==================== design 1
### The clock network, design 1

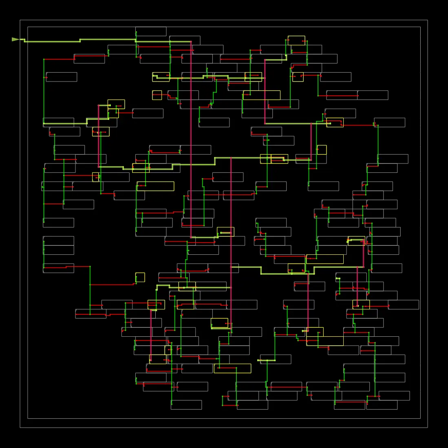

[src/rtl/transition_energy_monitor_pkg.sv]
// Shared types, default widths and arithmetic helpers for the transition energy monitor.
package transition_energy_monitor_pkg;

    // Read-port handshake states.
    typedef enum logic [1:0] {
        ST_IDLE    = 2'd0,
        ST_CAPTURE = 2'd1,
        ST_ACK     = 2'd2
    } rd_state_t;

    localparam int DEF_CNT_W = 16;
    localparam int DEF_E_W   = 24;

    // Saturating add on operands up to 32 bits wide.
    // Returns {overflow, sum}. When a + b exceeds max_val the sum clamps to
    // max_val and the overflow bit is set.
    function automatic logic [32:0] sat_add(
        input logic [31:0] a,
        input logic [31:0] b,
        input logic [31:0] max_val
    );
        logic [32:0] sum;
        sum = {1'b0, a} + {1'b0, b};
        if (sum > {1'b0, max_val}) begin
            return {1'b1, max_val};
        end
        return {1'b0, sum[31:0]};
    endfunction

endpackage

[src/rtl/transition_energy_monitor_rise_detector.sv]
// Two-flop synchronizer followed by a rising-edge detector for one gate output.
module rise_detector (
    input  logic clk,
    input  logic reset,
    input  logic d_in,
    output logic rise
);

    logic sync1_q, sync1_d;
    logic sync2_q, sync2_d;
    logic prev_q,  prev_d;

    // Next-state for the synchronizer chain and the delayed copy used for edge detection.
    always_comb begin
        sync1_d = d_in;
        sync2_d = sync1_q;
        prev_d  = sync2_q;
    end

    // Chain registers; cleared to 0 so a gate already high out of reset reads as one rise.
    always_ff @(posedge clk or posedge reset) begin
        if (reset) begin
            sync1_q <= 1'b0;
            sync2_q <= 1'b0;
            prev_q  <= 1'b0;
        end else begin
            sync1_q <= sync1_d;
            sync2_q <= sync2_d;
            prev_q  <= prev_d;
        end
    end

    assign rise = sync2_q & ~prev_q;

endmodule

[src/rtl/transition_energy_monitor.sv]
// Counts synchronized 0->1 transitions per gate, accumulates switching energy,
// and offers a req/ack snapshot read port that never stalls counting.
// Counter and energy widths must not exceed 32 bits (saturating helper width).
module transition_energy_monitor
    import transition_energy_monitor_pkg::*;
#(
    parameter int N_GATES     = 4,
    parameter int SEL_W       = 2,
    parameter int CNT_W       = DEF_CNT_W,
    parameter int E_W         = DEF_E_W,
    parameter int E_PER_TRANS = 1
) (
    input  logic               clk,
    input  logic               reset,
    input  logic [N_GATES-1:0] gate_out,
    input  logic               enable,
    input  logic               clear,
    input  logic               rd_req,
    input  logic [SEL_W-1:0]   rd_sel,
    output logic               rd_ack,
    output logic [CNT_W-1:0]   rd_count,
    output logic [E_W-1:0]     rd_total,
    output logic               overflow
);

    localparam logic [31:0] CNT_MAX = 32'({CNT_W{1'b1}});
    localparam logic [31:0] E_MAX   = 32'({E_W{1'b1}});

    logic [N_GATES-1:0] rise;

    generate
        for (genvar gi = 0; gi < N_GATES; gi++) begin : g_det
            rise_detector u_rise_detector (
                .clk   (clk),
                .reset (reset),
                .d_in  (gate_out[gi]),
                .rise  (rise[gi])
            );
        end
    endgenerate

    logic [CNT_W-1:0] cnt_q [N_GATES];
    logic [CNT_W-1:0] cnt_d [N_GATES];
    logic [E_W-1:0]   total_q, total_d;
    logic             overflow_q, overflow_d;
    logic [31:0]      rise_pop;
    logic [32:0]      cnt_sum;
    logic [32:0]      total_sum;

    // Counter/total update: clear dominates, then enabled rises are added with saturation.
    always_comb begin
        cnt_d      = cnt_q;
        total_d    = total_q;
        overflow_d = overflow_q;
        rise_pop   = '0;
        cnt_sum    = '0;
        total_sum  = '0;
        for (int i = 0; i < N_GATES; i++) begin
            rise_pop = rise_pop + 32'(rise[i]);
        end
        if (clear) begin
            for (int i = 0; i < N_GATES; i++) begin
                cnt_d[i] = '0;
            end
            total_d    = '0;
            overflow_d = 1'b0;
        end else if (enable) begin
            for (int i = 0; i < N_GATES; i++) begin
                if (rise[i]) begin
                    cnt_sum  = sat_add(32'(cnt_q[i]), 32'd1, CNT_MAX);
                    cnt_d[i] = cnt_sum[CNT_W-1:0];
                    if (cnt_sum[32]) begin
                        overflow_d = 1'b1;
                    end
                end
            end
            if (rise_pop != '0) begin
                total_sum = sat_add(32'(total_q), rise_pop * 32'(E_PER_TRANS), E_MAX);
                total_d   = total_sum[E_W-1:0];
                if (total_sum[32]) begin
                    overflow_d = 1'b1;
                end
            end
        end
    end

    // Activity registers.
    always_ff @(posedge clk or posedge reset) begin
        if (reset) begin
            for (int i = 0; i < N_GATES; i++) begin
                cnt_q[i] <= '0;
            end
            total_q    <= '0;
            overflow_q <= 1'b0;
        end else begin
            cnt_q      <= cnt_d;
            total_q    <= total_d;
            overflow_q <= overflow_d;
        end
    end

    rd_state_t        state_q, state_d;
    logic [SEL_W-1:0] sel_q, sel_d;
    logic [CNT_W-1:0] rd_count_q, rd_count_d;
    logic [E_W-1:0]   rd_total_q, rd_total_d;
    logic [CNT_W-1:0] sel_count;

    // Selected-counter mux; indices with no gate behind them read as zero.
    always_comb begin
        sel_count = '0;
        for (int i = 0; i < N_GATES; i++) begin
            if (sel_q == SEL_W'(i)) begin
                sel_count = cnt_q[i];
            end
        end
    end

    // Read handshake: latch selector, snapshot pre-edge values, hold until request drops.
    always_comb begin
        state_d    = state_q;
        sel_d      = sel_q;
        rd_count_d = rd_count_q;
        rd_total_d = rd_total_q;
        case (state_q)
            ST_IDLE: begin
                if (rd_req) begin
                    state_d = ST_CAPTURE;
                    sel_d   = rd_sel;
                end
            end
            ST_CAPTURE: begin
                rd_count_d = sel_count;
                rd_total_d = total_q;
                state_d    = ST_ACK;
            end
            ST_ACK: begin
                if (!rd_req) begin
                    state_d = ST_IDLE;
                end
            end
            default: state_d = ST_IDLE;
        endcase
    end

    // Read-port registers.
    always_ff @(posedge clk or posedge reset) begin
        if (reset) begin
            state_q    <= ST_IDLE;
            sel_q      <= '0;
            rd_count_q <= '0;
            rd_total_q <= '0;
        end else begin
            state_q    <= state_d;
            sel_q      <= sel_d;
            rd_count_q <= rd_count_d;
            rd_total_q <= rd_total_d;
        end
    end

    assign rd_ack   = (state_q == ST_ACK);
    assign rd_count = rd_count_q;
    assign rd_total = rd_total_q;
    assign overflow = overflow_q;

endmodule

[config.mk]
export PLATFORM = sky130hd
export DESIGN_NAME = transition_energy_monitor
export DESIGN_NICKNAME = d
export VERILOG_FILES = /design/src/rtl/transition_energy_monitor_pkg.sv /design/src/rtl/transition_energy_monitor_rise_detector.sv /design/src/rtl/transition_energy_monitor.sv
export SDC_FILE = /design/constraint.sdc
export NUM_CORES = 1
export LEC_CHECK = 0
export CAP_MARGIN = 20
export CORE_MARGIN = 2
export CORE_UTILIZATION = 60
export CTS_BUF_LIST = sky130_fd_sc_hd__clkbuf_8
export CTS_CLUSTER_SIZE = 28
export DETAILED_ROUTE_END_ITERATION = 10
export PLACE_DENSITY = 0.91
export SLEW_MARGIN = 20
export SYNTH_ARGS = -nofsm -noshare
export SYNTH_HDL_FRONTEND = slang
export SYNTH_HIERARCHICAL = 1
export SYNTH_SLANG_ARGS = --single-unit
[constraint.sdc]
create_clock -name clk -period 5.6 [get_ports clk]
set_input_delay 0.84 -clock clk [delete_from_list [all_inputs] [get_ports clk]]
set_output_delay 0.84 -clock clk [all_outputs]
set_load 0.1 [all_outputs]
==================== design 2
==> src/rtl/rob_commit.sv <==
// rob_commit: 8-entry reorder buffer with in-order, one-per-cycle retirement.
//
// Issue allocates entries at the tail and receives the tail index as the
// instruction tag. The CDB marks entries done and stores their result. The
// head entry retires once it is both busy and done. Each retirement registers
// a one-cycle commit pulse and a register-bank write. Branches never write
// the bank. commit_unit tells issue which reservation-station class to release.
//
// Optional feature, enabled by defining ROB_FLUSH_EN:
//   adds cdb_mispredict / flush. A branch entry that completed with the
//   mispredict flag set flushes the whole buffer when it retires.
//
// Ports:
//   clk1, rst_n              clock (rising edge), async active-low reset
//   alloc_valid/rd/unit      allocation request from issue
//   alloc_ready, alloc_tag   entry available / tag the entry would receive
//   cdb_valid/tag/value      result broadcast
//   cdb_mispredict, flush    (ROB_FLUSH_EN only) branch mispredict in / flush out
//   commit_valid/unit/tag    registered retirement pulse
//   rf_we/waddr/wdata        registered register-bank write
//   rob_count/empty/full     occupancy status
module rob_commit #(
  parameter int unsigned DEPTH  = 8,
  parameter int unsigned DATA_W = 16,
  parameter int unsigned REG_W  = 4,
  parameter int unsigned PTR_W  = 3
) (
  input  logic              clk1,
  input  logic              rst_n,
  input  logic              alloc_valid,
  input  logic [REG_W-1:0]  alloc_rd,
  input  logic [1:0]        alloc_unit,
  output logic              alloc_ready,
  output logic [PTR_W-1:0]  alloc_tag,
  input  logic              cdb_valid,
  input  logic [PTR_W-1:0]  cdb_tag,
  input  logic [DATA_W-1:0] cdb_value,
`ifdef ROB_FLUSH_EN
  input  logic              cdb_mispredict,
  output logic              flush,
`endif
  output logic              commit_valid,
  output logic [1:0]        commit_unit,
  output logic [PTR_W-1:0]  commit_tag,
  output logic              rf_we,
  output logic [REG_W-1:0]  rf_waddr,
  output logic [DATA_W-1:0] rf_wdata,
  output logic [PTR_W:0]    rob_count,
  output logic              rob_empty,
  output logic              rob_full
);

  localparam int unsigned CNT_W    = PTR_W + 1;
  localparam logic [1:0]  UNIT_ADD = 2'd0;
  localparam logic [1:0]  UNIT_BCH = 2'd2;

  // Entry state: busy/done carry reset, payload does not need to.
  logic [DEPTH-1:0]  busy_q, busy_d;
  logic [DEPTH-1:0]  done_q, done_d;
  logic [REG_W-1:0]  rd_q    [DEPTH];
  logic [1:0]        unit_q  [DEPTH];
  logic [DATA_W-1:0] value_q [DEPTH];

  logic [PTR_W-1:0]  head_q, head_d;
  logic [PTR_W-1:0]  tail_q, tail_d;
  logic [CNT_W-1:0]  count_q, count_d;

  // Registered retirement outputs.
  logic              commit_valid_q, commit_valid_d;
  logic [1:0]        commit_unit_q, commit_unit_d;
  logic [PTR_W-1:0]  commit_tag_q, commit_tag_d;
  logic              rf_we_q, rf_we_d;
  logic [REG_W-1:0]  rf_waddr_q, rf_waddr_d;
  logic [DATA_W-1:0] rf_wdata_q, rf_wdata_d;

  logic              alloc_ok_c;
  logic              alloc_do_c;
  logic              cdb_hit_c;
  logic              commit_fire_c;
  logic              flush_fire_c;
  logic [1:0]        alloc_unit_c;

  // Decisions from pre-edge state only.
  assign alloc_ok_c    = (count_q < CNT_W'(DEPTH));
  assign cdb_hit_c     = cdb_valid && busy_q[cdb_tag] && !done_q[cdb_tag];
  assign commit_fire_c = busy_q[head_q] && done_q[head_q];
  // Reserved unit code 3 is stored as add so release accounting sees add.
  assign alloc_unit_c  = (alloc_unit == 2'd3) ? UNIT_ADD : alloc_unit;

`ifdef ROB_FLUSH_EN
  logic [DEPTH-1:0] mis_q;
  logic             flush_q, flush_d;

  assign flush_fire_c = commit_fire_c && mis_q[head_q] && (unit_q[head_q] == UNIT_BCH);
  assign flush        = flush_q;
`else
  assign flush_fire_c = 1'b0;
`endif

  // A flushing retirement drops any allocation in the same cycle.
  assign alloc_do_c = alloc_valid && alloc_ok_c && !flush_fire_c;

  // Next-state for pointers, occupancy and entry flags.
  always_comb begin
    busy_d  = busy_q;
    done_d  = done_q;
    head_d  = head_q;
    tail_d  = tail_q;
    count_d = count_q;

    if (cdb_hit_c) begin
      done_d[cdb_tag] = 1'b1;
    end
    if (commit_fire_c) begin
      busy_d[head_q] = 1'b0;
      done_d[head_q] = 1'b0;
      head_d         = head_q + PTR_W'(1);
    end
    if (alloc_do_c) begin
      busy_d[tail_q] = 1'b1;
      done_d[tail_q] = 1'b0;
      tail_d         = tail_q + PTR_W'(1);
    end

    unique case ({alloc_do_c, commit_fire_c})
      2'b10:   count_d = count_q + CNT_W'(1);
      2'b01:   count_d = count_q - CNT_W'(1);
      default: count_d = count_q;
    endcase

    if (flush_fire_c) begin
      busy_d  = '0;
      done_d  = '0;
      tail_d  = head_q + PTR_W'(1);
      count_d = '0;
    end
  end

  // Next values of the registered retirement outputs; address/data hold when idle.
  always_comb begin
    commit_valid_d = 1'b0;
    commit_unit_d  = commit_unit_q;
    commit_tag_d   = commit_tag_q;
    rf_we_d        = 1'b0;
    rf_waddr_d     = rf_waddr_q;
    rf_wdata_d     = rf_wdata_q;
    if (commit_fire_c) begin
      commit_valid_d = 1'b1;
      commit_unit_d  = unit_q[head_q];
      commit_tag_d   = head_q;
      rf_we_d        = (unit_q[head_q] != UNIT_BCH);
      rf_waddr_d     = rd_q[head_q];
      rf_wdata_d     = value_q[head_q];
    end
  end

`ifdef ROB_FLUSH_EN
  always_comb begin
    flush_d = flush_fire_c;
  end
`endif

  // Control and output registers.
  always_ff @(posedge clk1 or negedge rst_n) begin
    if (!rst_n) begin
      busy_q         <= '0;
      done_q         <= '0;
      head_q         <= '0;
      tail_q         <= '0;
      count_q        <= '0;
      commit_valid_q <= 1'b0;
      commit_unit_q  <= '0;
      commit_tag_q   <= '0;
      rf_we_q        <= 1'b0;
      rf_waddr_q     <= '0;
      rf_wdata_q     <= '0;
    end else begin
      busy_q         <= busy_d;
      done_q         <= done_d;
      head_q         <= head_d;
      tail_q         <= tail_d;
      count_q        <= count_d;
      commit_valid_q <= commit_valid_d;
      commit_unit_q  <= commit_unit_d;
      commit_tag_q   <= commit_tag_d;
      rf_we_q        <= rf_we_d;
      rf_waddr_q     <= rf_waddr_d;
      rf_wdata_q     <= rf_wdata_d;
    end
  end

`ifdef ROB_FLUSH_EN
  always_ff @(posedge clk1 or negedge rst_n) begin
    if (!rst_n) begin
      flush_q <= 1'b0;
    end else begin
      flush_q <= flush_d;
    end
  end
`endif

  // Entry payload; valid only while the busy/done flags say so.
  always_ff @(posedge clk1) begin
    if (alloc_do_c) begin
      rd_q[tail_q]   <= alloc_rd;
      unit_q[tail_q] <= alloc_unit_c;
    end
    if (cdb_hit_c) begin
      value_q[cdb_tag] <= cdb_value;
`ifdef ROB_FLUSH_EN
      mis_q[cdb_tag]   <= cdb_mispredict && (unit_q[cdb_tag] == UNIT_BCH);
`endif
    end
  end

  assign alloc_ready  = alloc_ok_c;
  assign alloc_tag    = tail_q;
  assign rob_count    = count_q;
  assign rob_empty    = (count_q == '0);
  assign rob_full     = (count_q == CNT_W'(DEPTH));
  assign commit_valid = commit_valid_q;
  assign commit_unit  = commit_unit_q;
  assign commit_tag   = commit_tag_q;
  assign rf_we        = rf_we_q;
  assign rf_waddr     = rf_waddr_q;
  assign rf_wdata     = rf_wdata_q;

endmodule

==> config.mk <==
export PLATFORM = sky130hd
export DESIGN_NAME = rob_commit
export DESIGN_NICKNAME = d
export VERILOG_FILES = /design/src/rtl/rob_commit.sv
export SDC_FILE = /design/constraint.sdc
export NUM_CORES = 1
export LEC_CHECK = 0
export ABC_CLOCK_PERIOD_IN_PS = 7200
export CORE_MARGIN = 2
export CORE_UTILIZATION = 45
export CTS_CLUSTER_SIZE = 40
export DETAILED_ROUTE_END_ITERATION = 7
export GPL_ROUTABILITY_DRIVEN = 0
export PLACE_DENSITY_LB_ADDON = 0.08
export SYNTH_ARGS = -nofsm -noshare
export SYNTH_HDL_FRONTEND = slang
export SYNTH_SLANG_ARGS = --single-unit
==> constraint.sdc <==
create_clock -name clk1 -period 7.2 [get_ports clk1]
set_clock_uncertainty 0.15 [all_clocks]
set_input_delay 0.72 -clock clk1 [delete_from_list [all_inputs] [get_ports clk1]]
set_output_delay 0.72 -clock clk1 [all_outputs]
set_load 0.005 [all_outputs]

==> layout pictures side by side <==
Ports around the boundary.
panel A
Drawn at 2 px/µm. Pins as bars across the die edge, other pins in grey.
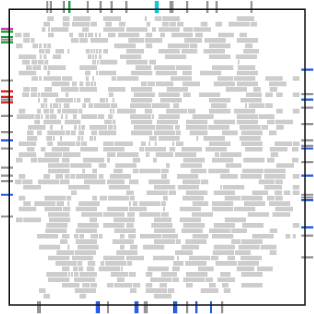
panel B
Drawn at 3 px/µm. Pins as bars across the die edge, other pins in grey.
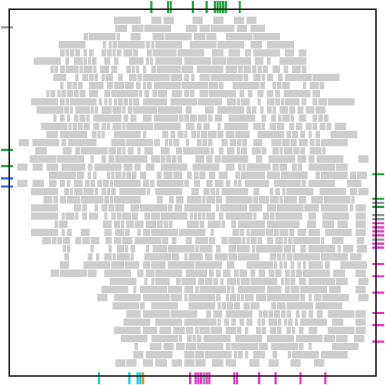
| picture | from |
|---|---|
| panel B | design 1 |
| panel A | design 2 |
The one with the largest die is panel A.

Key to panel A:
legend:
  clk1:
    colour: magenta
    pins: 1
    direction: input
    edge: west
  rob_count:
    colour: green
    pins: 4
    direction: output
    edge: 3 west, 1 north
  cdb_tag:
    colour: red
    pins: 3
    direction: input
    edge: west
  rf_wdata:
    colour: blue
    pins: 16
    direction: output
    edge: 8 south, 6 east, 2 west
  alloc_unit:
    colour: cyan
    pins: 2
    direction: input
    edge: north
all pins by edge: 19 west, 16 north, 16 east, 15 south

### M4 wires, design 2

Drawn at 2 px/µm.
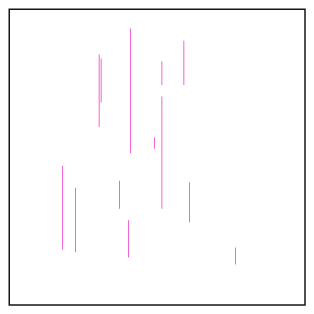
nets with wire on the layer: 7
share of all routed wire: 1.9%
longest straight run: 61.9 µm
wire length on this layer: 348 µm

==> impl_metrics.py, design 2 <==
# Flow results
metrics = {
    "status": {
        "status": "complete, no violations",
    },
    "global_route": {
        "grt_max_degree": 54,
        "use_met1": 0.247,
    },
    "critical_path": {
        "cp.arrival_ns": 3.74,
        "rrSetupSlack_ns": 3.68,
        "criticalPathCategory": "register to register",
        "start_kind": "register",
    },
    "yosys": {
        "postSynthCellCount": 510,
        "yosys_most_used_dff": "edfxtp_1",
        "syn_area_per_cell_um2": 18.1,
        "synth_nets": 544,
        "ys_chip_area_um2": 9220,
        "synth.top_cells.by_area": "edfxtp_1 (57%), dfrtp_1 (14%), mux2_2 (7.3%), mux4_2 (7.3%), a22oi_1 (1.1%)",
    },
    "timing": {
        "tns_ns": 0,
        "fmax_mhz": 284,
        "min_period_over_period": 0.488,
        "setup_slack_ns": 3.68,
    },
    "clock_tree": {
        "cts_hold_buffers": 0,
        "cts_resized": 0,
    },
    "die": {
        "core_region_area_um2": 20200,
        "fp-utilization": 0.457,
        "io_pins": 66,
    },
    "place": {
        "dp_slack_ns": 3.67,
    },
    "routing": {
        "drc": 0,
    },
    "final_layout": {
        "post-route-util": 0.543,
        "top_register": "value_q",
        "antenna_cells": 0,
        "largest_reg_flops": 128,
        "reg_top3": "value_q: 128 flops, rd_q: 32 flops",
    },
}
[design 2: power by group]
group / internal (mW) / total, mW / switching (mW)
sequential: 1.54 / 1.69 / 0.150
clock: 0.763 / 1.23 / 0.468
combinational: 0.525 / 0.909 / 0.384
[design 2: cell families (layout without fill, tap and decap cells)]
family / Yosys count / in the layout / synth area share
buffers and inverters: 33 / 123 / 0.0171
XOR/XNOR: 8 / 8 / 0.00760
AND-OR/OR-AND: 57 / 57 / 0.0455
AND/OR/NAND/NOR: 78 / 78 / 0.0451
multiplexers: 100 / 100 / 0.161
flip-flops: 229 / 229 / 0.717
adder cells (fa/ha/maj): 5 / 5 / 0.00679
[design 2: layout make-up]
class | instances | area (µm²) | area share
Sequential cell | 229 | 6620 | 0.605
Clock inverter | 7 | 80.1 | 0.00732
Tap cell | 270 | 338 | 0.0309
Timing Repair Buffer | 72 | 698 | 0.0638
Multi-Input combinational cell | 248 | 2460 | 0.224
Clock buffer | 36 | 727 | 0.0664
Inverter | 8 | 30.0 | 0.00274
### Gate-type map, design 1

Drawn at 3 px/µm.
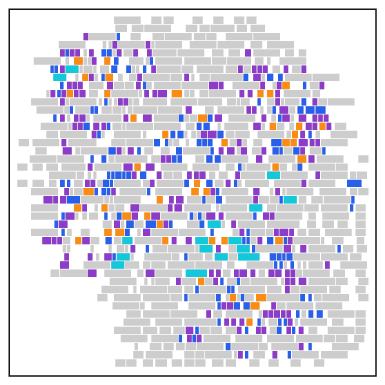
legend:
  adder and majority cells:
    colour: cyan
    cells: 16
    most_used: ha_1
  NAND gates:
    colour: blue
    cells: 151
    most_used: nand2_1
  inverting AOI/OAI gates:
    colour: purple
    cells: 198
    most_used: o21ai_0
    where: all over the die
  AND and OR gates:
    colour: orange
    cells: 45
    most_used: and3_1

About 'The clock network' of design 1:
total CTS buffers: 17
Flop Count: 145
clkbuf count: 18
skew final: 0.00673 ns

==> impl_metrics.py, design 1 <==
# Flow results
metrics = {
    "status": {
        "status": "complete, no violations",
    },
    "clock_tree": {
        "clkLatencyLatePin_ns": 0.48,
        "clockBufferDepth": 2,
        "cts_hold_buffers": 0,
        "post_cts_buffers": 0,
        "clockRootBuffer": "clkbuf_8",
    },
    "place": {
        "dp_slack_ns": 1.88,
    },
    "power_and_ir_drop": {
        "power.leakage_nw": 4.01,
        "power_density_nw_per_um2": 273,
    },
    "critical_path": {
        "crit_chain": "nor2b_4, fa_1, ha_1, ha_1, fa_1, a21o_1, nand2_1, nor4_1, nand2b_1, o22ai_1, a211oi_1, o211ai_1",
        "start_kind": "register",
        "max_stage_delay_ns": 0.56,
    },
    "min_path": {
        "holdCritStartpoint": "g_det[1].u_rise_detector/sync1_q",
    },
    "timing": {
        "tns_ns": 0,
        "slew_viol_final": 0,
    },
    "yosys": {
        "numSynthFlops": 145,
        "ys_seq_frac": 0.436,
        "syn-cell-area_um2": 8320,
    },
    "final_layout": {
        "lay_top_count": "dfrtp_1",
        "logic_area_um2": 4300,
        "final_area_um2": 9280,
        "drive_gt1_frac": 0.121,
    },
    "die": {
        "core_region_area_um2": 13700,
    },
    "flow_run": {
        "warning_count": 30,
    },
    "global_route": {
        "grt_pass1_wl_mm": 34.7,
        "grt_max_degree": 63,
    },
}
-- design 1: metal layers --
layer  track usage  vias to the layer above
li1              -                     3206
met1         0.398                     3584
met2         0.473                      503
met3        0.0852                       70
met4         0.136                        0
met5             0                        -
-- design 1: power by group through the flow --
stage	Clock, mW	Sequential, mW	Combinational (mW)
2_1_floorplan	0	1.20	0.295
3_3_place_gp	0	1.18	0.402
3_5_place_dp	0	1.18	0.410
4_1_cts	0.959	1.16	0.414
5_1_grt	1.01	1.17	0.439
6_report	0.955	1.16	0.413
-- design 1: cells by family (layout without fill, tap and decap cells) --
family	Yosys count	after routing	share of synthesized area
AOI/OAI and AO/OA	244	244	0.182
xor gates and xnor gates	25	25	0.0263
adders and majority gates	16	16	0.0256
buffers and inverters	84	117	0.0472
DFF	145	145	0.436
muxes	54	54	0.0957
and+or+nand+nor	297	297	0.187
-- design 1: flip-flops by register name, indices dropped and copies added, names as in the netlist --
| register | count |
|---|---|
| sel_q | 2 |
| g_det.u_rise_detector/prev_q | 4 |
| total_q | 24 |
| rd_total | 24 |
| state_q | 2 |
| overflow | 1 |
| rd_count | 16 |
| cnt_q | 64 |
| g_det.u_rise_detector/prev_d | 4 |
| g_det.u_rise_detector/sync1_q | 4 |

==================== design 3
### The clock network, design 3

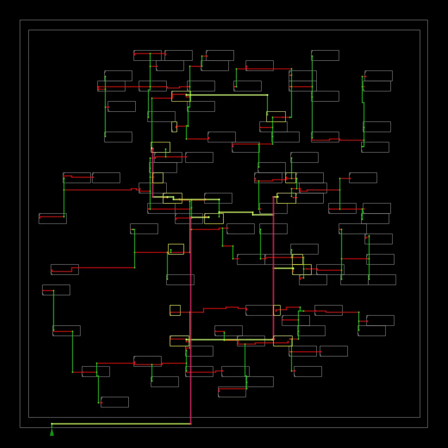

[src/rtl/sprite_line_scheduler.sv]
// sprite_line_scheduler: per-line sprite attribute scan that picks up to SLOTS covering sprites and commits them atomically
module sprite_line_scheduler #(
  parameter int MAX_SPRITES = 8,
  parameter int SLOTS = 4,
  localparam int IW = $clog2(MAX_SPRITES)
) (
  input  logic                  clk,
  input  logic                  reset,
  input  logic                  line_start,
  input  logic [9:0]            next_y,
  output logic                  tbl_rd,
  output logic [IW-1:0]         tbl_idx,
  input  logic                  tbl_en,
  input  logic [9:0]            tbl_y,
  input  logic [3:0]            tbl_h,
  output logic [SLOTS-1:0]      slot_valid,
  output logic [SLOTS*IW-1:0]   slot_id,
  output logic [SLOTS*4-1:0]    slot_row,
  output logic                  busy,
  output logic                  done,
  output logic                  overflow
);
  localparam int CW = $clog2(SLOTS + 1);
  typedef enum logic [1:0] {IDLE, READ, EVAL, DONE} state_t;
  state_t                state;
  logic [9:0]            y;
  logic [IW-1:0]         i;
  logic [CW-1:0]         cnt;
  logic [SLOTS-1:0]      st_valid, n_valid;
  logic [SLOTS*IW-1:0]   st_id, n_id;
  logic [SLOTS*4-1:0]    st_row, n_row;
  logic [9:0]            diff;
  logic                  hit, full, last;
  assign diff = y - tbl_y;
  assign hit  = tbl_en && diff <= {6'b0, tbl_h};
  assign full = cnt == CW'(SLOTS);
  assign last = i == IW'(MAX_SPRITES - 1);
  // staging slots as they stand after the entry under evaluation is accepted
  always_comb begin
    n_valid = st_valid;
    n_id    = st_id;
    n_row   = st_row;
    for (int k = 0; k < SLOTS; k++)
      if (hit && !full && cnt == CW'(k)) begin
        n_valid[k]          = 1'b1;
        n_id[k*IW +: IW]    = i;
        n_row[k*4 +: 4]     = diff[3:0];
      end
  end
  // scan FSM; a hit with all slots taken ends the scan, and the commit happens on the edge into DONE
  always_ff @(posedge clk) begin
    if (reset) begin
      state      <= IDLE;
      y          <= '0;
      i          <= '0;
      cnt        <= '0;
      st_valid   <= '0;
      st_id      <= '0;
      st_row     <= '0;
      slot_valid <= '0;
      slot_id    <= '0;
      slot_row   <= '0;
      tbl_rd     <= 1'b0;
      tbl_idx    <= '0;
      busy       <= 1'b0;
      done       <= 1'b0;
      overflow   <= 1'b0;
    end else begin
      done   <= 1'b0;
      tbl_rd <= 1'b0;
      if (line_start) begin
        state    <= READ;
        y        <= next_y;
        i        <= '0;
        cnt      <= '0;
        st_valid <= '0;
        st_id    <= '0;
        st_row   <= '0;
        tbl_rd   <= 1'b1;
        tbl_idx  <= '0;
        busy     <= 1'b1;
      end else begin
        case (state)
          READ: state <= EVAL;
          EVAL: begin
            st_valid <= n_valid;
            st_id    <= n_id;
            st_row   <= n_row;
            cnt      <= (hit && !full) ? cnt + 1'b1 : cnt;
            if ((hit && full) || last) begin
              state      <= DONE;
              busy       <= 1'b0;
              done       <= 1'b1;
              slot_valid <= n_valid;
              slot_id    <= n_id;
              slot_row   <= n_row;
              overflow   <= hit && full;
            end else begin
              state   <= READ;
              i       <= i + 1'b1;
              tbl_rd  <= 1'b1;
              tbl_idx <= i + 1'b1;
            end
          end
          default: state <= IDLE;
        endcase
      end
    end
  end
endmodule

[config.mk]
export PLATFORM = sky130hd
export DESIGN_NAME = sprite_line_scheduler
export DESIGN_NICKNAME = d
export VERILOG_FILES = /design/src/rtl/sprite_line_scheduler.sv
export SDC_FILE = /design/constraint.sdc
export NUM_CORES = 1
export LEC_CHECK = 0
export CAP_MARGIN = 20
export CELL_PAD_IN_SITES_DETAIL_PLACEMENT = 0
export CELL_PAD_IN_SITES_GLOBAL_PLACEMENT = 1
export CORE_MARGIN = 2
export CORE_UTILIZATION = 40
export DETAILED_ROUTE_END_ITERATION = 10
export PLACE_DENSITY = 0.85
export SETUP_SLACK_MARGIN = 0.02
export SYNTH_ARGS = -nofsm -noshare
export SYNTH_HDL_FRONTEND = slang
export SYNTH_SLANG_ARGS = --single-unit
[constraint.sdc]
create_clock -name clk -period 7.4 [get_ports clk]
set_input_delay 1.48 -clock clk [delete_from_list [all_inputs] [get_ports clk]]
set_output_delay 1.48 -clock clk [all_outputs]
set_load 0.01 [all_outputs]
==================== design 4
===== src/rtl/fetch_ctrl.sv =====
// fetch_ctrl: IF-stage sequencer for the PC register and the instruction-memory
// fetch handshake. It merges load-use stalls, ID-stage redirects and a multi-cycle
// imem ack. It buffers one redirect while a fetch is outstanding, and it raises a
// sticky error when imem does not answer in time.
module fetch_ctrl #(
    parameter int TIMEOUT = 16,
    parameter int COUNT_W = 16
) (
    input  logic               clk_i,
    input  logic               rst_i,
    input  logic               start_i,
    input  logic [31:0]        pc_i,
    input  logic               load_use_i,
    input  logic               redirect_i,
    input  logic [31:0]        redirect_target_i,
    input  logic               imem_ack_i,
    output logic [31:0]        next_pc_o,
    output logic               hazard_pc_o,
    output logic               imem_req_o,
    output logic               ifid_stall_o,
    output logic               ifid_flush_o,
    output logic               err_o,
    output logic [COUNT_W-1:0] fetch_cnt_o
);

    localparam int WAIT_W = (TIMEOUT > 1) ? $clog2(TIMEOUT) : 1;

    typedef enum logic [1:0] {
        IDLE = 2'd0,
        REQ  = 2'd1,
        ERR  = 2'd2
    } state_t;

    state_t              state;
    state_t              state_next;
    logic [WAIT_W-1:0]   wait_cnt;
    logic [WAIT_W-1:0]   wait_cnt_next;
    logic                pend_valid;
    logic [31:0]         pend_target;
    logic [COUNT_W-1:0]  fetch_cnt;
    logic                advance;

    // The PC moves only when the fetch is acked and no load-use hazard holds it back.
    always_comb begin
        advance = (state == REQ) && imem_ack_i && !load_use_i;
    end

    // Next state and wait counter. A request is held until its ack arrives.
    // TIMEOUT consecutive unanswered REQ cycles lock the block in ERR.
    always_comb begin
        state_next    = state;
        wait_cnt_next = wait_cnt;
        case (state)
            IDLE: begin
                if (start_i) begin
                    state_next    = REQ;
                    wait_cnt_next = '0;
                end
            end
            REQ: begin
                if (imem_ack_i) begin
                    wait_cnt_next = '0;
                    if (!start_i) begin
                        state_next = IDLE;
                    end
                end else if (wait_cnt == WAIT_W'(TIMEOUT - 1)) begin
                    state_next = ERR;
                end else begin
                    wait_cnt_next = wait_cnt + WAIT_W'(1);
                end
            end
            ERR: begin
                state_next = ERR;
            end
            default: begin
                state_next    = IDLE;
                wait_cnt_next = '0;
            end
        endcase
    end

    // State register and wait counter.
    always_ff @(posedge clk_i or negedge rst_i) begin
        if (!rst_i) begin
            state    <= IDLE;
            wait_cnt <= '0;
        end else begin
            state    <= state_next;
            wait_cnt <= wait_cnt_next;
        end
    end

    // Pending redirect: holds a redirect that could not be applied yet.
    // A newer redirect replaces it. It is consumed on the next advance.
    always_ff @(posedge clk_i or negedge rst_i) begin
        if (!rst_i) begin
            pend_valid  <= 1'b0;
            pend_target <= '0;
        end else if (redirect_i && !advance) begin
            pend_valid  <= 1'b1;
            pend_target <= redirect_target_i;
        end else if (advance) begin
            pend_valid  <= 1'b0;
        end
    end

    // Count PC advances. The counter wraps naturally at its width.
    always_ff @(posedge clk_i or negedge rst_i) begin
        if (!rst_i) begin
            fetch_cnt <= '0;
        end else if (advance) begin
            fetch_cnt <= fetch_cnt + COUNT_W'(1);
        end
    end

    // PC selection, handshake and pipeline-register controls. A live redirect
    // outranks a pending one, which outranks sequential fetch.
    always_comb begin
        if (redirect_i) begin
            next_pc_o = redirect_target_i;
        end else if (pend_valid) begin
            next_pc_o = pend_target;
        end else begin
            next_pc_o = pc_i + 32'd4;
        end
        hazard_pc_o  = !advance;
        imem_req_o   = (state == REQ);
        ifid_flush_o = advance && (redirect_i || pend_valid);
        ifid_stall_o = !ifid_flush_o &&
                       (load_use_i || ((state == REQ) && !imem_ack_i));
        err_o        = (state == ERR);
        fetch_cnt_o  = fetch_cnt;
    end

endmodule


===== config.mk =====
export PLATFORM = sky130hd
export DESIGN_NAME = fetch_ctrl
export DESIGN_NICKNAME = d
export VERILOG_FILES = /design/src/rtl/fetch_ctrl.sv
export SDC_FILE = /design/constraint.sdc
export NUM_CORES = 1
export LEC_CHECK = 0
export ABC_AREA = 1
export CORE_MARGIN = 2
export CORE_UTILIZATION = 48
export DETAILED_ROUTE_END_ITERATION = 6
export HOLD_SLACK_MARGIN = 0.12
export PLACE_DENSITY = 0.82
export REMOVE_ABC_BUFFERS = 1
export SLEW_MARGIN = 40
export SYNTH_ARGS = -nofsm -noshare
export SYNTH_HDL_FRONTEND = slang
export SYNTH_SLANG_ARGS = --single-unit

===== constraint.sdc =====
create_clock -name clk_i -period 1.6 [get_ports clk_i]
set_input_delay 0.16 -clock clk_i [delete_from_list [all_inputs] [get_ports clk_i]]
set_output_delay 0.16 -clock clk_i [all_outputs]
set_load 0.02 [all_outputs]

==================== design 5
--- src/rtl/loader_pkg.sv ---
// Shared types and constants for UART-fed program loaders.
package loader_pkg;

    localparam logic [7:0]  MAGIC_DEFAULT = 8'hA5;
    localparam int unsigned INST_W        = 16;

    typedef enum logic [2:0] {
        ST_IDLE,
        ST_CNT_HI,
        ST_CNT_LO,
        ST_DATA_HI,
        ST_DATA_LO,
        ST_CSUM,
        ST_DONE,
        ST_ERR
    } loader_state_t;

endpackage

--- src/rtl/loader_timeout.sv ---
// Idle-cycle watchdog: pulses expired once after CYCLES enabled cycles without clear.
module loader_timeout #(
    parameter int unsigned CYCLES = 27_000_000
) (
    input  logic clk,
    input  logic reset,
    input  logic enable,
    input  logic clear,
    output logic expired
);

    localparam int unsigned CNT_W = $clog2(CYCLES + 1);

    logic [CNT_W-1:0] count_q, count_d;
    logic             expired_q, expired_d;

    // Counter saturates at CYCLES so expired is a single pulse
    always_comb begin
        count_d   = count_q;
        expired_d = 1'b0;
        if (!enable || clear) begin
            count_d = '0;
        end else begin
            if (count_q != CNT_W'(CYCLES)) begin
                count_d = count_q + CNT_W'(1);
            end
            expired_d = (count_q == CNT_W'(CYCLES - 1));
        end
    end

    always_ff @(posedge clk or negedge reset) begin
        if (!reset) begin
            count_q   <= '0;
            expired_q <= 1'b0;
        end else begin
            count_q   <= count_d;
            expired_q <= expired_d;
        end
    end

    assign expired = expired_q;

endmodule

--- src/rtl/rom_loader.sv ---
// Receives a framed program image over UART bytes, writes it to instruction RAM
// and holds the CPU in reset until a complete, checksum-verified image is present.
module rom_loader
    import loader_pkg::*;
#(
    parameter int unsigned ADDR_W         = 15,
    parameter logic [7:0]  MAGIC          = MAGIC_DEFAULT,
    parameter int unsigned TIMEOUT_CYCLES = 27_000_000
) (
    input  logic              clk,
    input  logic              reset,
    input  logic [7:0]        rx_data,
    input  logic              rx_valid,
    output logic              rom_we,
    output logic [ADDR_W-1:0] rom_addr,
    output logic [INST_W-1:0] rom_wdata,
    output logic              cpu_reset,
    output logic              load_busy,
    output logic              load_done,
    output logic              load_error,
    output logic [ADDR_W:0]   words_loaded
);

    localparam int unsigned WL_W  = ADDR_W + 1;
    localparam int unsigned DEPTH = 32'd1 << ADDR_W;

    loader_state_t     state_q, state_d;
    logic [15:0]       cnt_q, cnt_d;
    logic [7:0]        hi_q, hi_d;
    logic [7:0]        csum_q, csum_d;
    logic [WL_W-1:0]   words_q, words_d;
    logic              rom_we_q, rom_we_d;
    logic [ADDR_W-1:0] rom_addr_q, rom_addr_d;
    logic [INST_W-1:0] rom_wdata_q, rom_wdata_d;
    logic              cpu_reset_q, cpu_reset_d;
    logic              busy_q, busy_d;
    logic              done_q, done_d;
    logic              error_q, error_d;

    logic              timer_en_c;
    logic              timer_expired;
    logic              abort_c;
    logic [15:0]       n_c;
    logic [WL_W-1:0]   word_next_c;

    assign timer_en_c = state_q inside {ST_CNT_HI, ST_CNT_LO, ST_DATA_HI, ST_DATA_LO, ST_CSUM};

    loader_timeout #(
        .CYCLES (TIMEOUT_CYCLES)
    ) u_timeout (
        .clk     (clk),
        .reset   (reset),
        .enable  (timer_en_c),
        .clear   (rx_valid),
        .expired (timer_expired)
    );

    always_comb begin
        state_d     = state_q;
        cnt_d       = cnt_q;
        hi_d        = hi_q;
        csum_d      = csum_q;
        words_d     = words_q;
        rom_we_d    = 1'b0;
        rom_addr_d  = rom_addr_q;
        rom_wdata_d = rom_wdata_q;
        cpu_reset_d = cpu_reset_q;
        busy_d      = busy_q;
        done_d      = done_q;
        error_d     = error_q;
        abort_c     = 1'b0;
        n_c         = {cnt_q[15:8], rx_data};
        word_next_c = words_q + WL_W'(1);

        case (state_q)
            ST_IDLE, ST_DONE, ST_ERR: begin
                if (rx_valid && rx_data == MAGIC) begin
                    state_d     = ST_CNT_HI;
                    words_d     = '0;
                    csum_d      = '0;
                    busy_d      = 1'b1;
                    cpu_reset_d = 1'b1;
                    done_d      = 1'b0;
                    error_d     = 1'b0;
                end
            end
            ST_CNT_HI: begin
                if (rx_valid) begin
                    cnt_d   = {rx_data, 8'h00};
                    state_d = ST_CNT_LO;
                end
            end
            ST_CNT_LO: begin
                if (rx_valid) begin
                    cnt_d = n_c;
                    if (n_c == 16'd0 || 32'(n_c) > DEPTH) begin
                        abort_c = 1'b1;
                    end else begin
                        state_d = ST_DATA_HI;
                    end
                end
            end
            ST_DATA_HI: begin
                if (rx_valid) begin
                    hi_d    = rx_data;
                    csum_d  = csum_q ^ rx_data;
                    state_d = ST_DATA_LO;
                end
            end
            ST_DATA_LO: begin
                if (rx_valid) begin
                    rom_we_d    = 1'b1;
                    rom_addr_d  = ADDR_W'(words_q);
                    rom_wdata_d = {hi_q, rx_data};
                    csum_d      = csum_q ^ rx_data;
                    words_d     = word_next_c;
                    state_d     = (32'(word_next_c) == 32'(cnt_q)) ? ST_CSUM : ST_DATA_HI;
                end
            end
            ST_CSUM: begin
                if (rx_valid) begin
                    if (rx_data == csum_q) begin
                        state_d     = ST_DONE;
                        done_d      = 1'b1;
                        busy_d      = 1'b0;
                        cpu_reset_d = 1'b0;
                    end else begin
                        abort_c = 1'b1;
                    end
                end
            end
            default: state_d = ST_IDLE;
        endcase

        // A byte arriving in the expiry cycle takes priority over the timeout
        if (timer_en_c && !rx_valid && timer_expired) begin
            abort_c = 1'b1;
        end

        if (abort_c) begin
            state_d     = ST_ERR;
            error_d     = 1'b1;
            busy_d      = 1'b0;
            done_d      = 1'b0;
            cpu_reset_d = 1'b1;
        end
    end

    always_ff @(posedge clk or negedge reset) begin
        if (!reset) begin
            state_q     <= ST_IDLE;
            cnt_q       <= '0;
            hi_q        <= '0;
            csum_q      <= '0;
            words_q     <= '0;
            rom_we_q    <= 1'b0;
            rom_addr_q  <= '0;
            rom_wdata_q <= '0;
            cpu_reset_q <= 1'b1;
            busy_q      <= 1'b0;
            done_q      <= 1'b0;
            error_q     <= 1'b0;
        end else begin
            state_q     <= state_d;
            cnt_q       <= cnt_d;
            hi_q        <= hi_d;
            csum_q      <= csum_d;
            words_q     <= words_d;
            rom_we_q    <= rom_we_d;
            rom_addr_q  <= rom_addr_d;
            rom_wdata_q <= rom_wdata_d;
            cpu_reset_q <= cpu_reset_d;
            busy_q      <= busy_d;
            done_q      <= done_d;
            error_q     <= error_d;
        end
    end

    assign rom_we       = rom_we_q;
    assign rom_addr     = rom_addr_q;
    assign rom_wdata    = rom_wdata_q;
    assign cpu_reset    = cpu_reset_q;
    assign load_busy    = busy_q;
    assign load_done    = done_q;
    assign load_error   = error_q;
    assign words_loaded = words_q;

endmodule
--- config.mk ---
export PLATFORM = sky130hd
export DESIGN_NAME = rom_loader
export DESIGN_NICKNAME = d
export VERILOG_FILES = /design/src/rtl/loader_pkg.sv /design/src/rtl/loader_timeout.sv /design/src/rtl/rom_loader.sv
export SDC_FILE = /design/constraint.sdc
export NUM_CORES = 1
export LEC_CHECK = 0
export ABC_AREA = 0
export CAP_MARGIN = 20
export CORE_MARGIN = 3
export CORE_UTILIZATION = 48
export CTS_BUF_LIST = sky130_fd_sc_hd__clkbuf_16
export DETAILED_ROUTE_END_ITERATION = 16
export GPL_TIMING_DRIVEN = 1
export PLACE_DENSITY = 0.69
export SLEW_MARGIN = 20
export SYNTH_ARGS = -nofsm -noshare
export SYNTH_HDL_FRONTEND = slang
export SYNTH_HIERARCHICAL = 1
export SYNTH_SLANG_ARGS = --single-unit
--- constraint.sdc ---
create_clock -name clk -period 6.2 [get_ports clk]
set_clock_uncertainty 0.1 [all_clocks]
set_input_delay 1.24 -clock clk [delete_from_list [all_inputs] [get_ports clk]]
set_output_delay 1.24 -clock clk [all_outputs]
set_load 0.05 [all_outputs]
### Ports around the boundary, design 4

Drawn at 4 px/µm. Pins as bars across the die edge, other pins in grey.
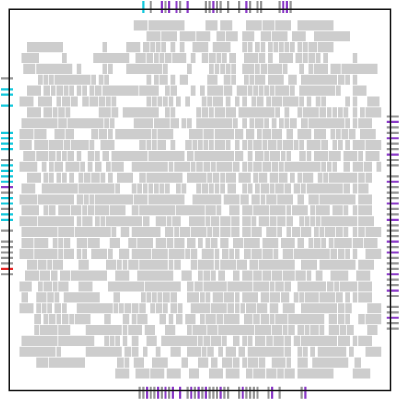
legend:
  fetch_cnt_o:
    colour: cyan
    pins: 16
    direction: output
    edge: 15 west, 1 north
  imem_ack_i:
    colour: red
    pins: 1
    direction: input
    edge: west
  next_pc_o:
    colour: purple
    pins: 32
    direction: output
    edge: 12 south, 11 east, 8 north, 1 west
all pins by edge: 38 east, 34 south, 28 west, 23 north

==> impl_metrics.py, design 4 <==
# Flow results
metrics = {
    "global_route": {
        "global_route.usage.met2": 0.530,
        "grt_use_met3": 0.0543,
        "grt_max_degree": 43,
    },
    "yosys": {
        "postSynthCellCount": 638,
        "syn-cell-area_um2": 3970,
    },
    "final_layout": {
        "comb_share": 0.396,
        "nFillCells": 516,
        "signal_buffers": 217,
        "antenna_cells": 0,
        "layout-area-overhead-vs-synth_pct": 63.1,
    },
    "die": {
        "fp-utilization": 0.488,
    },
    "status": {
        "status": "finished, violations left",
        "violations": "negative setup slack",
    },
    "critical_path": {
        "start_kind": "register",
        "critPathCapture": "next_pc_o[31]",
        "worstRegToRegCells": 10,
        "slowest_stage": "dfrtp_1",
        "rrSetupSlack_ns": 0,
    },
    "place": {
        "place_congestion": 0.893,
        "place_inst": 913,
    },
    "power_and_ir_drop": {
        "finalPower_mw": 5.16,
        "ir_drop_mv": 0.732,
    },
    "timing": {
        "setup_viol_count_final": 28,
        "setup_slack_ns": -0.134,
    },
    "routing": {
        "drt_wl_total_mm": 14.4,
        "dr.pass1.iters": 5,
    },
    "flow_run": {
        "max_cap_viol_count": 0,
    },
    "clock_tree": {
        "clkLatencyLatePin_ns": 0.32,
    },
}
-- design 4: logic make-up (layout without fill, tap and decap cells) --
logic type / Yosys count / in the layout / share of synthesized area
and+or+nand+nor: 411 / 411 / 0.432
buffers and inverters: 88 / 291 / 0.0866
AOI/OAI and AO/OA: 65 / 65 / 0.0904
DFF: 55 / 55 / 0.347
xor gates and xnor gates: 16 / 16 / 0.0353
adders and majority gates: 3 / 3 / 0.00945
-- design 4: flip-flops by register name (all words and copies together) (netlist names) --
name,count
state,2
pend_valid,1
pend_target,32
fetch_cnt_o,16
wait_cnt,4
-- design 4: synthesized netlist by cell type (2+ instances only) --
library cell  instances
ha_1                  3
o21bai_1              2
or2_2                 2
clkbuf_1             10
a22oi_1               6
nand2_1             223
nor2_2                5
nand3_1              66
xnor2_1               9
buf_2                 8
a21oi_1              16
inv_2                 2
nand4_1               9
and2_1                2
nand2_2               2
inv_1                64
dfrtp_1              55
o21ai_1               3
nor3_1                9
buf_1                 3
xor2_1                7
o21ai_0              32
nor2_1               90
-- design 4: where the power goes --
part           internal (mW)  switching, mW
Sequential              1.63          0.238
Combinational           1.15           1.25
Clock                  0.367          0.533
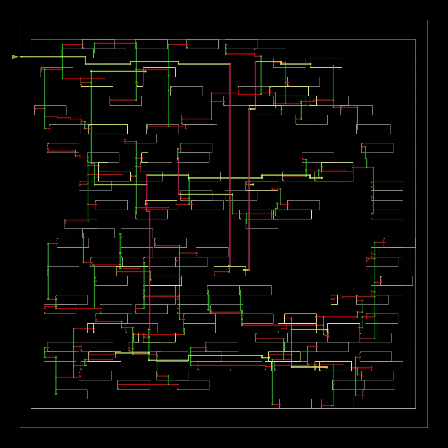
*The clock network, design 5*
clkbuf count: 17
Flop Count: 113

==> impl_metrics.py, design 5 <==
# Flow results
metrics = {
    "status": {
        "status": "complete, no violations",
    },
    "yosys": {
        "yosysCellCount": 656,
        "syn-cell-area_um2": 5920,
        "ys_chip_area_um2": 5920,
    },
    "final_layout": {
        "logic_area_um2": 2870,
        "lay_top_count": "nand2_1",
        "nFillCells": 992,
    },
    "critical_path": {
        "cp.arrival_ns": 4.04,
        "path_depth": 7,
        "rrSetupSlack_ns": 3.07,
        "critPathCaptureType": "register",
        "max_stage_delay_ns": 0.90,
    },
    "routing": {
        "dr.pass1.iters": 4,
        "drt_wl_total_mm": 14.5,
        "drc": 0,
    },
    "place": {
        "io_buffers": 62,
        "place_inst": 820,
        "dp_slack_ns": 1.96,
    },
    "die": {
        "die_h_um": 117,
        "die-area_um2": 13700,
    },
    "timing": {
        "hold_violations": 0,
    },
    "global_route": {
        "grt_max_degree": 72,
    },
    "clock_tree": {
        "cts_resized": 0,
    },
    "power_and_ir_drop": {
        "power_density_nw_per_um2": 489,
        "clock_power_mw": 1.04,
        "power.share.clock": 0.296,
    },
}
==> design 5: logic make-up after synthesis <==
logic type	share of synthesized area
flip-flops	0.478
adder cells (fa/ha/maj)	0.00634
buffers and inverters	0.0372
XOR/XNOR	0.0533
AND/OR/NAND/NOR	0.250
AND-OR/OR-AND	0.136
multiplexers	0.0391
==> design 5: flip-flops by register name, summed over array words and instances, names as in the netlist, 3 cells and up <==
signal / flops
rom_wdata: 16
state_q: 3
cnt_q: 16
u_timeout/count_q: 25
words_loaded: 16
rom_addr: 15
hi_q: 8
csum_q: 8
==> design 5: how the worst min path moves through the flow <==
stage / endpoint / slack (ns) / cells after the start
floorplan: rom_wdata[10] / 0.33 / 2
global placement: rom_wdata[8] / 0.34 / 2
global route: rom_wdata[11] / 0.38 / 2
detailed placement: rom_wdata[11] / 0.35 / 2
CTS: rom_wdata[11] / 0.37 / 2
finish: rom_wdata[12] / 0.37 / 2
==> design 5: routing by layer <==
layer,global-route usage,wire (µm),up-vias
li1,-,-,2389
met1,0.321,6700,2431
met2,0.350,6720,162
met3,0.0638,763,26
met4,0.0925,296,0
met5,0,0,-
### Gate-type map, design 3

Drawn at 3 px/µm.
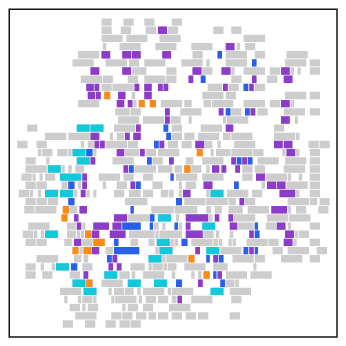
legend:
  adder and majority cells:
    colour: cyan
    cells: 23
    most_used: ha_1
  inverting AOI/OAI gates:
    colour: purple
    cells: 98
    most_used: a21oi_1
  AND and OR gates:
    colour: orange
    cells: 14
    most_used: and2_1
  NAND gates:
    colour: blue
    cells: 39
    most_used: nand3_1

### Ports around the boundary, design 3

Drawn at 3 px/µm. Pins as bars across the die edge, other pins in grey.
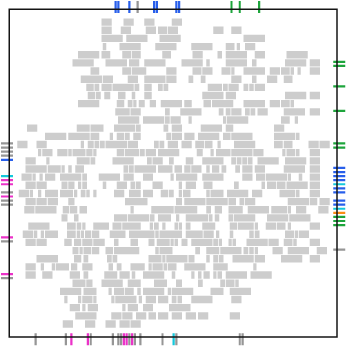
legend:
  slot_valid:
    colour: cyan
    pins: 4
    direction: output
    edge: 2 east, 1 south, 1 west
  tbl_y:
    colour: magenta
    pins: 10
    direction: input
    edge: 5 west, 5 south
  reset:
    colour: orange
    pins: 1
    direction: input
    edge: east
  slot_row:
    colour: blue
    pins: 16
    direction: output
    edge: 8 east, 7 north, 1 west
  slot_id:
    colour: green
    pins: 12
    direction: output
    edge: 9 east, 3 north
all pins by edge: 21 east, 19 south, 16 west, 11 north

## Picture notes: 'The clock network' of design 3
skew final: 0.0159 ns
clk sinks: 86

==> impl_metrics.py, design 3 <==
# Flow results
metrics = {
    "place": {
        "place_congestion": 0.811,
        "placed_area_um2": 5130,
        "hpwl_mm": 7.30,
        "io_buffers": 66,
        "place_inst": 645,
    },
    "yosys": {
        "synth_nets": 517,
        "yosys_warnings": 0,
        "syn_area_per_cell_um2": 9.42,
        "top_cell": "dfxtp_1",
    },
    "routing": {
        "viasPerCell": 5.44,
        "vias": 3595,
        "avgRoutedWirePerCell_um": 15.5,
    },
    "critical_path": {
        "cp.arrival_ns": 5.88,
        "start_kind": "input pin",
    },
    "min_path": {
        "hold_path.class": "register to register",
    },
    "final_layout": {
        "drive_gt1_frac": 0.109,
        "post-route-util": 0.491,
        "clk_share": 0.0328,
    },
    "timing": {
        "tns_ns": 0,
        "whs_ns": 0.463,
    },
    "status": {
        "status": "complete, no violations",
    },
    "clock_tree": {
        "cts_resized": 0,
        "cts_hold_buffers": 0,
    },
    "die": {
        "rows": 38,
    },
}
==> design 3: cell families after synthesis <==
| family | share of synthesized area |
|---|---|
| flip-flops | 0.392 |
| multiplexers | 0.0981 |
| XOR/XNOR | 0.00798 |
| AND/OR/NAND/NOR | 0.156 |
| buffers and inverters | 0.0639 |
| adder cells (fa/ha/maj) | 0.0673 |
| AND-OR/OR-AND | 0.214 |
==> design 3: path summary, 6_finish.rpt <==
check | from | end | slack [ns] | cells after the start
worst min-delay path | st_id[10] | st_id[10] | 0.46 | 2
worst max register to register | y[0] | slot_id[9] | 2.85 | 12
worst min register to register | st_id[10] | st_id[10] | 0.46 | 2
worst max-delay path | tbl_y[0] | slot_id[9] | 1.70 | 12
==> design 3: per-layer routing <==
layer / vias up / GRT usage
met5: - / 0
met4: 0 / 0.0650
met3: 16 / 0.0365
met2: 87 / 0.303
met1: 1714 / 0.241
li1: 1778 / -
==> design 3: worst min-delay path, delay by kind of cell, from the launching register on <==
kind	cells	cell delay [ns]
flops	1	0.32
compound gates	1	0.06
simple gates	1	0.05
==> design 3: where the power goes <==
part	switching [mW]	internal [mW]
Sequential	0.00246	0.467
Combinational	0.0654	0.0469
Clock	0.177	0.124

==================== design 6
### Gate-type map, design 6

Drawn at 1.5 px/µm.
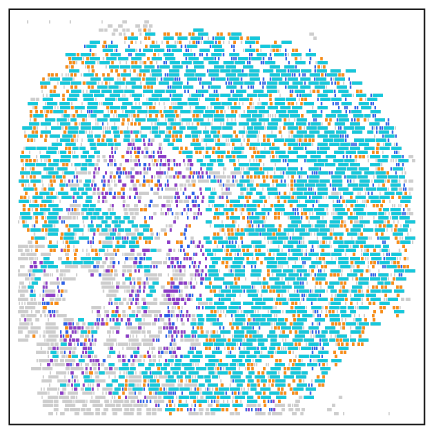

==> src/rtl/matmul_sequencer.sv <==
// Memory-port sequencer computing C = A x B for square NxN unsigned matrices:
// word reads of A and B, internal multiply-accumulate, one write per C element.
module matmul_sequencer #(
  parameter int              N      = 3,
  parameter int              DATA_W = 32,
  parameter int              ADDR_W = 17,
  parameter logic [ADDR_W-1:0] A_BASE = 17'h00200,
  parameter logic [ADDR_W-1:0] B_BASE = 17'h00300,
  parameter logic [ADDR_W-1:0] C_BASE = 17'h00100
) (
  input  logic              clk,
  input  logic              reset,
  input  logic              start,
  output logic              busy,
  output logic              done,
  output logic              overflow,
  output logic              memread,
  output logic              memwrite,
  output logic [ADDR_W-1:0] address,
  output logic [DATA_W-1:0] mem_wdata,
  input  logic [DATA_W-1:0] mem_rdata
);

  localparam int              IW   = (N > 1) ? $clog2(N) : 1;
  localparam logic [IW-1:0]   LAST = IW'(N - 1);

  typedef enum logic [2:0] {IDLE, RD_A, RD_B, WR, DONE} state_t;

  state_t              state_q, state_d;
  logic [IW-1:0]       i_q, i_d, j_q, j_d, k_q, k_d;
  logic [DATA_W-1:0]   acc_q, acc_d, a_reg_q, a_reg_d;
  logic                overflow_q, overflow_d;
  logic                busy_q, busy_d, done_q, done_d;
  logic                memread_q, memread_d, memwrite_q, memwrite_d;
  logic [ADDR_W-1:0]   address_q, address_d;
  logic [DATA_W-1:0]   mem_wdata_q, mem_wdata_d;
  logic [DATA_W:0]     mac_res;

  // Returns {overflow, truncated sum}: overflow covers both a wide product and a sum carry.
  function automatic logic [DATA_W:0] mac(input logic [DATA_W-1:0] acc,
                                          input logic [DATA_W-1:0] a,
                                          input logic [DATA_W-1:0] b);
    logic [2*DATA_W-1:0] prod;
    logic [DATA_W:0]     sum;
    prod = (2*DATA_W)'(a) * (2*DATA_W)'(b);
    sum  = {1'b0, acc} + {1'b0, prod[DATA_W-1:0]};
    return {(|prod[2*DATA_W-1:DATA_W]) | sum[DATA_W], sum[DATA_W-1:0]};
  endfunction

  function automatic logic [ADDR_W-1:0] elem_addr(input logic [ADDR_W-1:0] base,
                                                  input logic [IW-1:0]     row,
                                                  input logic [IW-1:0]     col);
    logic [ADDR_W-1:0] idx;
    idx = ADDR_W'(row) * ADDR_W'(N) + ADDR_W'(col);
    return base + (idx << 2);
  endfunction

  always_comb begin
    state_d    = state_q;
    i_d        = i_q;
    j_d        = j_q;
    k_d        = k_q;
    acc_d      = acc_q;
    a_reg_d    = a_reg_q;
    overflow_d = overflow_q;
    mac_res    = mac(acc_q, a_reg_q, mem_rdata);

    case (state_q)
      IDLE: begin
        if (start) begin
          i_d        = '0;
          j_d        = '0;
          k_d        = '0;
          acc_d      = '0;
          overflow_d = 1'b0;
          state_d    = RD_A;
        end
      end
      RD_A: begin
        a_reg_d = mem_rdata;
        state_d = RD_B;
      end
      RD_B: begin
        acc_d      = mac_res[DATA_W-1:0];
        overflow_d = overflow_q | mac_res[DATA_W];
        if (k_q != LAST) begin
          k_d     = k_q + 1'b1;
          state_d = RD_A;
        end else begin
          k_d     = '0;
          state_d = WR;
        end
      end
      WR: begin
        acc_d = '0;
        if (j_q == LAST) begin
          j_d = '0;
          i_d = (i_q == LAST) ? '0 : i_q + 1'b1;
        end else begin
          j_d = j_q + 1'b1;
        end
        state_d = (i_q == LAST && j_q == LAST) ? DONE : RD_A;
      end
      DONE:    state_d = IDLE;
      default: state_d = IDLE;
    endcase

    // Outputs are precomputed from the next state so they appear registered in that state.
    busy_d      = (state_d == RD_A) || (state_d == RD_B) || (state_d == WR);
    done_d      = (state_d == DONE);
    memread_d   = (state_d == RD_A) || (state_d == RD_B);
    memwrite_d  = (state_d == WR);
    mem_wdata_d = (state_d == WR) ? acc_d : '0;
    case (state_d)
      RD_A:    address_d = elem_addr(A_BASE, i_d, k_d);
      RD_B:    address_d = elem_addr(B_BASE, k_d, j_d);
      WR:      address_d = elem_addr(C_BASE, i_d, j_d);
      default: address_d = '0;
    endcase
  end

  always_ff @(posedge clk) begin
    if (reset) begin
      state_q     <= IDLE;
      i_q         <= '0;
      j_q         <= '0;
      k_q         <= '0;
      acc_q       <= '0;
      a_reg_q     <= '0;
      overflow_q  <= 1'b0;
      busy_q      <= 1'b0;
      done_q      <= 1'b0;
      memread_q   <= 1'b0;
      memwrite_q  <= 1'b0;
      address_q   <= '0;
      mem_wdata_q <= '0;
    end else begin
      state_q     <= state_d;
      i_q         <= i_d;
      j_q         <= j_d;
      k_q         <= k_d;
      acc_q       <= acc_d;
      a_reg_q     <= a_reg_d;
      overflow_q  <= overflow_d;
      busy_q      <= busy_d;
      done_q      <= done_d;
      memread_q   <= memread_d;
      memwrite_q  <= memwrite_d;
      address_q   <= address_d;
      mem_wdata_q <= mem_wdata_d;
    end
  end

  assign busy      = busy_q;
  assign done      = done_q;
  assign overflow  = overflow_q;
  assign memread   = memread_q;
  assign memwrite  = memwrite_q;
  assign address   = address_q;
  assign mem_wdata = mem_wdata_q;

endmodule

==> config.mk <==
export PLATFORM = sky130hd
export DESIGN_NAME = matmul_sequencer
export DESIGN_NICKNAME = d
export VERILOG_FILES = /design/src/rtl/matmul_sequencer.sv
export SDC_FILE = /design/constraint.sdc
export NUM_CORES = 2
export LEC_CHECK = 0
export ABC_AREA = 0
export CAP_MARGIN = 15
export CORE_MARGIN = 5
export CORE_UTILIZATION = 55
export CTS_CLUSTER_DIAMETER = 60
export DETAILED_ROUTE_END_ITERATION = 8
export PLACE_DENSITY = 0.72
export SETUP_SLACK_MARGIN = 0.4
export SYNTH_ARGS = -nofsm -noshare
export SYNTH_HDL_FRONTEND = slang
export SYNTH_SLANG_ARGS = --single-unit
==> constraint.sdc <==
create_clock -name clk -period 25.4 [get_ports clk]
set_clock_uncertainty 0.05 [all_clocks]
set_input_delay 3.81 -clock clk [delete_from_list [all_inputs] [get_ports clk]]
set_output_delay 3.81 -clock clk [all_outputs]
set_load 0.02 [all_outputs]
==================== design 7
==> src/rtl/l3_chunk_loader.sv <==
// UART command parser that feeds the L3 voxel cache. It issues one-hot X/Z scroll commands
// and streams block payloads into the cache as relative-coordinate writes.
module l3_chunk_loader #(
    parameter int unsigned LENGTH         = 64,
    parameter int unsigned WIDTH          = 64,
    parameter int unsigned HEIGHT         = 64,
    parameter int unsigned TIMEOUT_CYCLES = 1_000_000
) (
    input  logic                      clk_in,
    input  logic                      rst_in,
    input  logic [7:0]                byte_in,
    input  logic                      byte_valid_in,
    output logic [$clog2(LENGTH)-1:0] xwrite,
    output logic [$clog2(HEIGHT)-1:0] ywrite,
    output logic [$clog2(WIDTH)-1:0]  zwrite,
    output logic [7:0]                data_out,
    output logic                      write_enable,
    output logic [3:0]                control_input,
    output logic                      control_trigger,
    output logic                      valid_out,
    output logic                      busy_out,
    output logic                      done_out,
    output logic                      err_out
);
    localparam int unsigned XW = $clog2(LENGTH);
    localparam int unsigned YW = $clog2(HEIGHT);
    localparam int unsigned ZW = $clog2(WIDTH);
    localparam int unsigned TW = $clog2(TIMEOUT_CYCLES + 1);
    localparam logic [XW-1:0] XMAX  = XW'(LENGTH - 1);
    localparam logic [YW-1:0] YMAX  = YW'(HEIGHT - 1);
    localparam logic [ZW-1:0] ZMAX  = ZW'(WIDTH - 1);
    localparam logic [TW-1:0] TLAST = TW'(TIMEOUT_CYCLES - 1);

    typedef enum logic [1:0] {StIdle, StCmd, StScroll, StLoad} state_e;

    state_e        state_q, state_d;
    logic [3:0]    cmd_q, cmd_d;
    logic [XW-1:0] x_q, x_d, xw_q, xw_d;
    logic [YW-1:0] y_q, y_d, yw_q, yw_d;
    logic [ZW-1:0] z_q, z_d, zw_q, zw_d;
    logic [TW-1:0] tmo_q, tmo_d;
    logic [7:0]    data_q, data_d;
    logic [3:0]    ctl_q, ctl_d;
    logic          we_q, we_d, trig_q, trig_d, done_q, done_d, err_q, err_d;
    logic          last;

    // Final byte of the frame depends on which volume the command streams.
    always_comb begin
        last = 1'b0;
        case (cmd_q)
            4'h1, 4'h2: last = (y_q == YMAX) && (z_q == ZMAX);
            4'h4, 4'h8: last = (y_q == YMAX) && (x_q == XMAX);
            default:    last = (x_q == XMAX) && (y_q == YMAX) && (z_q == ZMAX);
        endcase
    end

    always_comb begin
        state_d = state_q;
        cmd_d   = cmd_q;
        x_d     = x_q;
        y_d     = y_q;
        z_d     = z_q;
        tmo_d   = '0;
        xw_d    = xw_q;
        yw_d    = yw_q;
        zw_d    = zw_q;
        data_d  = data_q;
        we_d    = 1'b0;
        ctl_d   = 4'h0;
        trig_d  = 1'b0;
        done_d  = 1'b0;
        err_d   = 1'b0;
        case (state_q)
            StIdle: begin
                if (byte_valid_in && byte_in == 8'hA5) state_d = StCmd;
            end
            StCmd: begin
                tmo_d = tmo_q + TW'(1);
                if (byte_valid_in) begin
                    tmo_d = '0;
                    cmd_d = byte_in[3:0];
                    x_d   = '0;
                    y_d   = '0;
                    z_d   = '0;
                    case (byte_in)
                        8'h00: state_d = StLoad;
                        8'h01, 8'h02, 8'h04, 8'h08: begin
                            state_d = StScroll;
                            trig_d  = 1'b1;
                            ctl_d   = byte_in[3:0];
                            if (byte_in == 8'h01) x_d = XMAX;
                            if (byte_in == 8'h04) z_d = ZMAX;
                        end
                        default: begin
                            state_d = StIdle;
                            err_d   = 1'b1;
                        end
                    endcase
                end else if (tmo_q == TLAST) begin
                    state_d = StIdle;
                    err_d   = 1'b1;
                end
            end
            StScroll: state_d = StLoad;
            StLoad: begin
                tmo_d = tmo_q + TW'(1);
                if (byte_valid_in) begin
                    tmo_d  = '0;
                    we_d   = 1'b1;
                    xw_d   = x_q;
                    yw_d   = y_q;
                    zw_d   = z_q;
                    data_d = byte_in;
                    // Extents are powers of two, so counters wrap naturally.
                    case (cmd_q)
                        4'h1, 4'h2: begin
                            z_d = z_q + ZW'(1);
                            if (z_q == ZMAX) y_d = y_q + YW'(1);
                        end
                        4'h4, 4'h8: begin
                            x_d = x_q + XW'(1);
                            if (x_q == XMAX) y_d = y_q + YW'(1);
                        end
                        default: begin
                            z_d = z_q + ZW'(1);
                            if (z_q == ZMAX) begin
                                y_d = y_q + YW'(1);
                                if (y_q == YMAX) x_d = x_q + XW'(1);
                            end
                        end
                    endcase
                    if (last) begin
                        done_d  = 1'b1;
                        state_d = StIdle;
                    end
                end else if (tmo_q == TLAST) begin
                    state_d = StIdle;
                    err_d   = 1'b1;
                end
            end
            default: state_d = StIdle;
        endcase
    end

    always_ff @(posedge clk_in or negedge rst_in) begin
        if (!rst_in) begin
            state_q <= StIdle;
            cmd_q   <= 4'h0;
            x_q     <= '0;
            y_q     <= '0;
            z_q     <= '0;
            tmo_q   <= '0;
            xw_q    <= '0;
            yw_q    <= '0;
            zw_q    <= '0;
            data_q  <= 8'h00;
            we_q    <= 1'b0;
            ctl_q   <= 4'h0;
            trig_q  <= 1'b0;
            done_q  <= 1'b0;
            err_q   <= 1'b0;
        end else begin
            state_q <= state_d;
            cmd_q   <= cmd_d;
            x_q     <= x_d;
            y_q     <= y_d;
            z_q     <= z_d;
            tmo_q   <= tmo_d;
            xw_q    <= xw_d;
            yw_q    <= yw_d;
            zw_q    <= zw_d;
            data_q  <= data_d;
            we_q    <= we_d;
            ctl_q   <= ctl_d;
            trig_q  <= trig_d;
            done_q  <= done_d;
            err_q   <= err_d;
        end
    end

    assign xwrite          = xw_q;
    assign ywrite          = yw_q;
    assign zwrite          = zw_q;
    assign data_out        = data_q;
    assign write_enable    = we_q;
    assign control_input   = ctl_q;
    assign control_trigger = trig_q;
    assign valid_out       = trig_q;
    assign busy_out        = (state_q != StIdle);
    assign done_out        = done_q;
    assign err_out         = err_q;
endmodule

==> config.mk <==
export PLATFORM = sky130hd
export DESIGN_NAME = l3_chunk_loader
export DESIGN_NICKNAME = d
export VERILOG_FILES = /design/src/rtl/l3_chunk_loader.sv
export SDC_FILE = /design/constraint.sdc
export NUM_CORES = 1
export LEC_CHECK = 0
export CAP_MARGIN = 15
export CORE_MARGIN = 2
export CORE_UTILIZATION = 29
export CTS_BUF_LIST = sky130_fd_sc_hd__clkbuf_8
export CTS_CLUSTER_DIAMETER = 150
export CTS_CLUSTER_SIZE = 16
export DETAILED_ROUTE_END_ITERATION = 7
export PLACE_DENSITY_LB_ADDON = 0.3
export SYNTH_ARGS = -nofsm -noshare
export SYNTH_HDL_FRONTEND = slang
export SYNTH_SLANG_ARGS = --single-unit
==> constraint.sdc <==
create_clock -name clk_in -period 4.5 [get_ports clk_in]
set_input_delay 0.9 -clock clk_in [delete_from_list [all_inputs] [get_ports clk_in]]
set_output_delay 0.9 -clock clk_in [all_outputs]
set_load 0.02 [all_outputs]
==================== design 8
**config.mk**
```make
export PLATFORM = sky130hd
export DESIGN_NAME = ldpc_3gpp_enc_buf_ctrl
export DESIGN_NICKNAME = d
export VERILOG_FILES = /design/src/rtl/ldpc_3gpp_enc_buf_ctrl.sv
export SDC_FILE = /design/constraint.sdc
export NUM_CORES = 1
export LEC_CHECK = 0
export ABC_AREA = 1
export CAP_MARGIN = 20
export CORE_ASPECT_RATIO = 0.8
export CORE_MARGIN = 2
export CORE_UTILIZATION = 46
export CTS_BUF_LIST = sky130_fd_sc_hd__clkbuf_4 sky130_fd_sc_hd__clkbuf_8
export DETAILED_ROUTE_END_ITERATION = 6
export PLACE_DENSITY = 0.78
export SETUP_SLACK_MARGIN = 0.4
export SLEW_MARGIN = 30
export SYNTH_ARGS = -nofsm -noshare
export SYNTH_HDL_FRONTEND = slang
export SYNTH_SLANG_ARGS = --single-unit
```
**constraint.sdc**
```tcl
create_clock -name iclk -period 1.3 [get_ports iclk]
set_input_delay 0.13 -clock iclk [delete_from_list [all_inputs] [get_ports iclk]]
set_output_delay 0.13 -clock iclk [all_outputs]
set_load 0.05 [all_outputs]
```
**src/rtl/ldpc_3gpp_enc_buf_ctrl.sv**
```systemverilog
// Bank buffer controller between the LDPC encoder write side and the encoder engine.
// Optional sticky overflow output oovf is built when LDPC_3GPP_ENC_BUF_CTRL_OVF_EN is defined.
module ldpc_3gpp_enc_buf_ctrl #(
    parameter int pADDR_W = 8,
    parameter int pBNUM_W = 1
) (
    input  logic               iclk,
    input  logic               ireset,
    input  logic               iclkena,
    input  logic               iwfull,
    input  logic [pADDR_W-1:0] iwaddr,
    output logic [pBNUM_W-1:0] owbank,
    output logic               ofulla,
    output logic               oemptya,
    output logic [pBNUM_W:0]   ocnt,
    input  logic               irbusy,
    input  logic               irdone,
    output logic               ostart,
    output logic [pBNUM_W-1:0] orbank,
    output logic [pADDR_W-1:0] olen
`ifdef LDPC_3GPP_ENC_BUF_CTRL_OVF_EN
    ,
    output logic               oovf
`endif
);

    localparam int cN = 2**pBNUM_W;
    localparam logic [pBNUM_W:0] cFULL = {1'b1, {pBNUM_W{1'b0}}};

    typedef enum logic {
        IDLE,
        BUSY
    } state_t;

    state_t             state;
    state_t             nstate;
    logic [pADDR_W-1:0] len [cN];
    logic               wr_acc;
    logic               rd_start;
    logic               rd_ret;

    assign ofulla  = (ocnt == cFULL);
    assign oemptya = (ocnt == '0);
    assign wr_acc  = iwfull && !ofulla;

    // The bank under read stays counted in ocnt until the engine reports done.
    always_comb begin
        nstate   = state;
        rd_start = 1'b0;
        rd_ret   = 1'b0;
        case (state)
            IDLE: begin
                if (!oemptya && !irbusy) begin
                    rd_start = 1'b1;
                    nstate   = BUSY;
                end
            end
            BUSY: begin
                if (irdone) begin
                    rd_ret = 1'b1;
                    nstate = IDLE;
                end
            end
            default: nstate = IDLE;
        endcase
    end

    always_ff @(posedge iclk or posedge ireset) begin
        if (ireset) begin
            state <= IDLE;
        end else if (iclkena) begin
            state <= nstate;
        end
    end

    always_ff @(posedge iclk or posedge ireset) begin
        if (ireset) begin
            owbank <= '0;
            orbank <= '0;
            ocnt   <= '0;
            ostart <= 1'b0;
            olen   <= '0;
        end else if (iclkena) begin
            ostart <= rd_start;
            if (wr_acc) begin
                owbank <= owbank + 1'b1;
            end
            if (rd_ret) begin
                orbank <= orbank + 1'b1;
            end
            if (wr_acc && !rd_ret) begin
                ocnt <= ocnt + 1'b1;
            end else if (!wr_acc && rd_ret) begin
                ocnt <= ocnt - 1'b1;
            end
            if (rd_start) begin
                olen <= len[orbank];
            end
        end
    end

    // Length storage is deliberately not reset; a block is only read after it was written.
    always_ff @(posedge iclk) begin
        if (iclkena && wr_acc) begin
            len[owbank] <= iwaddr;
        end
    end

`ifdef LDPC_3GPP_ENC_BUF_CTRL_OVF_EN
    always_ff @(posedge iclk or posedge ireset) begin
        if (ireset) begin
            oovf <= 1'b0;
        end else if (iclkena && iwfull && ofulla) begin
            oovf <= 1'b1;
        end
    end
`endif

endmodule
```
### Gate-type map, design 7

Drawn at 3 px/µm.
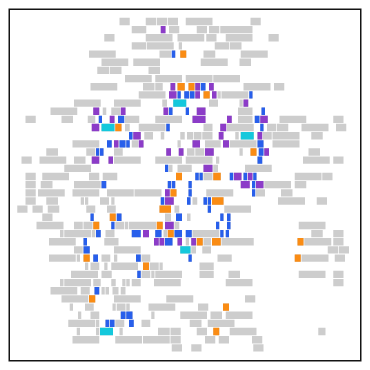
legend:
  inverting AOI/OAI gates:
    colour: purple
    cells: 44
    most_used: o21ai_0
  AND and OR gates:
    colour: orange
    cells: 24
    most_used: and3_1
  NAND gates:
    colour: blue
    cells: 69
    most_used: nand2_1
  adder and majority cells:
    colour: cyan
    cells: 5
    most_used: ha_1

==> impl_metrics.py, design 7 <==
# Flow results
metrics = {
    "power_and_ir_drop": {
        "power.share.clock": 0.255,
        "seq_power_mw": 0.979,
        "power.switching_mw": 0.834,
        "internal_power_mw": 1.56,
    },
    "routing": {
        "dr.pass1.iters": 4,
        "antenna_left": 0,
        "drt_wl_total_mm": 8.00,
    },
    "clock_tree": {
        "clockRootBuffer": "clkbuf_8",
        "cts_tree": "built",
    },
    "timing": {
        "whs_ns": 0.482,
        "setup_viol_count_final": 0,
        "grt_setup_unrepaired": "false",
    },
    "die": {
        "fp-utilization": 0.294,
        "die-area_um2": 13600,
    },
    "yosys": {
        "synth_top_area_share": 0.530,
        "syn_area_per_cell_um2": 10.4,
    },
    "final_layout": {
        "drive_gt1_frac": 0.118,
    },
    "critical_path": {
        "rrSetupSlack_ns": 2.28,
    },
    "status": {
        "status": "complete, no violations",
    },
}
## design 7: stage by stage
stage / instance area (µm²) / cells / utilization
3_3_place_gp: 4280 / 554 / 0.342
6_report: 4510 / 570 / 0.361
5_1_grt: 4510 / 570 / 0.361
4_1_cts: 4510 / 570 / 0.361
3_5_place_dp: 4280 / 554 / 0.342
2_1_floorplan: 3680 / 353 / -
## design 7: sequential cells by signal, summed over array words and instances, names as in the netlist, 6 cells and up
name	count
xwrite	6
zwrite	6
tmo_q	20
data_out	8
y_q	6
z_q	6
x_q	6
ywrite	6
## design 7: layer usage
layer  routed length, µm  vias to the layer above  global-route usage  part of all wire
met5                   0                        -                   0                 0
met4                 182                        0              0.0682             0.023
met3                 366                       10              0.0322             0.046
met2                3690                       57               0.196              0.46
met1                3760                     1338               0.165              0.47
li1                    -                     1326                   -                 -
## design 7: worst max-delay path, stage by stage, from the launching register on
cell	delay [ns]
dfrtp_1	0.44
or2_2	0.35
clkdlybuf4s50_1	0.55
## design 7: area by class of cell
class | count | area share
sequential | 78 | 0.432
multi-input combinational | 251 | 0.360
inverter | 6 | 0.00499
tap | 172 | 0.0477
clock inverter | 4 | 0.0152
clock buffer | 12 | 0.0366
timing repair buffer | 47 | 0.103
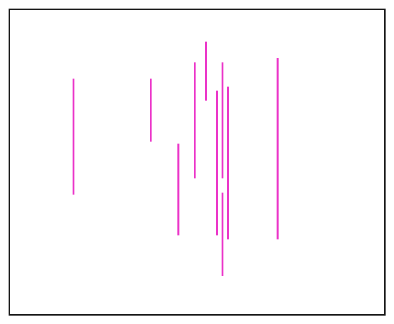
*M4 wires, design 8*
Drawn at 6 px/µm.
main direction: vertical
wire length on this layer: 184 µm
share of all routed wire: 5.2%
longest straight run: 29.9 µm

==> impl_metrics.py, design 8 <==
# Flow results
metrics = {
    "final_layout": {
        "layoutNonFillerInstCount": 218,
    },
    "routing": {
        "top_layer": "met4",
        "met1_length_mm": 1.28,
    },
    "global_route": {
        "use_met1": 0.229,
        "grt_busiest_layer": "met2",
        "grt_use_met3": 0.0740,
    },
    "yosys": {
        "ys_async_sr_fraction": 0.467,
        "synth_nets": 135,
    },
    "power_and_ir_drop": {
        "power_leader": "combinational logic",
        "power_density_nw_per_um2": 2600,
        "internal_power_mw": 3.09,
    },
    "status": {
        "status": "finished, violations left",
        "violations": "negative setup slack",
    },
    "critical_path": {
        "cp.arrival_ns": 1.62,
        "crit_path_max_fanout": 3,
    },
    "clock_tree": {
        "clkLatencyLatePin_ns": 0.33,
        "clock_sinks": 30,
    },
    "place": {
        "io_buffers": 28,
        "place_inst": 193,
        "hpwl_mm": 1.97,
    },
    "timing": {
        "setup_viol_count_final": 20,
        "setup_slack_ns": -0.102,
    },
    "die": {
        "die_h_um": 50.7,
    },
}
[design 8: cell usage after synthesis (2+ instances only)]
library cell  instances  area share
dfrtp_1              14        0.28
edfxtp_1             16        0.38
inv_1                 9       0.027
inv_2                 3      0.0090
nand2_1              51        0.15
nand3_1              10       0.040
nand4_1               2       0.010
nor2_1                4       0.012
nor2_2                2       0.010
nor2_4                3       0.027
xor2_1                2       0.014
[design 8: cell type report]
| cell class | instances | area (µm²) |
|---|---|---|
| fillers | 132 | 402 |
| well taps | 36 | 45.0 |
| multi-input cells | 79 | 488 |
| inverters | 12 | 51.3 |
| repair buffers | 53 | 647 |
| clock buffers | 5 | 37.5 |
| flip-flops and latches | 30 | 836 |
| clock inverters | 3 | 16.3 |
[design 8: critical path, cell delays in order, from the launching register on]
cell and delay (ns):
dfrtp_2 0.44, nand2_4 0.09, clkinvlp_4 0.13, nor2_4 0.13
ha_4 0.22, nor2_4 0.12, nand3_2 0.07, nand2_1 0.06
nand2_1 0.05
[design 8: registers in the layout, summed over array words and instances (netlist names)]
signal  count
len        16
ocnt        2
olen        8
orbank      1
ostart      1
owbank      1
state       1
### M4 wires, design 6

Drawn at 1.5 px/µm.
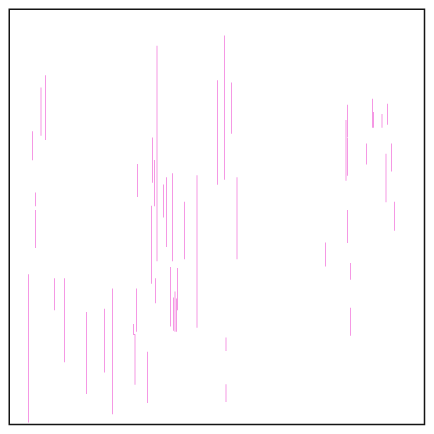
wire length on this layer: 1850 µm
share of all routed wire: 1.9%
longest straight run: 144 µm
nets with wire on the layer: 41
main direction: vertical

Notes on 'Gate-type map' of design 6 above:
legend:
  NAND gates:
    colour: blue
    cells: 569
    most_used: nand2_1
  AND and OR gates:
    colour: orange
    cells: 710
    most_used: and2_1
    where: all over the die
  adder and majority cells:
    colour: cyan
    cells: 1203
    most_used: fa_1
    where: all over the die
  inverting AOI/OAI gates:
    colour: purple
    cells: 338
    most_used: a21oi_1

==> impl_metrics.py, design 6 <==
# Flow results
metrics = {
    "yosys": {
        "synth_top_area_share": 0.463,
        "syn-cell-area_um2": 38900,
        "yosysCellCount": 4268,
        "postSynthCellCount": 4268,
        "ys_seq_frac": 0.0602,
    },
    "routing": {
        "dr.pass1.iters": 5,
        "antenna_left": 0,
        "drt_wl_total_mm": 98.5,
        "wl_met3_mm": 6.91,
    },
    "power_and_ir_drop": {
        "power.leakage_nw": 17.9,
        "power.switching_mw": 1.55,
        "ir_drop_mv": 0.0910,
        "power.share.clock": 0.085,
    },
    "global_route": {
        "global_route.usage.met2": 0.444,
        "grt_max_degree": 47,
    },
    "critical_path": {
        "rr_endpoint": "overflow",
        "critPathCapture": "overflow",
        "cp-startpoint": "mem_rdata[2]",
    },
    "place": {
        "place_congestion": 0.964,
    },
    "final_layout": {
        "comb_cells": 3143,
        "layout-area-overhead-vs-synth_pct": 5.05,
        "antenna_cells": 1,
        "final_area_um2": 40800,
    },
    "timing": {
        "slew_viol_final": 0,
        "setup_slack_ns": 11.33,
    },
    "status": {
        "status": "complete, no violations",
    },
    "clock_tree": {
        "htree_levels": 4,
    },
    "die": {
        "io_pins": 89,
    },
}
[design 6: sequential cells by signal, indices dropped and copies added (netlist names)]
signal and cells:
memwrite 1, a_reg_q 32, k_q 2, busy 1, done 1, address 7, j_q 2, overflow 1
i_q 2, memread 1, acc_q 32, state_q 3, mem_wdata 32
[design 6: placed cells by master (no fill, tap or decap), types with 11 or more instances in the layout]
cell / synthesis / layout
clkdlybuf4s50_1: 0 / 74
a22oi_1: 25 / 25
nand4_1: 27 / 27
a21o_1: 36 / 36
o21ai_0: 62 / 62
fa_1: 900 / 900
xnor2_1: 50 / 50
and3_1: 13 / 13
o21bai_1: 18 / 17
and2_1: 672 / 672
nand2_1: 511 / 511
dfxtp_1: 117 / 107
clkbuf_16: 0 / 17
inv_1: 760 / 760
xor2_1: 22 / 22
a21oi_1: 143 / 143
a31oi_1: 17 / 17
ha_1: 303 / 303
nand2b_1: 12 / 12
buf_4: 10 / 53
nand3_1: 11 / 11
nor2_1: 113 / 113
nor2b_1: 18 / 18
nor3_1: 18 / 18

==> layout pictures side by side <==
Metal layers overlaid.
(a)
Drawn at 2 px/µm. Only two layers are drawn.
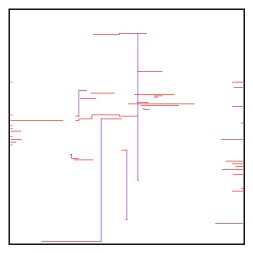
(b)
Drawn at 1 px/µm. Only two layers are drawn.
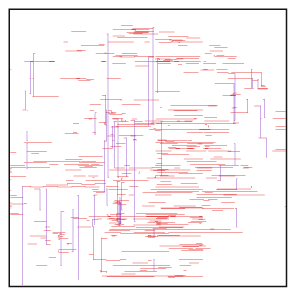
(c)
Drawn at 4 px/µm. Only two layers are drawn.
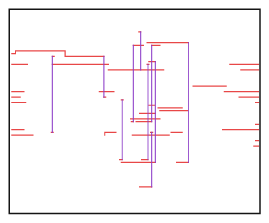
For design 7, see (a).
For design 6, see (b).
For design 8, see (c).

Key to (b):
legend:
  metal 3:
    colour: red
    wire_length: 6910 µm
  metal 4:
    colour: purple
    wire_length: 1850 µm


==================== design 9
### Ports around the boundary, design 9

Pins as bars across the die edge, other pins in grey.
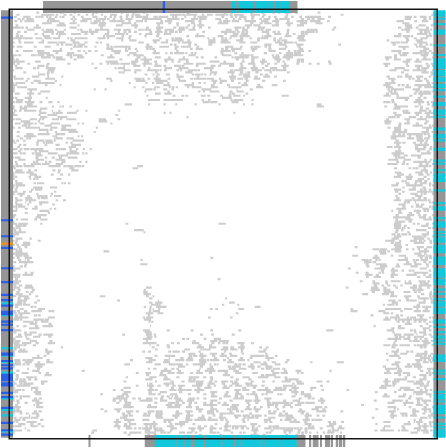

$ cat src/rtl/rv32i_types.sv
`timescale 1ns/1ps
`default_nettype none
// ============================================================================
// Module      : rv32i_types (package)
// Description : Shared types for the memory-side cache arbiter: the
//               arbiter state encoding, the owner encoding, and the
//               round-robin grant helper.
// Revision    : 1.0  initial release
// ============================================================================
package rv32i_types;

    // Arbiter state. Two bits are needed for three states; the fourth
    // encoding is unreachable and is steered back to IDLE by the FSM.
    typedef enum logic [1:0] {
        IDLE = 2'd0,
        BUSY = 2'd1,
        DONE = 2'd2
    } arb_state_t;

    // Which cache owns, or last owned, the memory port.
    typedef enum logic {
        OWNER_I = 1'b0,
        OWNER_D = 1'b1
    } arb_owner_t;

    // Returns 1 when the D-cache should be granted.
    // A lone requester always wins. When both caches request, the one
    // that was not served last wins.
    function automatic logic arb_pick_d(
        input logic       i_req,
        input logic       d_req,
        input arb_owner_t last
    );
        return d_req & (~i_req | (last == OWNER_I));
    endfunction

endpackage : rv32i_types
`default_nettype wire

$ cat src/rtl/cache_arbiter.sv
`timescale 1ns/1ps
`default_nettype none
// ============================================================================
// Module      : cache_arbiter
// Description : Shares one line-wide physical memory port between an
//               I-cache (fills only) and a D-cache (fills and writebacks).
//               A three-state FSM (IDLE -> BUSY -> DONE) serves one line
//               transaction at a time. Simultaneous requests are granted
//               round-robin, starting with the D-cache after reset.
//
// Ports       :
//   clk             system clock, rising edge
//   rst             asynchronous reset, active low
//   i_pmem_read     I-cache fill request (held until i_pmem_resp)
//   i_pmem_address  I-cache line address
//   i_pmem_rdata    line returned to the I-cache (registered)
//   i_pmem_resp     one-cycle completion pulse to the I-cache
//   d_pmem_read     D-cache fill request (held until d_pmem_resp)
//   d_pmem_write    D-cache writeback request (held until d_pmem_resp)
//   d_pmem_address  D-cache line address
//   d_pmem_wdata    D-cache writeback line
//   d_pmem_rdata    line returned to the D-cache (registered)
//   d_pmem_resp     one-cycle completion pulse to the D-cache
//   pmem_read       memory read command (registered)
//   pmem_write      memory write command (registered)
//   pmem_address    memory line address (registered)
//   pmem_wdata      memory write line (registered)
//   pmem_rdata      memory read line
//   pmem_resp       memory completion, single cycle
//
// Revision    : 1.0  initial release
// ============================================================================
module cache_arbiter
    import rv32i_types::*;
#(
    parameter int LINE_W = 256,
    parameter int ADDR_W = 32
) (
    input  logic              clk,
    input  logic              rst,

    // I-cache side
    input  logic              i_pmem_read,
    input  logic [ADDR_W-1:0] i_pmem_address,
    output logic [LINE_W-1:0] i_pmem_rdata,
    output logic              i_pmem_resp,

    // D-cache side
    input  logic              d_pmem_read,
    input  logic              d_pmem_write,
    input  logic [ADDR_W-1:0] d_pmem_address,
    input  logic [LINE_W-1:0] d_pmem_wdata,
    output logic [LINE_W-1:0] d_pmem_rdata,
    output logic              d_pmem_resp,

    // Memory side
    output logic              pmem_read,
    output logic              pmem_write,
    output logic [ADDR_W-1:0] pmem_address,
    output logic [LINE_W-1:0] pmem_wdata,
    input  logic [LINE_W-1:0] pmem_rdata,
    input  logic              pmem_resp
);

    // ------------------------------------------------------------------
    // State
    // ------------------------------------------------------------------
    arb_state_t        r_state;
    arb_owner_t        r_owner;      // owner of the transaction in flight
    arb_owner_t        r_last;       // most recently granted requester

    logic              r_pmem_read;
    logic              r_pmem_write;
    logic [ADDR_W-1:0] r_pmem_address;
    logic [LINE_W-1:0] r_pmem_wdata;
    logic [LINE_W-1:0] r_i_rdata;
    logic [LINE_W-1:0] r_d_rdata;
    logic              r_i_resp;
    logic              r_d_resp;

    // ------------------------------------------------------------------
    // Request decode and arbitration
    // ------------------------------------------------------------------
    logic w_i_req;
    logic w_d_req;
    logic w_grant_d;

    assign w_i_req   = i_pmem_read;
    // A D-cache request is either a fill or a writeback.
    assign w_d_req   = d_pmem_read | d_pmem_write;
    assign w_grant_d = arb_pick_d(w_i_req, w_d_req, r_last);

    // ------------------------------------------------------------------
    // FSM with registered outputs
    // ------------------------------------------------------------------
    always_ff @(posedge clk or negedge rst) begin
        if (!rst) begin
            r_state        <= IDLE;
            r_owner        <= OWNER_I;
            r_last         <= OWNER_I;   // so D wins the first contested grant
            r_pmem_read    <= 1'b0;
            r_pmem_write   <= 1'b0;
            r_pmem_address <= '0;
            r_pmem_wdata   <= '0;
            r_i_rdata      <= '0;
            r_d_rdata      <= '0;
            r_i_resp       <= 1'b0;
            r_d_resp       <= 1'b0;
        end else begin
            case (r_state)
                IDLE: begin
                    r_i_resp <= 1'b0;
                    r_d_resp <= 1'b0;
                    // pmem_resp is deliberately not looked at here.
                    if (w_i_req || w_d_req) begin
                        r_state <= BUSY;
                        if (w_grant_d) begin
                            r_owner        <= OWNER_D;
                            r_last         <= OWNER_D;
                            r_pmem_address <= d_pmem_address;
                            r_pmem_wdata   <= d_pmem_wdata;
                            // Read and write together is a writeback.
                            r_pmem_write   <= d_pmem_write;
                            r_pmem_read    <= ~d_pmem_write;
                        end else begin
                            r_owner        <= OWNER_I;
                            r_last         <= OWNER_I;
                            r_pmem_address <= i_pmem_address;
                            r_pmem_wdata   <= '0;
                            r_pmem_write   <= 1'b0;
                            r_pmem_read    <= 1'b1;
                        end
                    end
                end

                BUSY: begin
                    // Command is held unchanged until memory completes.
                    if (pmem_resp) begin
                        r_state      <= DONE;
                        r_pmem_read  <= 1'b0;
                        r_pmem_write <= 1'b0;
                        if (r_owner == OWNER_D) begin
                            r_d_rdata <= pmem_rdata;
                            r_d_resp  <= 1'b1;
                        end else begin
                            r_i_rdata <= pmem_rdata;
                            r_i_resp  <= 1'b1;
                        end
                    end
                end

                DONE: begin
                    // The owner drops its request on seeing resp, so no
                    // arbitration here: waiting requests go in the next IDLE.
                    r_state  <= IDLE;
                    r_i_resp <= 1'b0;
                    r_d_resp <= 1'b0;
                end

                default: begin
                    r_state <= IDLE;
                end
            endcase
        end
    end

    // ------------------------------------------------------------------
    // Output drive
    // ------------------------------------------------------------------
    assign pmem_read    = r_pmem_read;
    assign pmem_write   = r_pmem_write;
    assign pmem_address = r_pmem_address;
    assign pmem_wdata   = r_pmem_wdata;
    assign i_pmem_rdata = r_i_rdata;
    assign i_pmem_resp  = r_i_resp;
    assign d_pmem_rdata = r_d_rdata;
    assign d_pmem_resp  = r_d_resp;

endmodule : cache_arbiter
`default_nettype wire

$ cat config.mk
export PLATFORM = sky130hd
export DESIGN_NAME = cache_arbiter
export DESIGN_NICKNAME = d
export VERILOG_FILES = /design/src/rtl/rv32i_types.sv /design/src/rtl/cache_arbiter.sv
export SDC_FILE = /design/constraint.sdc
export NUM_CORES = 1
export LEC_CHECK = 0
export CORE_AREA = 2 2 542 544
export DETAILED_ROUTE_END_ITERATION = 8
export DIE_AREA = 0 0 544 546
export HOLD_SLACK_MARGIN = 0.15
export PLACE_DENSITY = 0.37
export SYNTH_ARGS = -nofsm -noshare
export SYNTH_HDL_FRONTEND = slang
export SYNTH_SLANG_ARGS = --single-unit
$ cat constraint.sdc
create_clock -name clk -period 2.3 [get_ports clk]
set_input_delay 0.46 -clock clk [delete_from_list [all_inputs] [get_ports clk]]
set_output_delay 0.46 -clock clk [all_outputs]
set_load 0.05 [all_outputs]
==================== design 10
## config.mk

```make
export PLATFORM = sky130hd
export DESIGN_NAME = fetch_unit
export DESIGN_NICKNAME = d
export VERILOG_FILES = /design/src/rtl/fetch_unit.sv
export SDC_FILE = /design/constraint.sdc
export NUM_CORES = 1
export LEC_CHECK = 0
export CAP_MARGIN = 0
export CORE_MARGIN = 2
export CORE_UTILIZATION = 50
export CTS_CLUSTER_DIAMETER = 80
export DETAILED_ROUTE_END_ITERATION = 7
export PLACE_DENSITY = 0.95
export SYNTH_ARGS = -nofsm -noshare
export SYNTH_HDL_FRONTEND = slang
export SYNTH_SLANG_ARGS = --single-unit
```

## constraint.sdc

```tcl
create_clock -name Clk -period 3.78 [get_ports Clk]
set_clock_uncertainty 0.1 [all_clocks]
set_input_delay 1.134 -clock Clk [delete_from_list [all_inputs] [get_ports Clk]]
set_output_delay 1.134 -clock Clk [all_outputs]
set_load 0.005 [all_outputs]
```

## src/rtl/fetch_unit.sv

```systemverilog
// fetch_unit: program counter plus a single-outstanding instruction fetch FSM with an ack timeout.
// Optional FETCH_PC_BOUNDS_EN: PC saturates at its maximum and raises a sticky Pc_Fault instead of wrapping.
`timescale 1ns/1ps

module fetch_unit #(
   parameter int INST_WIDTH  = 21,
   parameter int ADDR_WIDTH  = 8,
   parameter int ACK_TIMEOUT = 15
) (
   input  logic                  Clk,
   input  logic                  Reset,
   input  logic                  PC_Clr,
   input  logic                  PC_Load,
   input  logic                  PC_Inc,
   input  logic                  IR_Load,
   output logic                  Inst_Req,
   output logic [ADDR_WIDTH-1:0] Inst_Addr,
   input  logic [INST_WIDTH-1:0] Inst_Data,
   input  logic                  Inst_Ack,
   output logic [2:0]            Opcode,
   output logic [5:0]            Dest_Reg,
   output logic [5:0]            Source_Reg1,
   output logic [5:0]            Source_Reg2,
   output logic [ADDR_WIDTH-1:0] PC,
`ifdef FETCH_PC_BOUNDS_EN
   output logic                  Pc_Fault,
`endif
   output logic                  Fetch_Busy,
   output logic                  Fetch_Done,
   output logic                  Fetch_Err
);

   typedef enum logic [1:0] {S_IDLE, S_WAIT, S_DONE, S_ERR} state_t;

   localparam logic [7:0]            TIMEOUT_CNT = 8'(ACK_TIMEOUT);
   localparam logic [ADDR_WIDTH-1:0] PC_ONE      = {{(ADDR_WIDTH-1){1'b0}}, 1'b1};

   state_t                state;
   state_t                next_state;
   logic [INST_WIDTH-1:0] ir;
   logic [7:0]            wait_cnt;
   logic [7:0]            wait_cnt_inc;
   logic                  timeout;
   logic [ADDR_WIDTH-1:0] load_val;

   assign Opcode      = ir[20:18];
   assign Dest_Reg    = ir[17:12];
   assign Source_Reg1 = ir[11:6];
   assign Source_Reg2 = ir[5:0];

   assign wait_cnt_inc = wait_cnt + 8'd1;
   assign timeout      = !Inst_Ack && (wait_cnt_inc == TIMEOUT_CNT);

   // Jump target is the destination field, zero-extended or truncated to the PC width.
   generate
      if (ADDR_WIDTH > 6) begin : g_load_ext
         assign load_val = {{(ADDR_WIDTH-6){1'b0}}, Dest_Reg};
      end else begin : g_load_trunc
         assign load_val = Dest_Reg[ADDR_WIDTH-1:0];
      end
   endgenerate

`ifdef FETCH_PC_BOUNDS_EN
   localparam logic [ADDR_WIDTH-1:0] PC_MAX = '1;

   always_ff @(posedge Clk or posedge Reset) begin
      if (Reset) begin
         PC       <= '0;
         Pc_Fault <= 1'b0;
      end else if (PC_Clr) begin
         PC       <= '0;
         Pc_Fault <= 1'b0;
      end else if (PC_Load) begin
         PC       <= load_val;
         Pc_Fault <= 1'b0;
      end else if (PC_Inc) begin
         if (PC == PC_MAX) begin
            Pc_Fault <= 1'b1;
         end else begin
            PC <= PC + PC_ONE;
         end
      end
   end
`else
   always_ff @(posedge Clk or posedge Reset) begin
      if (Reset) begin
         PC <= '0;
      end else if (PC_Clr) begin
         PC <= '0;
      end else if (PC_Load) begin
         PC <= load_val;
      end else if (PC_Inc) begin
         PC <= PC + PC_ONE;
      end
   end
`endif

   always_ff @(posedge Clk or posedge Reset) begin
      if (Reset) begin
         state <= S_IDLE;
      end else begin
         state <= next_state;
      end
   end

   always_comb begin
      next_state = state;
      unique case (state)
         S_IDLE: if (IR_Load) next_state = S_WAIT;
         S_WAIT: begin
            if (Inst_Ack) begin
               next_state = S_DONE;
            end else if (timeout) begin
               next_state = S_ERR;
            end
         end
         S_DONE: next_state = S_IDLE;
         S_ERR:  next_state = S_IDLE;
         default: next_state = S_IDLE;
      endcase
   end

   always_comb begin
      Fetch_Busy = 1'b0;
      Fetch_Done = 1'b0;
      Fetch_Err  = 1'b0;
      unique case (state)
         S_WAIT: Fetch_Busy = 1'b1;
         S_DONE: begin
            Fetch_Busy = 1'b1;
            Fetch_Done = 1'b1;
         end
         S_ERR: begin
            Fetch_Busy = 1'b1;
            Fetch_Err  = 1'b1;
         end
         default: ;
      endcase
   end

   // The address is latched at request time so later PC commands cannot disturb an open fetch.
   always_ff @(posedge Clk or posedge Reset) begin
      if (Reset) begin
         ir        <= '0;
         Inst_Addr <= '0;
         Inst_Req  <= 1'b0;
         wait_cnt  <= '0;
      end else begin
         unique case (state)
            S_IDLE: begin
               if (IR_Load) begin
                  Inst_Addr <= PC;
                  Inst_Req  <= 1'b1;
                  wait_cnt  <= '0;
               end
            end
            S_WAIT: begin
               if (Inst_Ack) begin
                  ir       <= Inst_Data;
                  Inst_Req <= 1'b0;
               end else begin
                  wait_cnt <= wait_cnt_inc;
                  if (timeout) Inst_Req <= 1'b0;
               end
            end
            default: ;
         endcase
      end
   end

endmodule

```

### Gate-type map, design 10

Drawn at 6 px/µm.
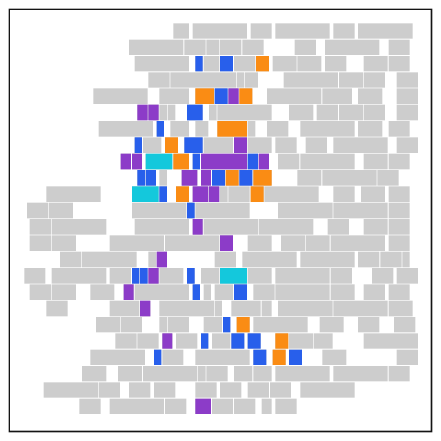
legend:
  inverting AOI/OAI gates:
    colour: purple
    cells: 20
    most_used: o21ai_0
  NAND gates:
    colour: blue
    cells: 27
    most_used: nand2_1
  adder and majority cells:
    colour: cyan
    cells: 3
    most_used: ha_1
  AND and OR gates:
    colour: orange
    cells: 13
    most_used: and3_1

### Clock network drawn from the DEF, design 10

Drawn at 6 px/µm.
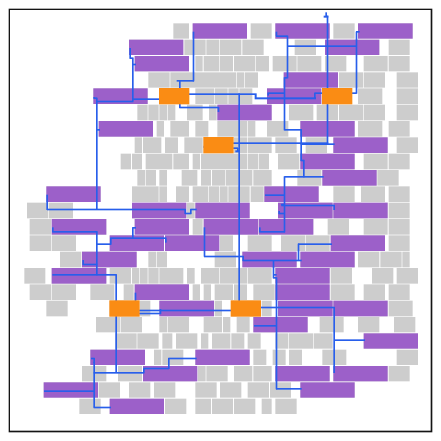
legend:
  clock wires:
    colour: blue
    length: 527 µm
  flip-flops:
    colour: purple
    count: 48
  clock drivers:
    colour: orange
    count: 5
routed clock nets: 6

==> impl_metrics.py, design 10 <==
# Flow results
metrics = {
    "routing": {
        "drt_wl_total_mm": 4.62,
        "drtIter0Drc": 120,
        "antenna_left": 0,
    },
    "die": {
        "rows": 24,
        "io_pins": 69,
    },
    "global_route": {
        "grt_pass1_vias": 1609,
        "grt_busiest_layer": "met2",
    },
    "min_path": {
        "holdPathStages": 1,
    },
    "final_layout": {
        "n_all_inverters": 6,
        "drive_gt1_frac": 0.181,
        "clk_share": 0.0331,
        "seq_share": 0.402,
    },
    "flow_run": {
        "warning_count": 27,
    },
    "place": {
        "io_buffers": 68,
        "place_inst": 294,
        "place_congestion": 0.875,
    },
    "yosys": {
        "synthSimpleGateAreaFrac": 0.130,
        "syn_area_per_cell_um2": 12.1,
    },
    "status": {
        "status": "complete, no violations",
    },
    "timing": {
        "hold_violations": 0,
    },
    "power_and_ir_drop": {
        "clock_power_mw": 0.349,
    },
}
[design 10: sequential cells by signal (all words and copies together), names as in the netlist]
name,flops
ir,21
Inst_Addr,8
PC,8
wait_cnt,8
state,2
Inst_Req,1
[design 10: how the worst max path moves through the flow]
stage	startpoint	to	cells past startpoint
floorplan	Reset	Inst_Addr[0]	1
global placement	IR_Load	Inst_Addr[2]	4
detailed placement	Inst_Ack	wait_cnt[6]	5
CTS	state[0]	Fetch_Busy	2
global route	state[0]	Fetch_Busy	2
finish	state[1]	Fetch_Busy	2
[design 10: worst register-to-register path, stage by stage, from the launching register on]
cell	delay, ns
dfrtp_1	0.44
ha_1	0.32
xor2_1	0.17
nand4b_1	0.12
or4b_4	0.49
o221a_1	0.22
[design 10: synth_stat cells, types with 2 or more instances]
master and count:
and3_1 6, mux2_2 29, nand3_1 2, nor2b_1 2, xor2_1 6, nor3_1 2
and2_1 2, dfrtp_1 48, clkbuf_1 3, inv_1 6, o31ai_1 2, xnor2_1 3
o21ai_0 9, buf_6 2, nand4_1 7, nand2b_1 2, nor2_1 7, ha_1 3
a21oi_1 5, mux2i_1 3, nand2_1 14
### M4 wires, design 9

Drawn at 1 px/µm.
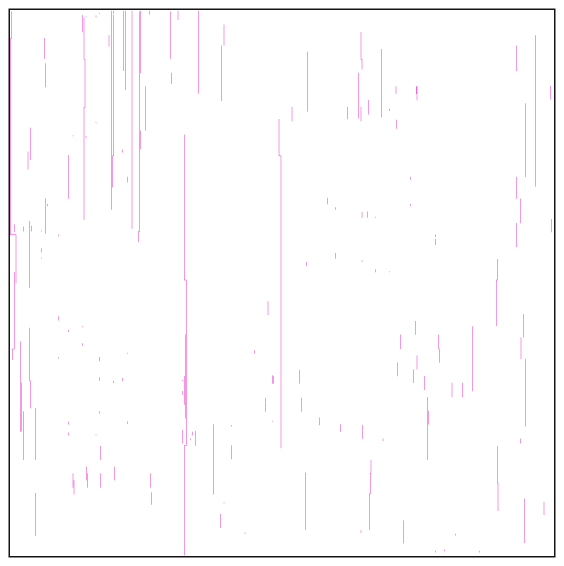
nets with wire on the layer: 119
share of all routed wire: 2.6%
wire length on this layer: 5270 µm
longest straight run: 292 µm
main direction: vertical

## Picture notes: 'Ports around the boundary' of design 9
legend:
  pmem_resp:
    colour: orange
    pins: 1
    direction: input
    edge: west
  pmem_address:
    colour: blue
    pins: 32
    direction: output
    edge: 31 west, 1 north
  d_pmem_rdata:
    colour: cyan
    pins: 256
    direction: output
    edge: 121 east, 91 south, 33 north, 11 west
all pins by edge: 400 west, 400 east, 351 north, 235 south

==> impl_metrics.py, design 9 <==
# Flow results
metrics = {
    "routing": {
        "viasPerCell": 3.13,
        "antenna_left": 0,
        "vias": 22900,
    },
    "yosys": {
        "yosys_warnings": 0,
        "synthSimpleGateAreaFrac": 0.00185,
    },
    "final_layout": {
        "drive_gt1_frac": 0.368,
        "layoutNonFillerInstCount": 7321,
        "seq_cells": 807,
    },
    "critical_path": {
        "cp.arrival_ns": 1.76,
    },
    "global_route": {
        "grt_overflow": 0,
    },
    "timing": {
        "hold_violations": 0,
        "slew_viol_final": 0,
        "max_slew.worst_pin.slew_ns": 0.642,
    },
    "status": {
        "status": "complete, no violations",
    },
    "power_and_ir_drop": {
        "internal_power_mw": 47.1,
        "power_leader": "combinational logic",
        "sw_frac_of_total": 0.511,
    },
    "place": {
        "place_inst": 7107,
    },
}
==> design 9: path summary, 6_finish.rpt <==
| check | startpoint | end | slack (ns) | depth (start not counted) |
|---|---|---|---|---|
| worst max-delay path | pmem_wdata[175] | pmem_wdata[175] | 0.08 | 1 |
| worst min-delay path | d_pmem_wdata[29] | pmem_wdata[29] | 0.23 | 2 |
| worst max register to register | r_state[0] | i_pmem_rdata[68] | 0.26 | 5 |
| worst min register to register | d_pmem_rdata[46] | d_pmem_rdata[46] | 0.49 | 1 |
| max in group asynchronous | rst | d_pmem_rdata[167] | 1.20 | 4 |
| min in group asynchronous | rst | d_pmem_rdata[251] | 0.33 | 3 |
==> design 9: what timing repair did <==
action,CTS,global route
pin swaps,0,0
setup endpoints to repair,558,12
resized,890,12
hold buffers,13,0
hold endpoints to repair,325,0
==> design 9: worst register-to-register path, cell delays in order (launching register included) <==
cell and delay, ns:
dfrtp_1 0.58, nand3b_2 0.20, nor2_4 0.21, buf_12 0.23, buf_4 0.32, mux2_2 0.35
==> design 9: layer usage <==
layer	GRT usage	up-vias	wire length [µm]
met2	0.224	1275	97400
met4	0.0323	130	5270
met1	0.129	11500	68100
met3	0.0940	381	31800
met5	0	-	867
li1	-	9678	-

==> layout pictures side by side <==
Metal layers overlaid.
Plate I
Drawn at 1 px/µm. Only two layers are drawn.
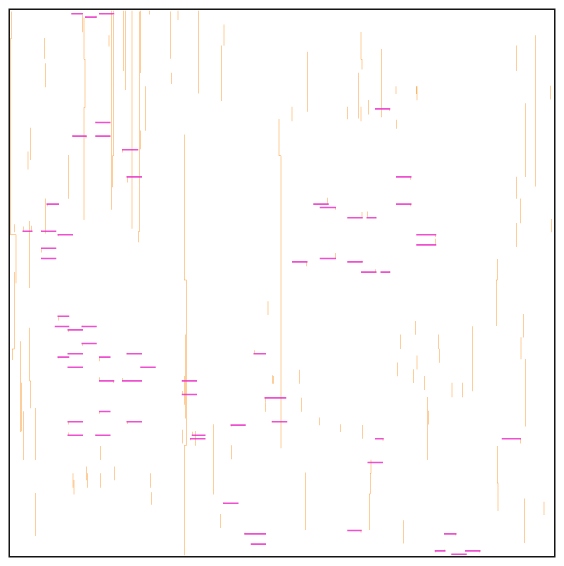
Plate II
Drawn at 4 px/µm. Only two layers are drawn.
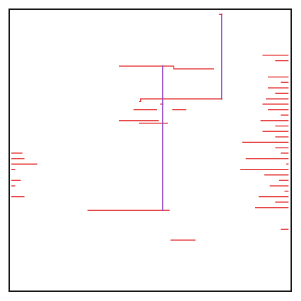
Of these, most wire: Plate I
Of these, largest die: Plate I
Plate II is design 10.
Plate I is design 9.


==================== design 11
### Clock network drawn from the DEF, design 11

Drawn at 10 px/µm.
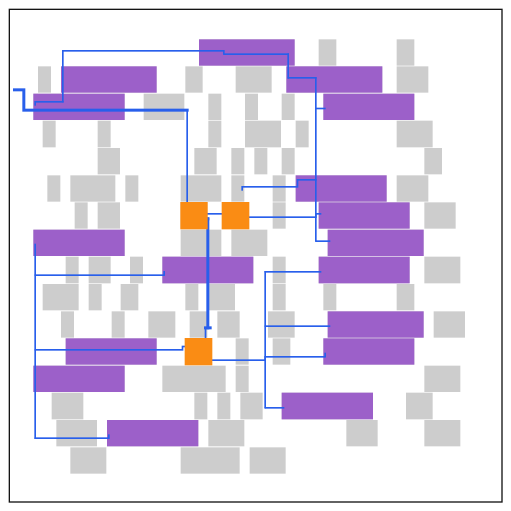

**src/rtl/register_f_ctrl.sv**
```systemverilog
// Flag/shadow-register strobe controller: arbitrates ALU flag updates, shadow
// exchanges and direct flag writes into single-cycle registered strobes.
module register_f_ctrl (
  input  logic       Clk,
  input  logic       notReset,
  input  logic       FlagReq,
  input  logic [1:0] FlagSize,
  input  logic       ExReq,
  input  logic       WrReq,
  output logic       PF_Write_S,
  output logic       notPF_Select_S_bit7,
  output logic       notPF_Select_S_bit15,
  output logic       notPF_Select_S_bit23,
  output logic       PR_Ex,
  output logic       notPR_Ex,
  output logic       PR_Write,
  output logic       notPR_Write,
  output logic       FlagAck,
  output logic       ExAck,
  output logic       WrAck,
  output logic       SizeErr,
  output logic       Busy,
  output logic       BankSel
);

  typedef enum logic [2:0] {
    ST_IDLE     = 3'd0,
    ST_STROBE_F = 3'd1,
    ST_STROBE_X = 3'd2,
    ST_STROBE_W = 3'd3,
    ST_GUARD    = 3'd4
  } state_t;

  state_t     state_r;
  logic [1:0] age_cnt_r;
  logic [1:0] age_next_s;
  logic       flag_elig_s;
  logic       ex_elig_s;
  logic       wr_elig_s;
  logic       grant_f_s;
  logic       grant_x_s;
  logic       grant_w_s;

  // Active-low source selects {bit23, bit15, bit7}; an illegal size selects nothing.
  function automatic logic [2:0] sel_decode(input logic [1:0] size);
    logic [2:0] sel;
    case (size)
      2'b00:   sel = 3'b110;
      2'b01:   sel = 3'b101;
      2'b10:   sel = 3'b011;
      default: sel = 3'b111;
    endcase
    return sel;
  endfunction

  // Eligibility, priority arbitration and flag ageing for the coming edge.
  always_comb begin
    grant_f_s = 1'b0;
    grant_x_s = 1'b0;
    grant_w_s = 1'b0;
    // STROBE_X always moves to GUARD, so nothing is granted there; the requester
    // being acknowledged in the current strobe is excluded from the next grant.
    flag_elig_s = FlagReq && (state_r != ST_STROBE_X) && (state_r != ST_STROBE_F);
    ex_elig_s   = ExReq   && (state_r != ST_STROBE_X);
    wr_elig_s   = WrReq   && (state_r != ST_STROBE_X) && (state_r != ST_STROBE_W);
    if (flag_elig_s && (age_cnt_r == 2'd2)) begin
      grant_f_s = 1'b1;
    end else if (wr_elig_s) begin
      grant_w_s = 1'b1;
    end else if (ex_elig_s) begin
      grant_x_s = 1'b1;
    end else if (flag_elig_s) begin
      grant_f_s = 1'b1;
    end else begin
      grant_f_s = 1'b0;
    end
    // A flag request that is being acknowledged is not losing, so it does not age.
    if (!FlagReq || grant_f_s) begin
      age_next_s = 2'd0;
    end else if (flag_elig_s && (grant_w_s || grant_x_s) && (age_cnt_r != 2'd2)) begin
      age_next_s = age_cnt_r + 2'd1;
    end else begin
      age_next_s = age_cnt_r;
    end
  end

  // State register and registered strobe/ack outputs, cleared by async reset.
  always_ff @(posedge Clk or negedge notReset) begin
    if (!notReset) begin
      state_r              <= ST_IDLE;
      age_cnt_r            <= 2'd0;
      PF_Write_S           <= 1'b0;
      notPF_Select_S_bit7  <= 1'b1;
      notPF_Select_S_bit15 <= 1'b1;
      notPF_Select_S_bit23 <= 1'b1;
      PR_Ex                <= 1'b0;
      notPR_Ex             <= 1'b1;
      PR_Write             <= 1'b0;
      notPR_Write          <= 1'b1;
      FlagAck              <= 1'b0;
      ExAck                <= 1'b0;
      WrAck                <= 1'b0;
      SizeErr              <= 1'b0;
      Busy                 <= 1'b0;
      BankSel              <= 1'b0;
    end else begin
      PF_Write_S           <= 1'b0;
      notPF_Select_S_bit7  <= 1'b1;
      notPF_Select_S_bit15 <= 1'b1;
      notPF_Select_S_bit23 <= 1'b1;
      PR_Ex                <= 1'b0;
      notPR_Ex             <= 1'b1;
      PR_Write             <= 1'b0;
      notPR_Write          <= 1'b1;
      FlagAck              <= 1'b0;
      ExAck                <= 1'b0;
      WrAck                <= 1'b0;
      SizeErr              <= 1'b0;
      Busy                 <= 1'b1;
      age_cnt_r            <= age_next_s;
      if (state_r == ST_STROBE_X) begin
        state_r <= ST_GUARD;
        BankSel <= ~BankSel;
      end else if (grant_w_s) begin
        state_r     <= ST_STROBE_W;
        PR_Write    <= 1'b1;
        notPR_Write <= 1'b0;
        WrAck       <= 1'b1;
      end else if (grant_x_s) begin
        state_r  <= ST_STROBE_X;
        PR_Ex    <= 1'b1;
        notPR_Ex <= 1'b0;
        ExAck    <= 1'b1;
      end else if (grant_f_s) begin
        state_r <= ST_STROBE_F;
        {notPF_Select_S_bit23, notPF_Select_S_bit15, notPF_Select_S_bit7} <= sel_decode(FlagSize);
        PF_Write_S <= (FlagSize != 2'b11);
        SizeErr    <= (FlagSize == 2'b11);
        FlagAck    <= 1'b1;
      end else begin
        state_r <= ST_IDLE;
        Busy    <= 1'b0;
      end
    end
  end

endmodule
```
**config.mk**
```make
export PLATFORM = sky130hd
export DESIGN_NAME = register_f_ctrl
export DESIGN_NICKNAME = d
export VERILOG_FILES = /design/src/rtl/register_f_ctrl.sv
export SDC_FILE = /design/constraint.sdc
export NUM_CORES = 1
export LEC_CHECK = 0
export ABC_AREA = 1
export CAP_MARGIN = 0
export CELL_PAD_IN_SITES_DETAIL_PLACEMENT = 1
export CELL_PAD_IN_SITES_GLOBAL_PLACEMENT = 1
export CORE_MARGIN = 1.5
export CORE_UTILIZATION = 34
export DETAILED_ROUTE_END_ITERATION = 16
export PLACE_DENSITY_LB_ADDON = 0.1
export SYNTH_ARGS = -nofsm -noshare
export SYNTH_HDL_FRONTEND = slang
export SYNTH_SLANG_ARGS = --single-unit
```
**constraint.sdc**
```tcl
create_clock -name Clk -period 1.3 [get_ports Clk]
set_input_delay 0.26 -clock Clk [delete_from_list [all_inputs] [get_ports Clk]]
set_output_delay 0.26 -clock Clk [all_outputs]
set_load 0.02 [all_outputs]
```
==================== design 12
===== src/rtl/toggle_event_receiver.sv =====
// Receiving end of a toggle-encoded event link: synchronises t_in, turns each level
// change into a one-cycle pulse, holds it for a valid/ready consumer and acks with a toggle.
module toggle_event_receiver #(
    parameter int SYNC_STAGES = 2,
    parameter int CNT_W       = 8
) (
    input  logic             clk,
    input  logic             reset,
    input  logic             t_in,
    input  logic             evt_ready,
    input  logic             clr_ovr,
    output logic             pulse,
    output logic             evt_valid,
    output logic             ack_t,
    output logic [CNT_W-1:0] count,
    output logic             overrun,
    output logic             dbg_state
);

    // Handshake: an event is transferred on a rising edge where evt_valid && evt_ready;
    // evt_valid never drops without that transfer, evt_ready is don't-care while idle.
    typedef enum logic {
        IDLE = 1'b0,
        PEND = 1'b1
    } state_t;

    state_t                 state;
    state_t                 state_nxt;
    logic [SYNC_STAGES-1:0] sync;
    logic                   prev;
    logic                   det;
    logic                   accept;

    // The line is taken as low at reset, so a high t_in after release counts as one toggle.
    always_ff @(posedge clk or posedge reset) begin
        if (reset) begin
            sync <= '0;
            prev <= 1'b0;
        end else begin
            sync <= {sync[SYNC_STAGES-2:0], t_in};
            prev <= sync[SYNC_STAGES-1];
        end
    end

    assign det    = sync[SYNC_STAGES-1] ^ prev;
    assign accept = (state == PEND) && evt_ready;

    always_comb begin
        state_nxt = state;
        case (state)
            IDLE:    if (det) state_nxt = PEND;
            PEND:    if (accept && !det) state_nxt = IDLE;
            default: state_nxt = IDLE;
        endcase
    end

    always_ff @(posedge clk or posedge reset) begin
        if (reset) begin
            state   <= IDLE;
            pulse   <= 1'b0;
            ack_t   <= 1'b0;
            count   <= '0;
            overrun <= 1'b0;
        end else begin
            state <= state_nxt;
            pulse <= det;
            if (accept)
                ack_t <= ~ack_t;
            if (det)
                count <= count + 1'b1;
            // A new toggle merging into an unaccepted event wins over a clear request.
            if ((state == PEND) && !evt_ready && det)
                overrun <= 1'b1;
            else if (clr_ovr)
                overrun <= 1'b0;
        end
    end

    assign evt_valid = (state == PEND);
    assign dbg_state = state;

endmodule


===== config.mk =====
export PLATFORM = sky130hd
export DESIGN_NAME = toggle_event_receiver
export DESIGN_NICKNAME = d
export VERILOG_FILES = /design/src/rtl/toggle_event_receiver.sv
export SDC_FILE = /design/constraint.sdc
export NUM_CORES = 1
export LEC_CHECK = 0
export ABC_AREA = 1
export ABC_CLOCK_PERIOD_IN_PS = 1800
export CAP_MARGIN = 20
export CORE_MARGIN = 2
export CORE_UTILIZATION = 29
export DETAILED_ROUTE_END_ITERATION = 8
export PLACE_DENSITY = 0.64
export SYNTH_ARGS = -nofsm -noshare
export SYNTH_HDL_FRONTEND = slang
export SYNTH_SLANG_ARGS = --single-unit

===== constraint.sdc =====
create_clock -name clk -period 1.8 [get_ports clk]
set_clock_uncertainty 0.05 [all_clocks]
set_input_delay 0.45 -clock clk [delete_from_list [all_inputs] [get_ports clk]]
set_output_delay 0.45 -clock clk [all_outputs]
set_load 0.03 [all_outputs]


==> screenshots <==
Ports around the boundary.
Drawn at 8 px/µm. Pins as bars across the die edge, other pins in grey.
shot_01.png
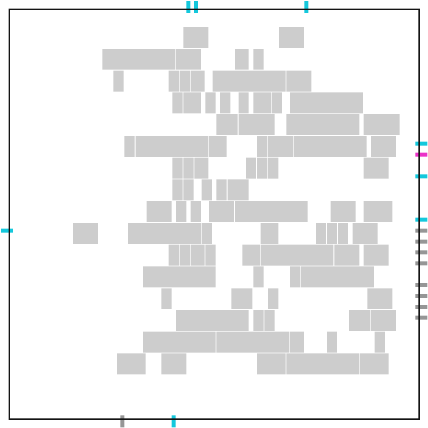
shot_02.png
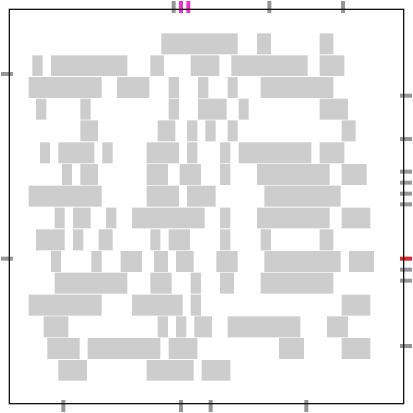
- shot_01.png = design 12
- shot_02.png = design 11

### Clock network drawn from the DEF, design 12

Drawn at 10 px/µm.
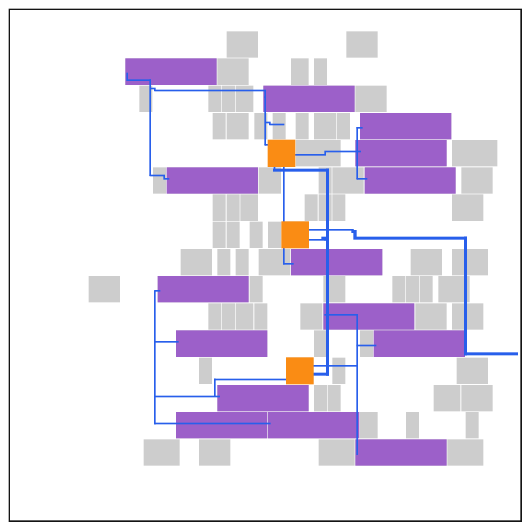
legend:
  clock drivers:
    colour: orange
    count: 3
  flip-flops:
    colour: purple
    count: 15
  clock wires:
    colour: blue
    length: 196 µm
routed clock nets: 4

### The clock network, design 12

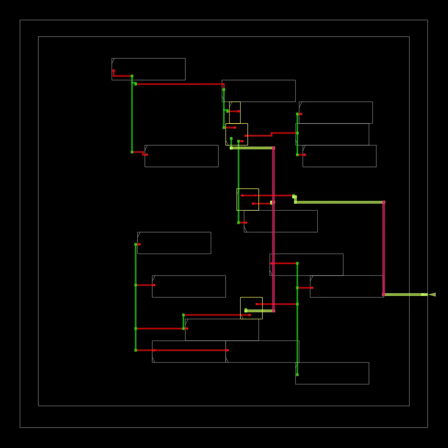
Late-Pin Clk Latency: 0.28 ns
total CTS buffers: 3
Clock group: 0.191 mW

==> impl_metrics.py, design 12 <==
# Flow results
metrics = {
    "clock_tree": {
        "clockRootBuffer": "clkbuf_4",
        "cts_hold_buffers": 0,
    },
    "global_route": {
        "grt_use_met3": 0.0263,
    },
    "die": {
        "die_x_um": 51.0,
        "io_pins": 18,
        "die-area_um2": 2610,
    },
    "routing": {
        "dr_wl_met2_um": 474,
        "dr.pass1.iters": 2,
    },
    "power_and_ir_drop": {
        "power_frac_seq": 0.436,
        "power_leader": "sequential cells",
        "power.share.clock": 0.167,
        "power_density_nw_per_um2": 1350,
    },
    "timing": {
        "min_period_over_period": 0.909,
    },
    "critical_path": {
        "max_stage_delay_ns": 0.43,
        "cp.arrival_ns": 1.14,
        "start_kind": "register",
        "path_buffers": 1,
    },
    "status": {
        "status": "complete, no violations",
    },
    "yosys": {
        "ys_sh_adder": 0.0195,
    },
    "final_layout": {
        "antenna_cells": 0,
    },
}
## design 12: state kept, by name, summed over array words and instances, names as in the netlist
signal and flops:
count 8, ack_t 1, overrun 1, prev 1, dbg_state 1, pulse 1, sync 2
## design 12: synth_stat cells
cell / number / area share
or2_1: 1 / 0.0098
nor2_2: 1 / 0.0098
nand2_2: 1 / 0.0098
dfrtp_1: 15 / 0.58
ha_1: 1 / 0.019
buf_4: 1 / 0.012
nor2_1: 4 / 0.023
xnor2_1: 3 / 0.041
o21ai_0: 3 / 0.023
xor2_1: 2 / 0.027
buf_6: 1 / 0.018
inv_1: 13 / 0.076
nand4_1: 2 / 0.019
nand2_1: 19 / 0.11
nand3_1: 2 / 0.016
## design 12: worst max path at each step
stage / start / end
2_1_floorplan: count[0] / count[4]
3_3_place_gp: count[3] / count[3]
3_5_place_dp: count[3] / count[3]
4_1_cts: pulse / pulse
5_1_grt: count[0] / count[0]
6_report: count[3] / count[3]
## design 12: layout by cell type (no fill, tap or decap), types with 3 or more instances in the layout
cell type	instances
xnor2_1	3
nand2_1	19
o21ai_0	3
dfrtp_1	15
clkdlybuf4s50_1	4
inv_1	13
nor2_1	4
dlygate4sd2_1	12
clkbuf_4	3
### The clock network, design 11

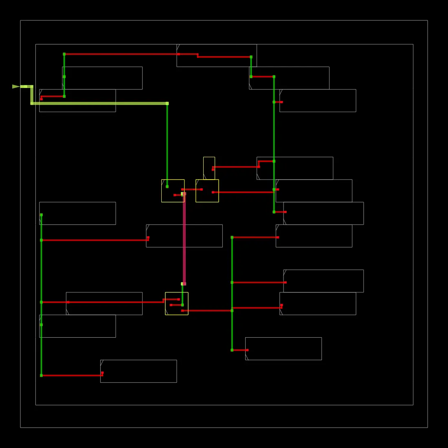
clkbuf count: 4
Flop Count: 17
total CTS buffers: 3

## Picture notes: 'Clock network drawn from the DEF' of design 11
legend:
  flip-flops:
    colour: purple
    count: 17
  clock wires:
    colour: blue
    length: 217 µm
  clock drivers:
    colour: orange
    count: 3
routed clock nets: 4

==> impl_metrics.py, design 11 <==
# Flow results
metrics = {
    "status": {
        "status": "complete, no violations",
    },
    "final_layout": {
        "comb_share": 0.235,
        "lay_top_count": "dfrtp_1",
        "layout-area-overhead-vs-synth_pct": 33.0,
        "largest_class": "sequential cells",
        "logic_area_um2": 226,
    },
    "critical_path": {
        "cp-startpoint": "ExAck",
        "slowest_stage": "dfrtp_1",
        "path_depth": 1,
    },
    "timing": {
        "whs_ns": 0.286,
        "min_period_over_period": 0.961,
    },
    "global_route": {
        "grt_overflow": 0,
    },
    "place": {
        "placed_area_um2": 965,
    },
    "power_and_ir_drop": {
        "power_leader": "combinational logic",
        "power.switching_mw": 0.820,
    },
    "min_path": {
        "hold_path.class": "input pin to asynchronous set/reset pin",
    },
    "die": {
        "rows": 16,
    },
}
design 11: routing by layer:
layer / part of all wire / global-route usage / vias to the layer above
met4: 0.0076 / 0.0429 / 0
met1: 0.44 / 0.157 / 239
met2: 0.50 / 0.212 / 14
met5: 0 / 0 / -
met3: 0.048 / 0.0307 / 2
li1: - / - / 255
design 11: kinds of logic after synthesis:
group / after synthesis / share of synthesized area
XOR/XNOR: 1 / 0.0121
AND/OR/NAND/NOR: 30 / 0.251
buffers and inverters: 16 / 0.0934
flip-flops: 17 / 0.597
adder cells (fa/ha/maj): 1 / 0.0173
AND-OR/OR-AND: 2 / 0.0294
design 11: synth_stat cells (all sizes together):
master | n | area [µm²]
nand3 | 3 | 32.5
o21ai | 1 | 16.3
nor3 | 1 | 5.00
buf | 2 | 15.0
xnor2 | 1 | 8.76
dfstp | 5 | 131
inv | 14 | 52.6
nand3b | 1 | 7.51
a21oi | 1 | 5.00
dfrtp | 12 | 300
nor2 | 8 | 37.5
nand2 | 13 | 73.8
nand4 | 4 | 25.0
ha | 1 | 12.5
design 11: what timing repair did:
action,CTS,global route
resized,29,5
hold buffers,0,0
endpoints found under the setup margin,14,4
cloned,0,0


==> layout pictures side by side <==
The clock network.
image #1
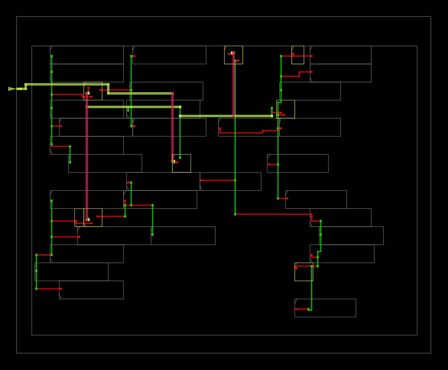
image #2
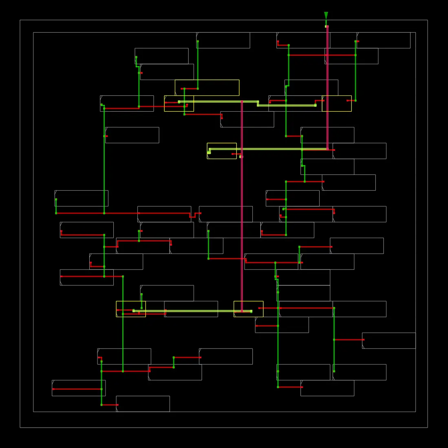
image #3
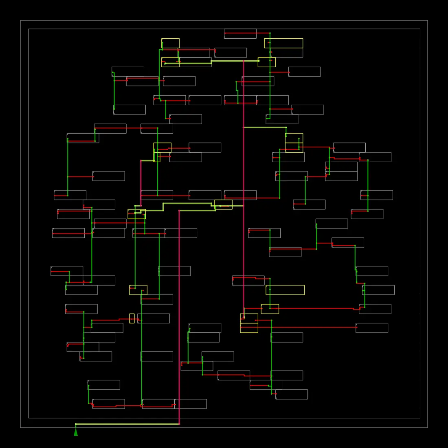
image #4
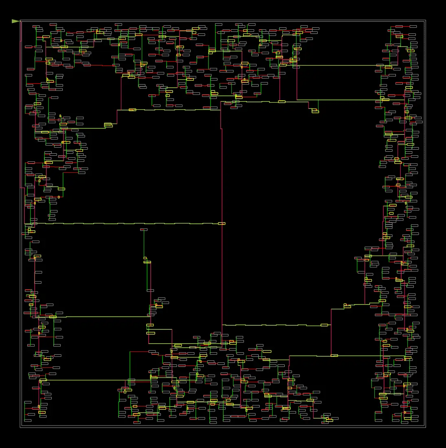
image #5
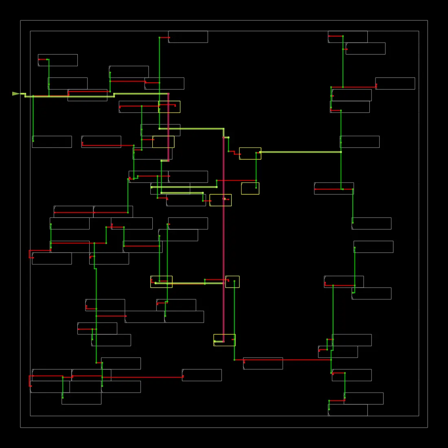
image #6
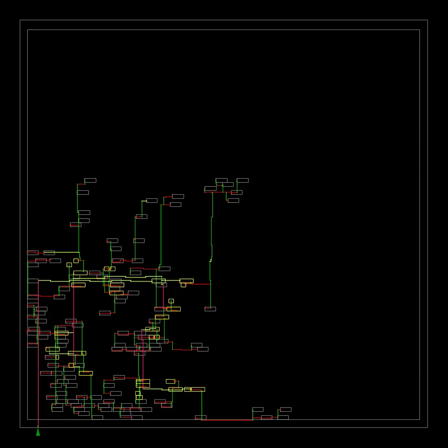
Image #6 is design 6.
Image #3 is design 7.
Image #1 is design 8.
Image #5 is design 4.
Image #4 is design 9.
Image #2 is design 10.


==> gallery <==
Metal layers overlaid.
picture 1
Drawn at 2 px/µm. Only two layers are drawn.
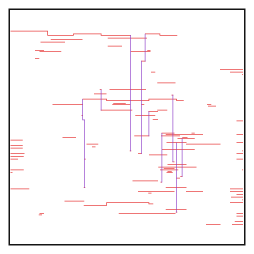
picture 2
Drawn at 2 px/µm. Only two layers are drawn.
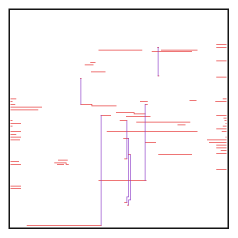
picture 3
Drawn at 2 px/µm. Only two layers are drawn.
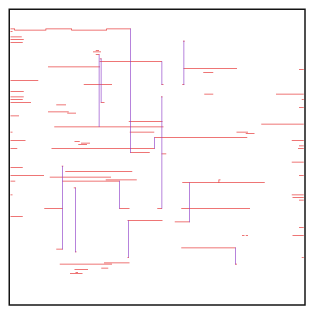
picture 4
Drawn at 2 px/µm. Only two layers are drawn.
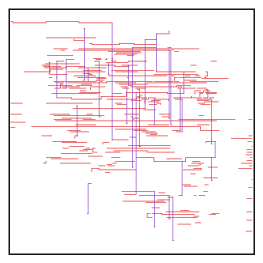
picture 5
Drawn at 6 px/µm. Only two layers are drawn.
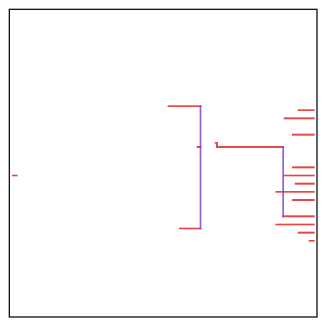
picture 6
Drawn at 3 px/µm. Only two layers are drawn.
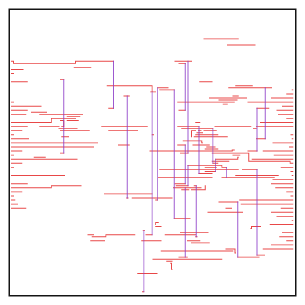
- picture 3 = design 2
- picture 2 = design 3
- picture 6 = design 4
- picture 4 = design 1
- picture 1 = design 5
- picture 5 = design 12
The one with the largest die is picture 3.
The one with the least wire is picture 5.

Key to picture 4:
legend:
  metal 3:
    colour: red
    wire_length: 2320 µm
  metal 4:
    colour: purple
    wire_length: 661 µm

Power and IR drop assume default switching activity.
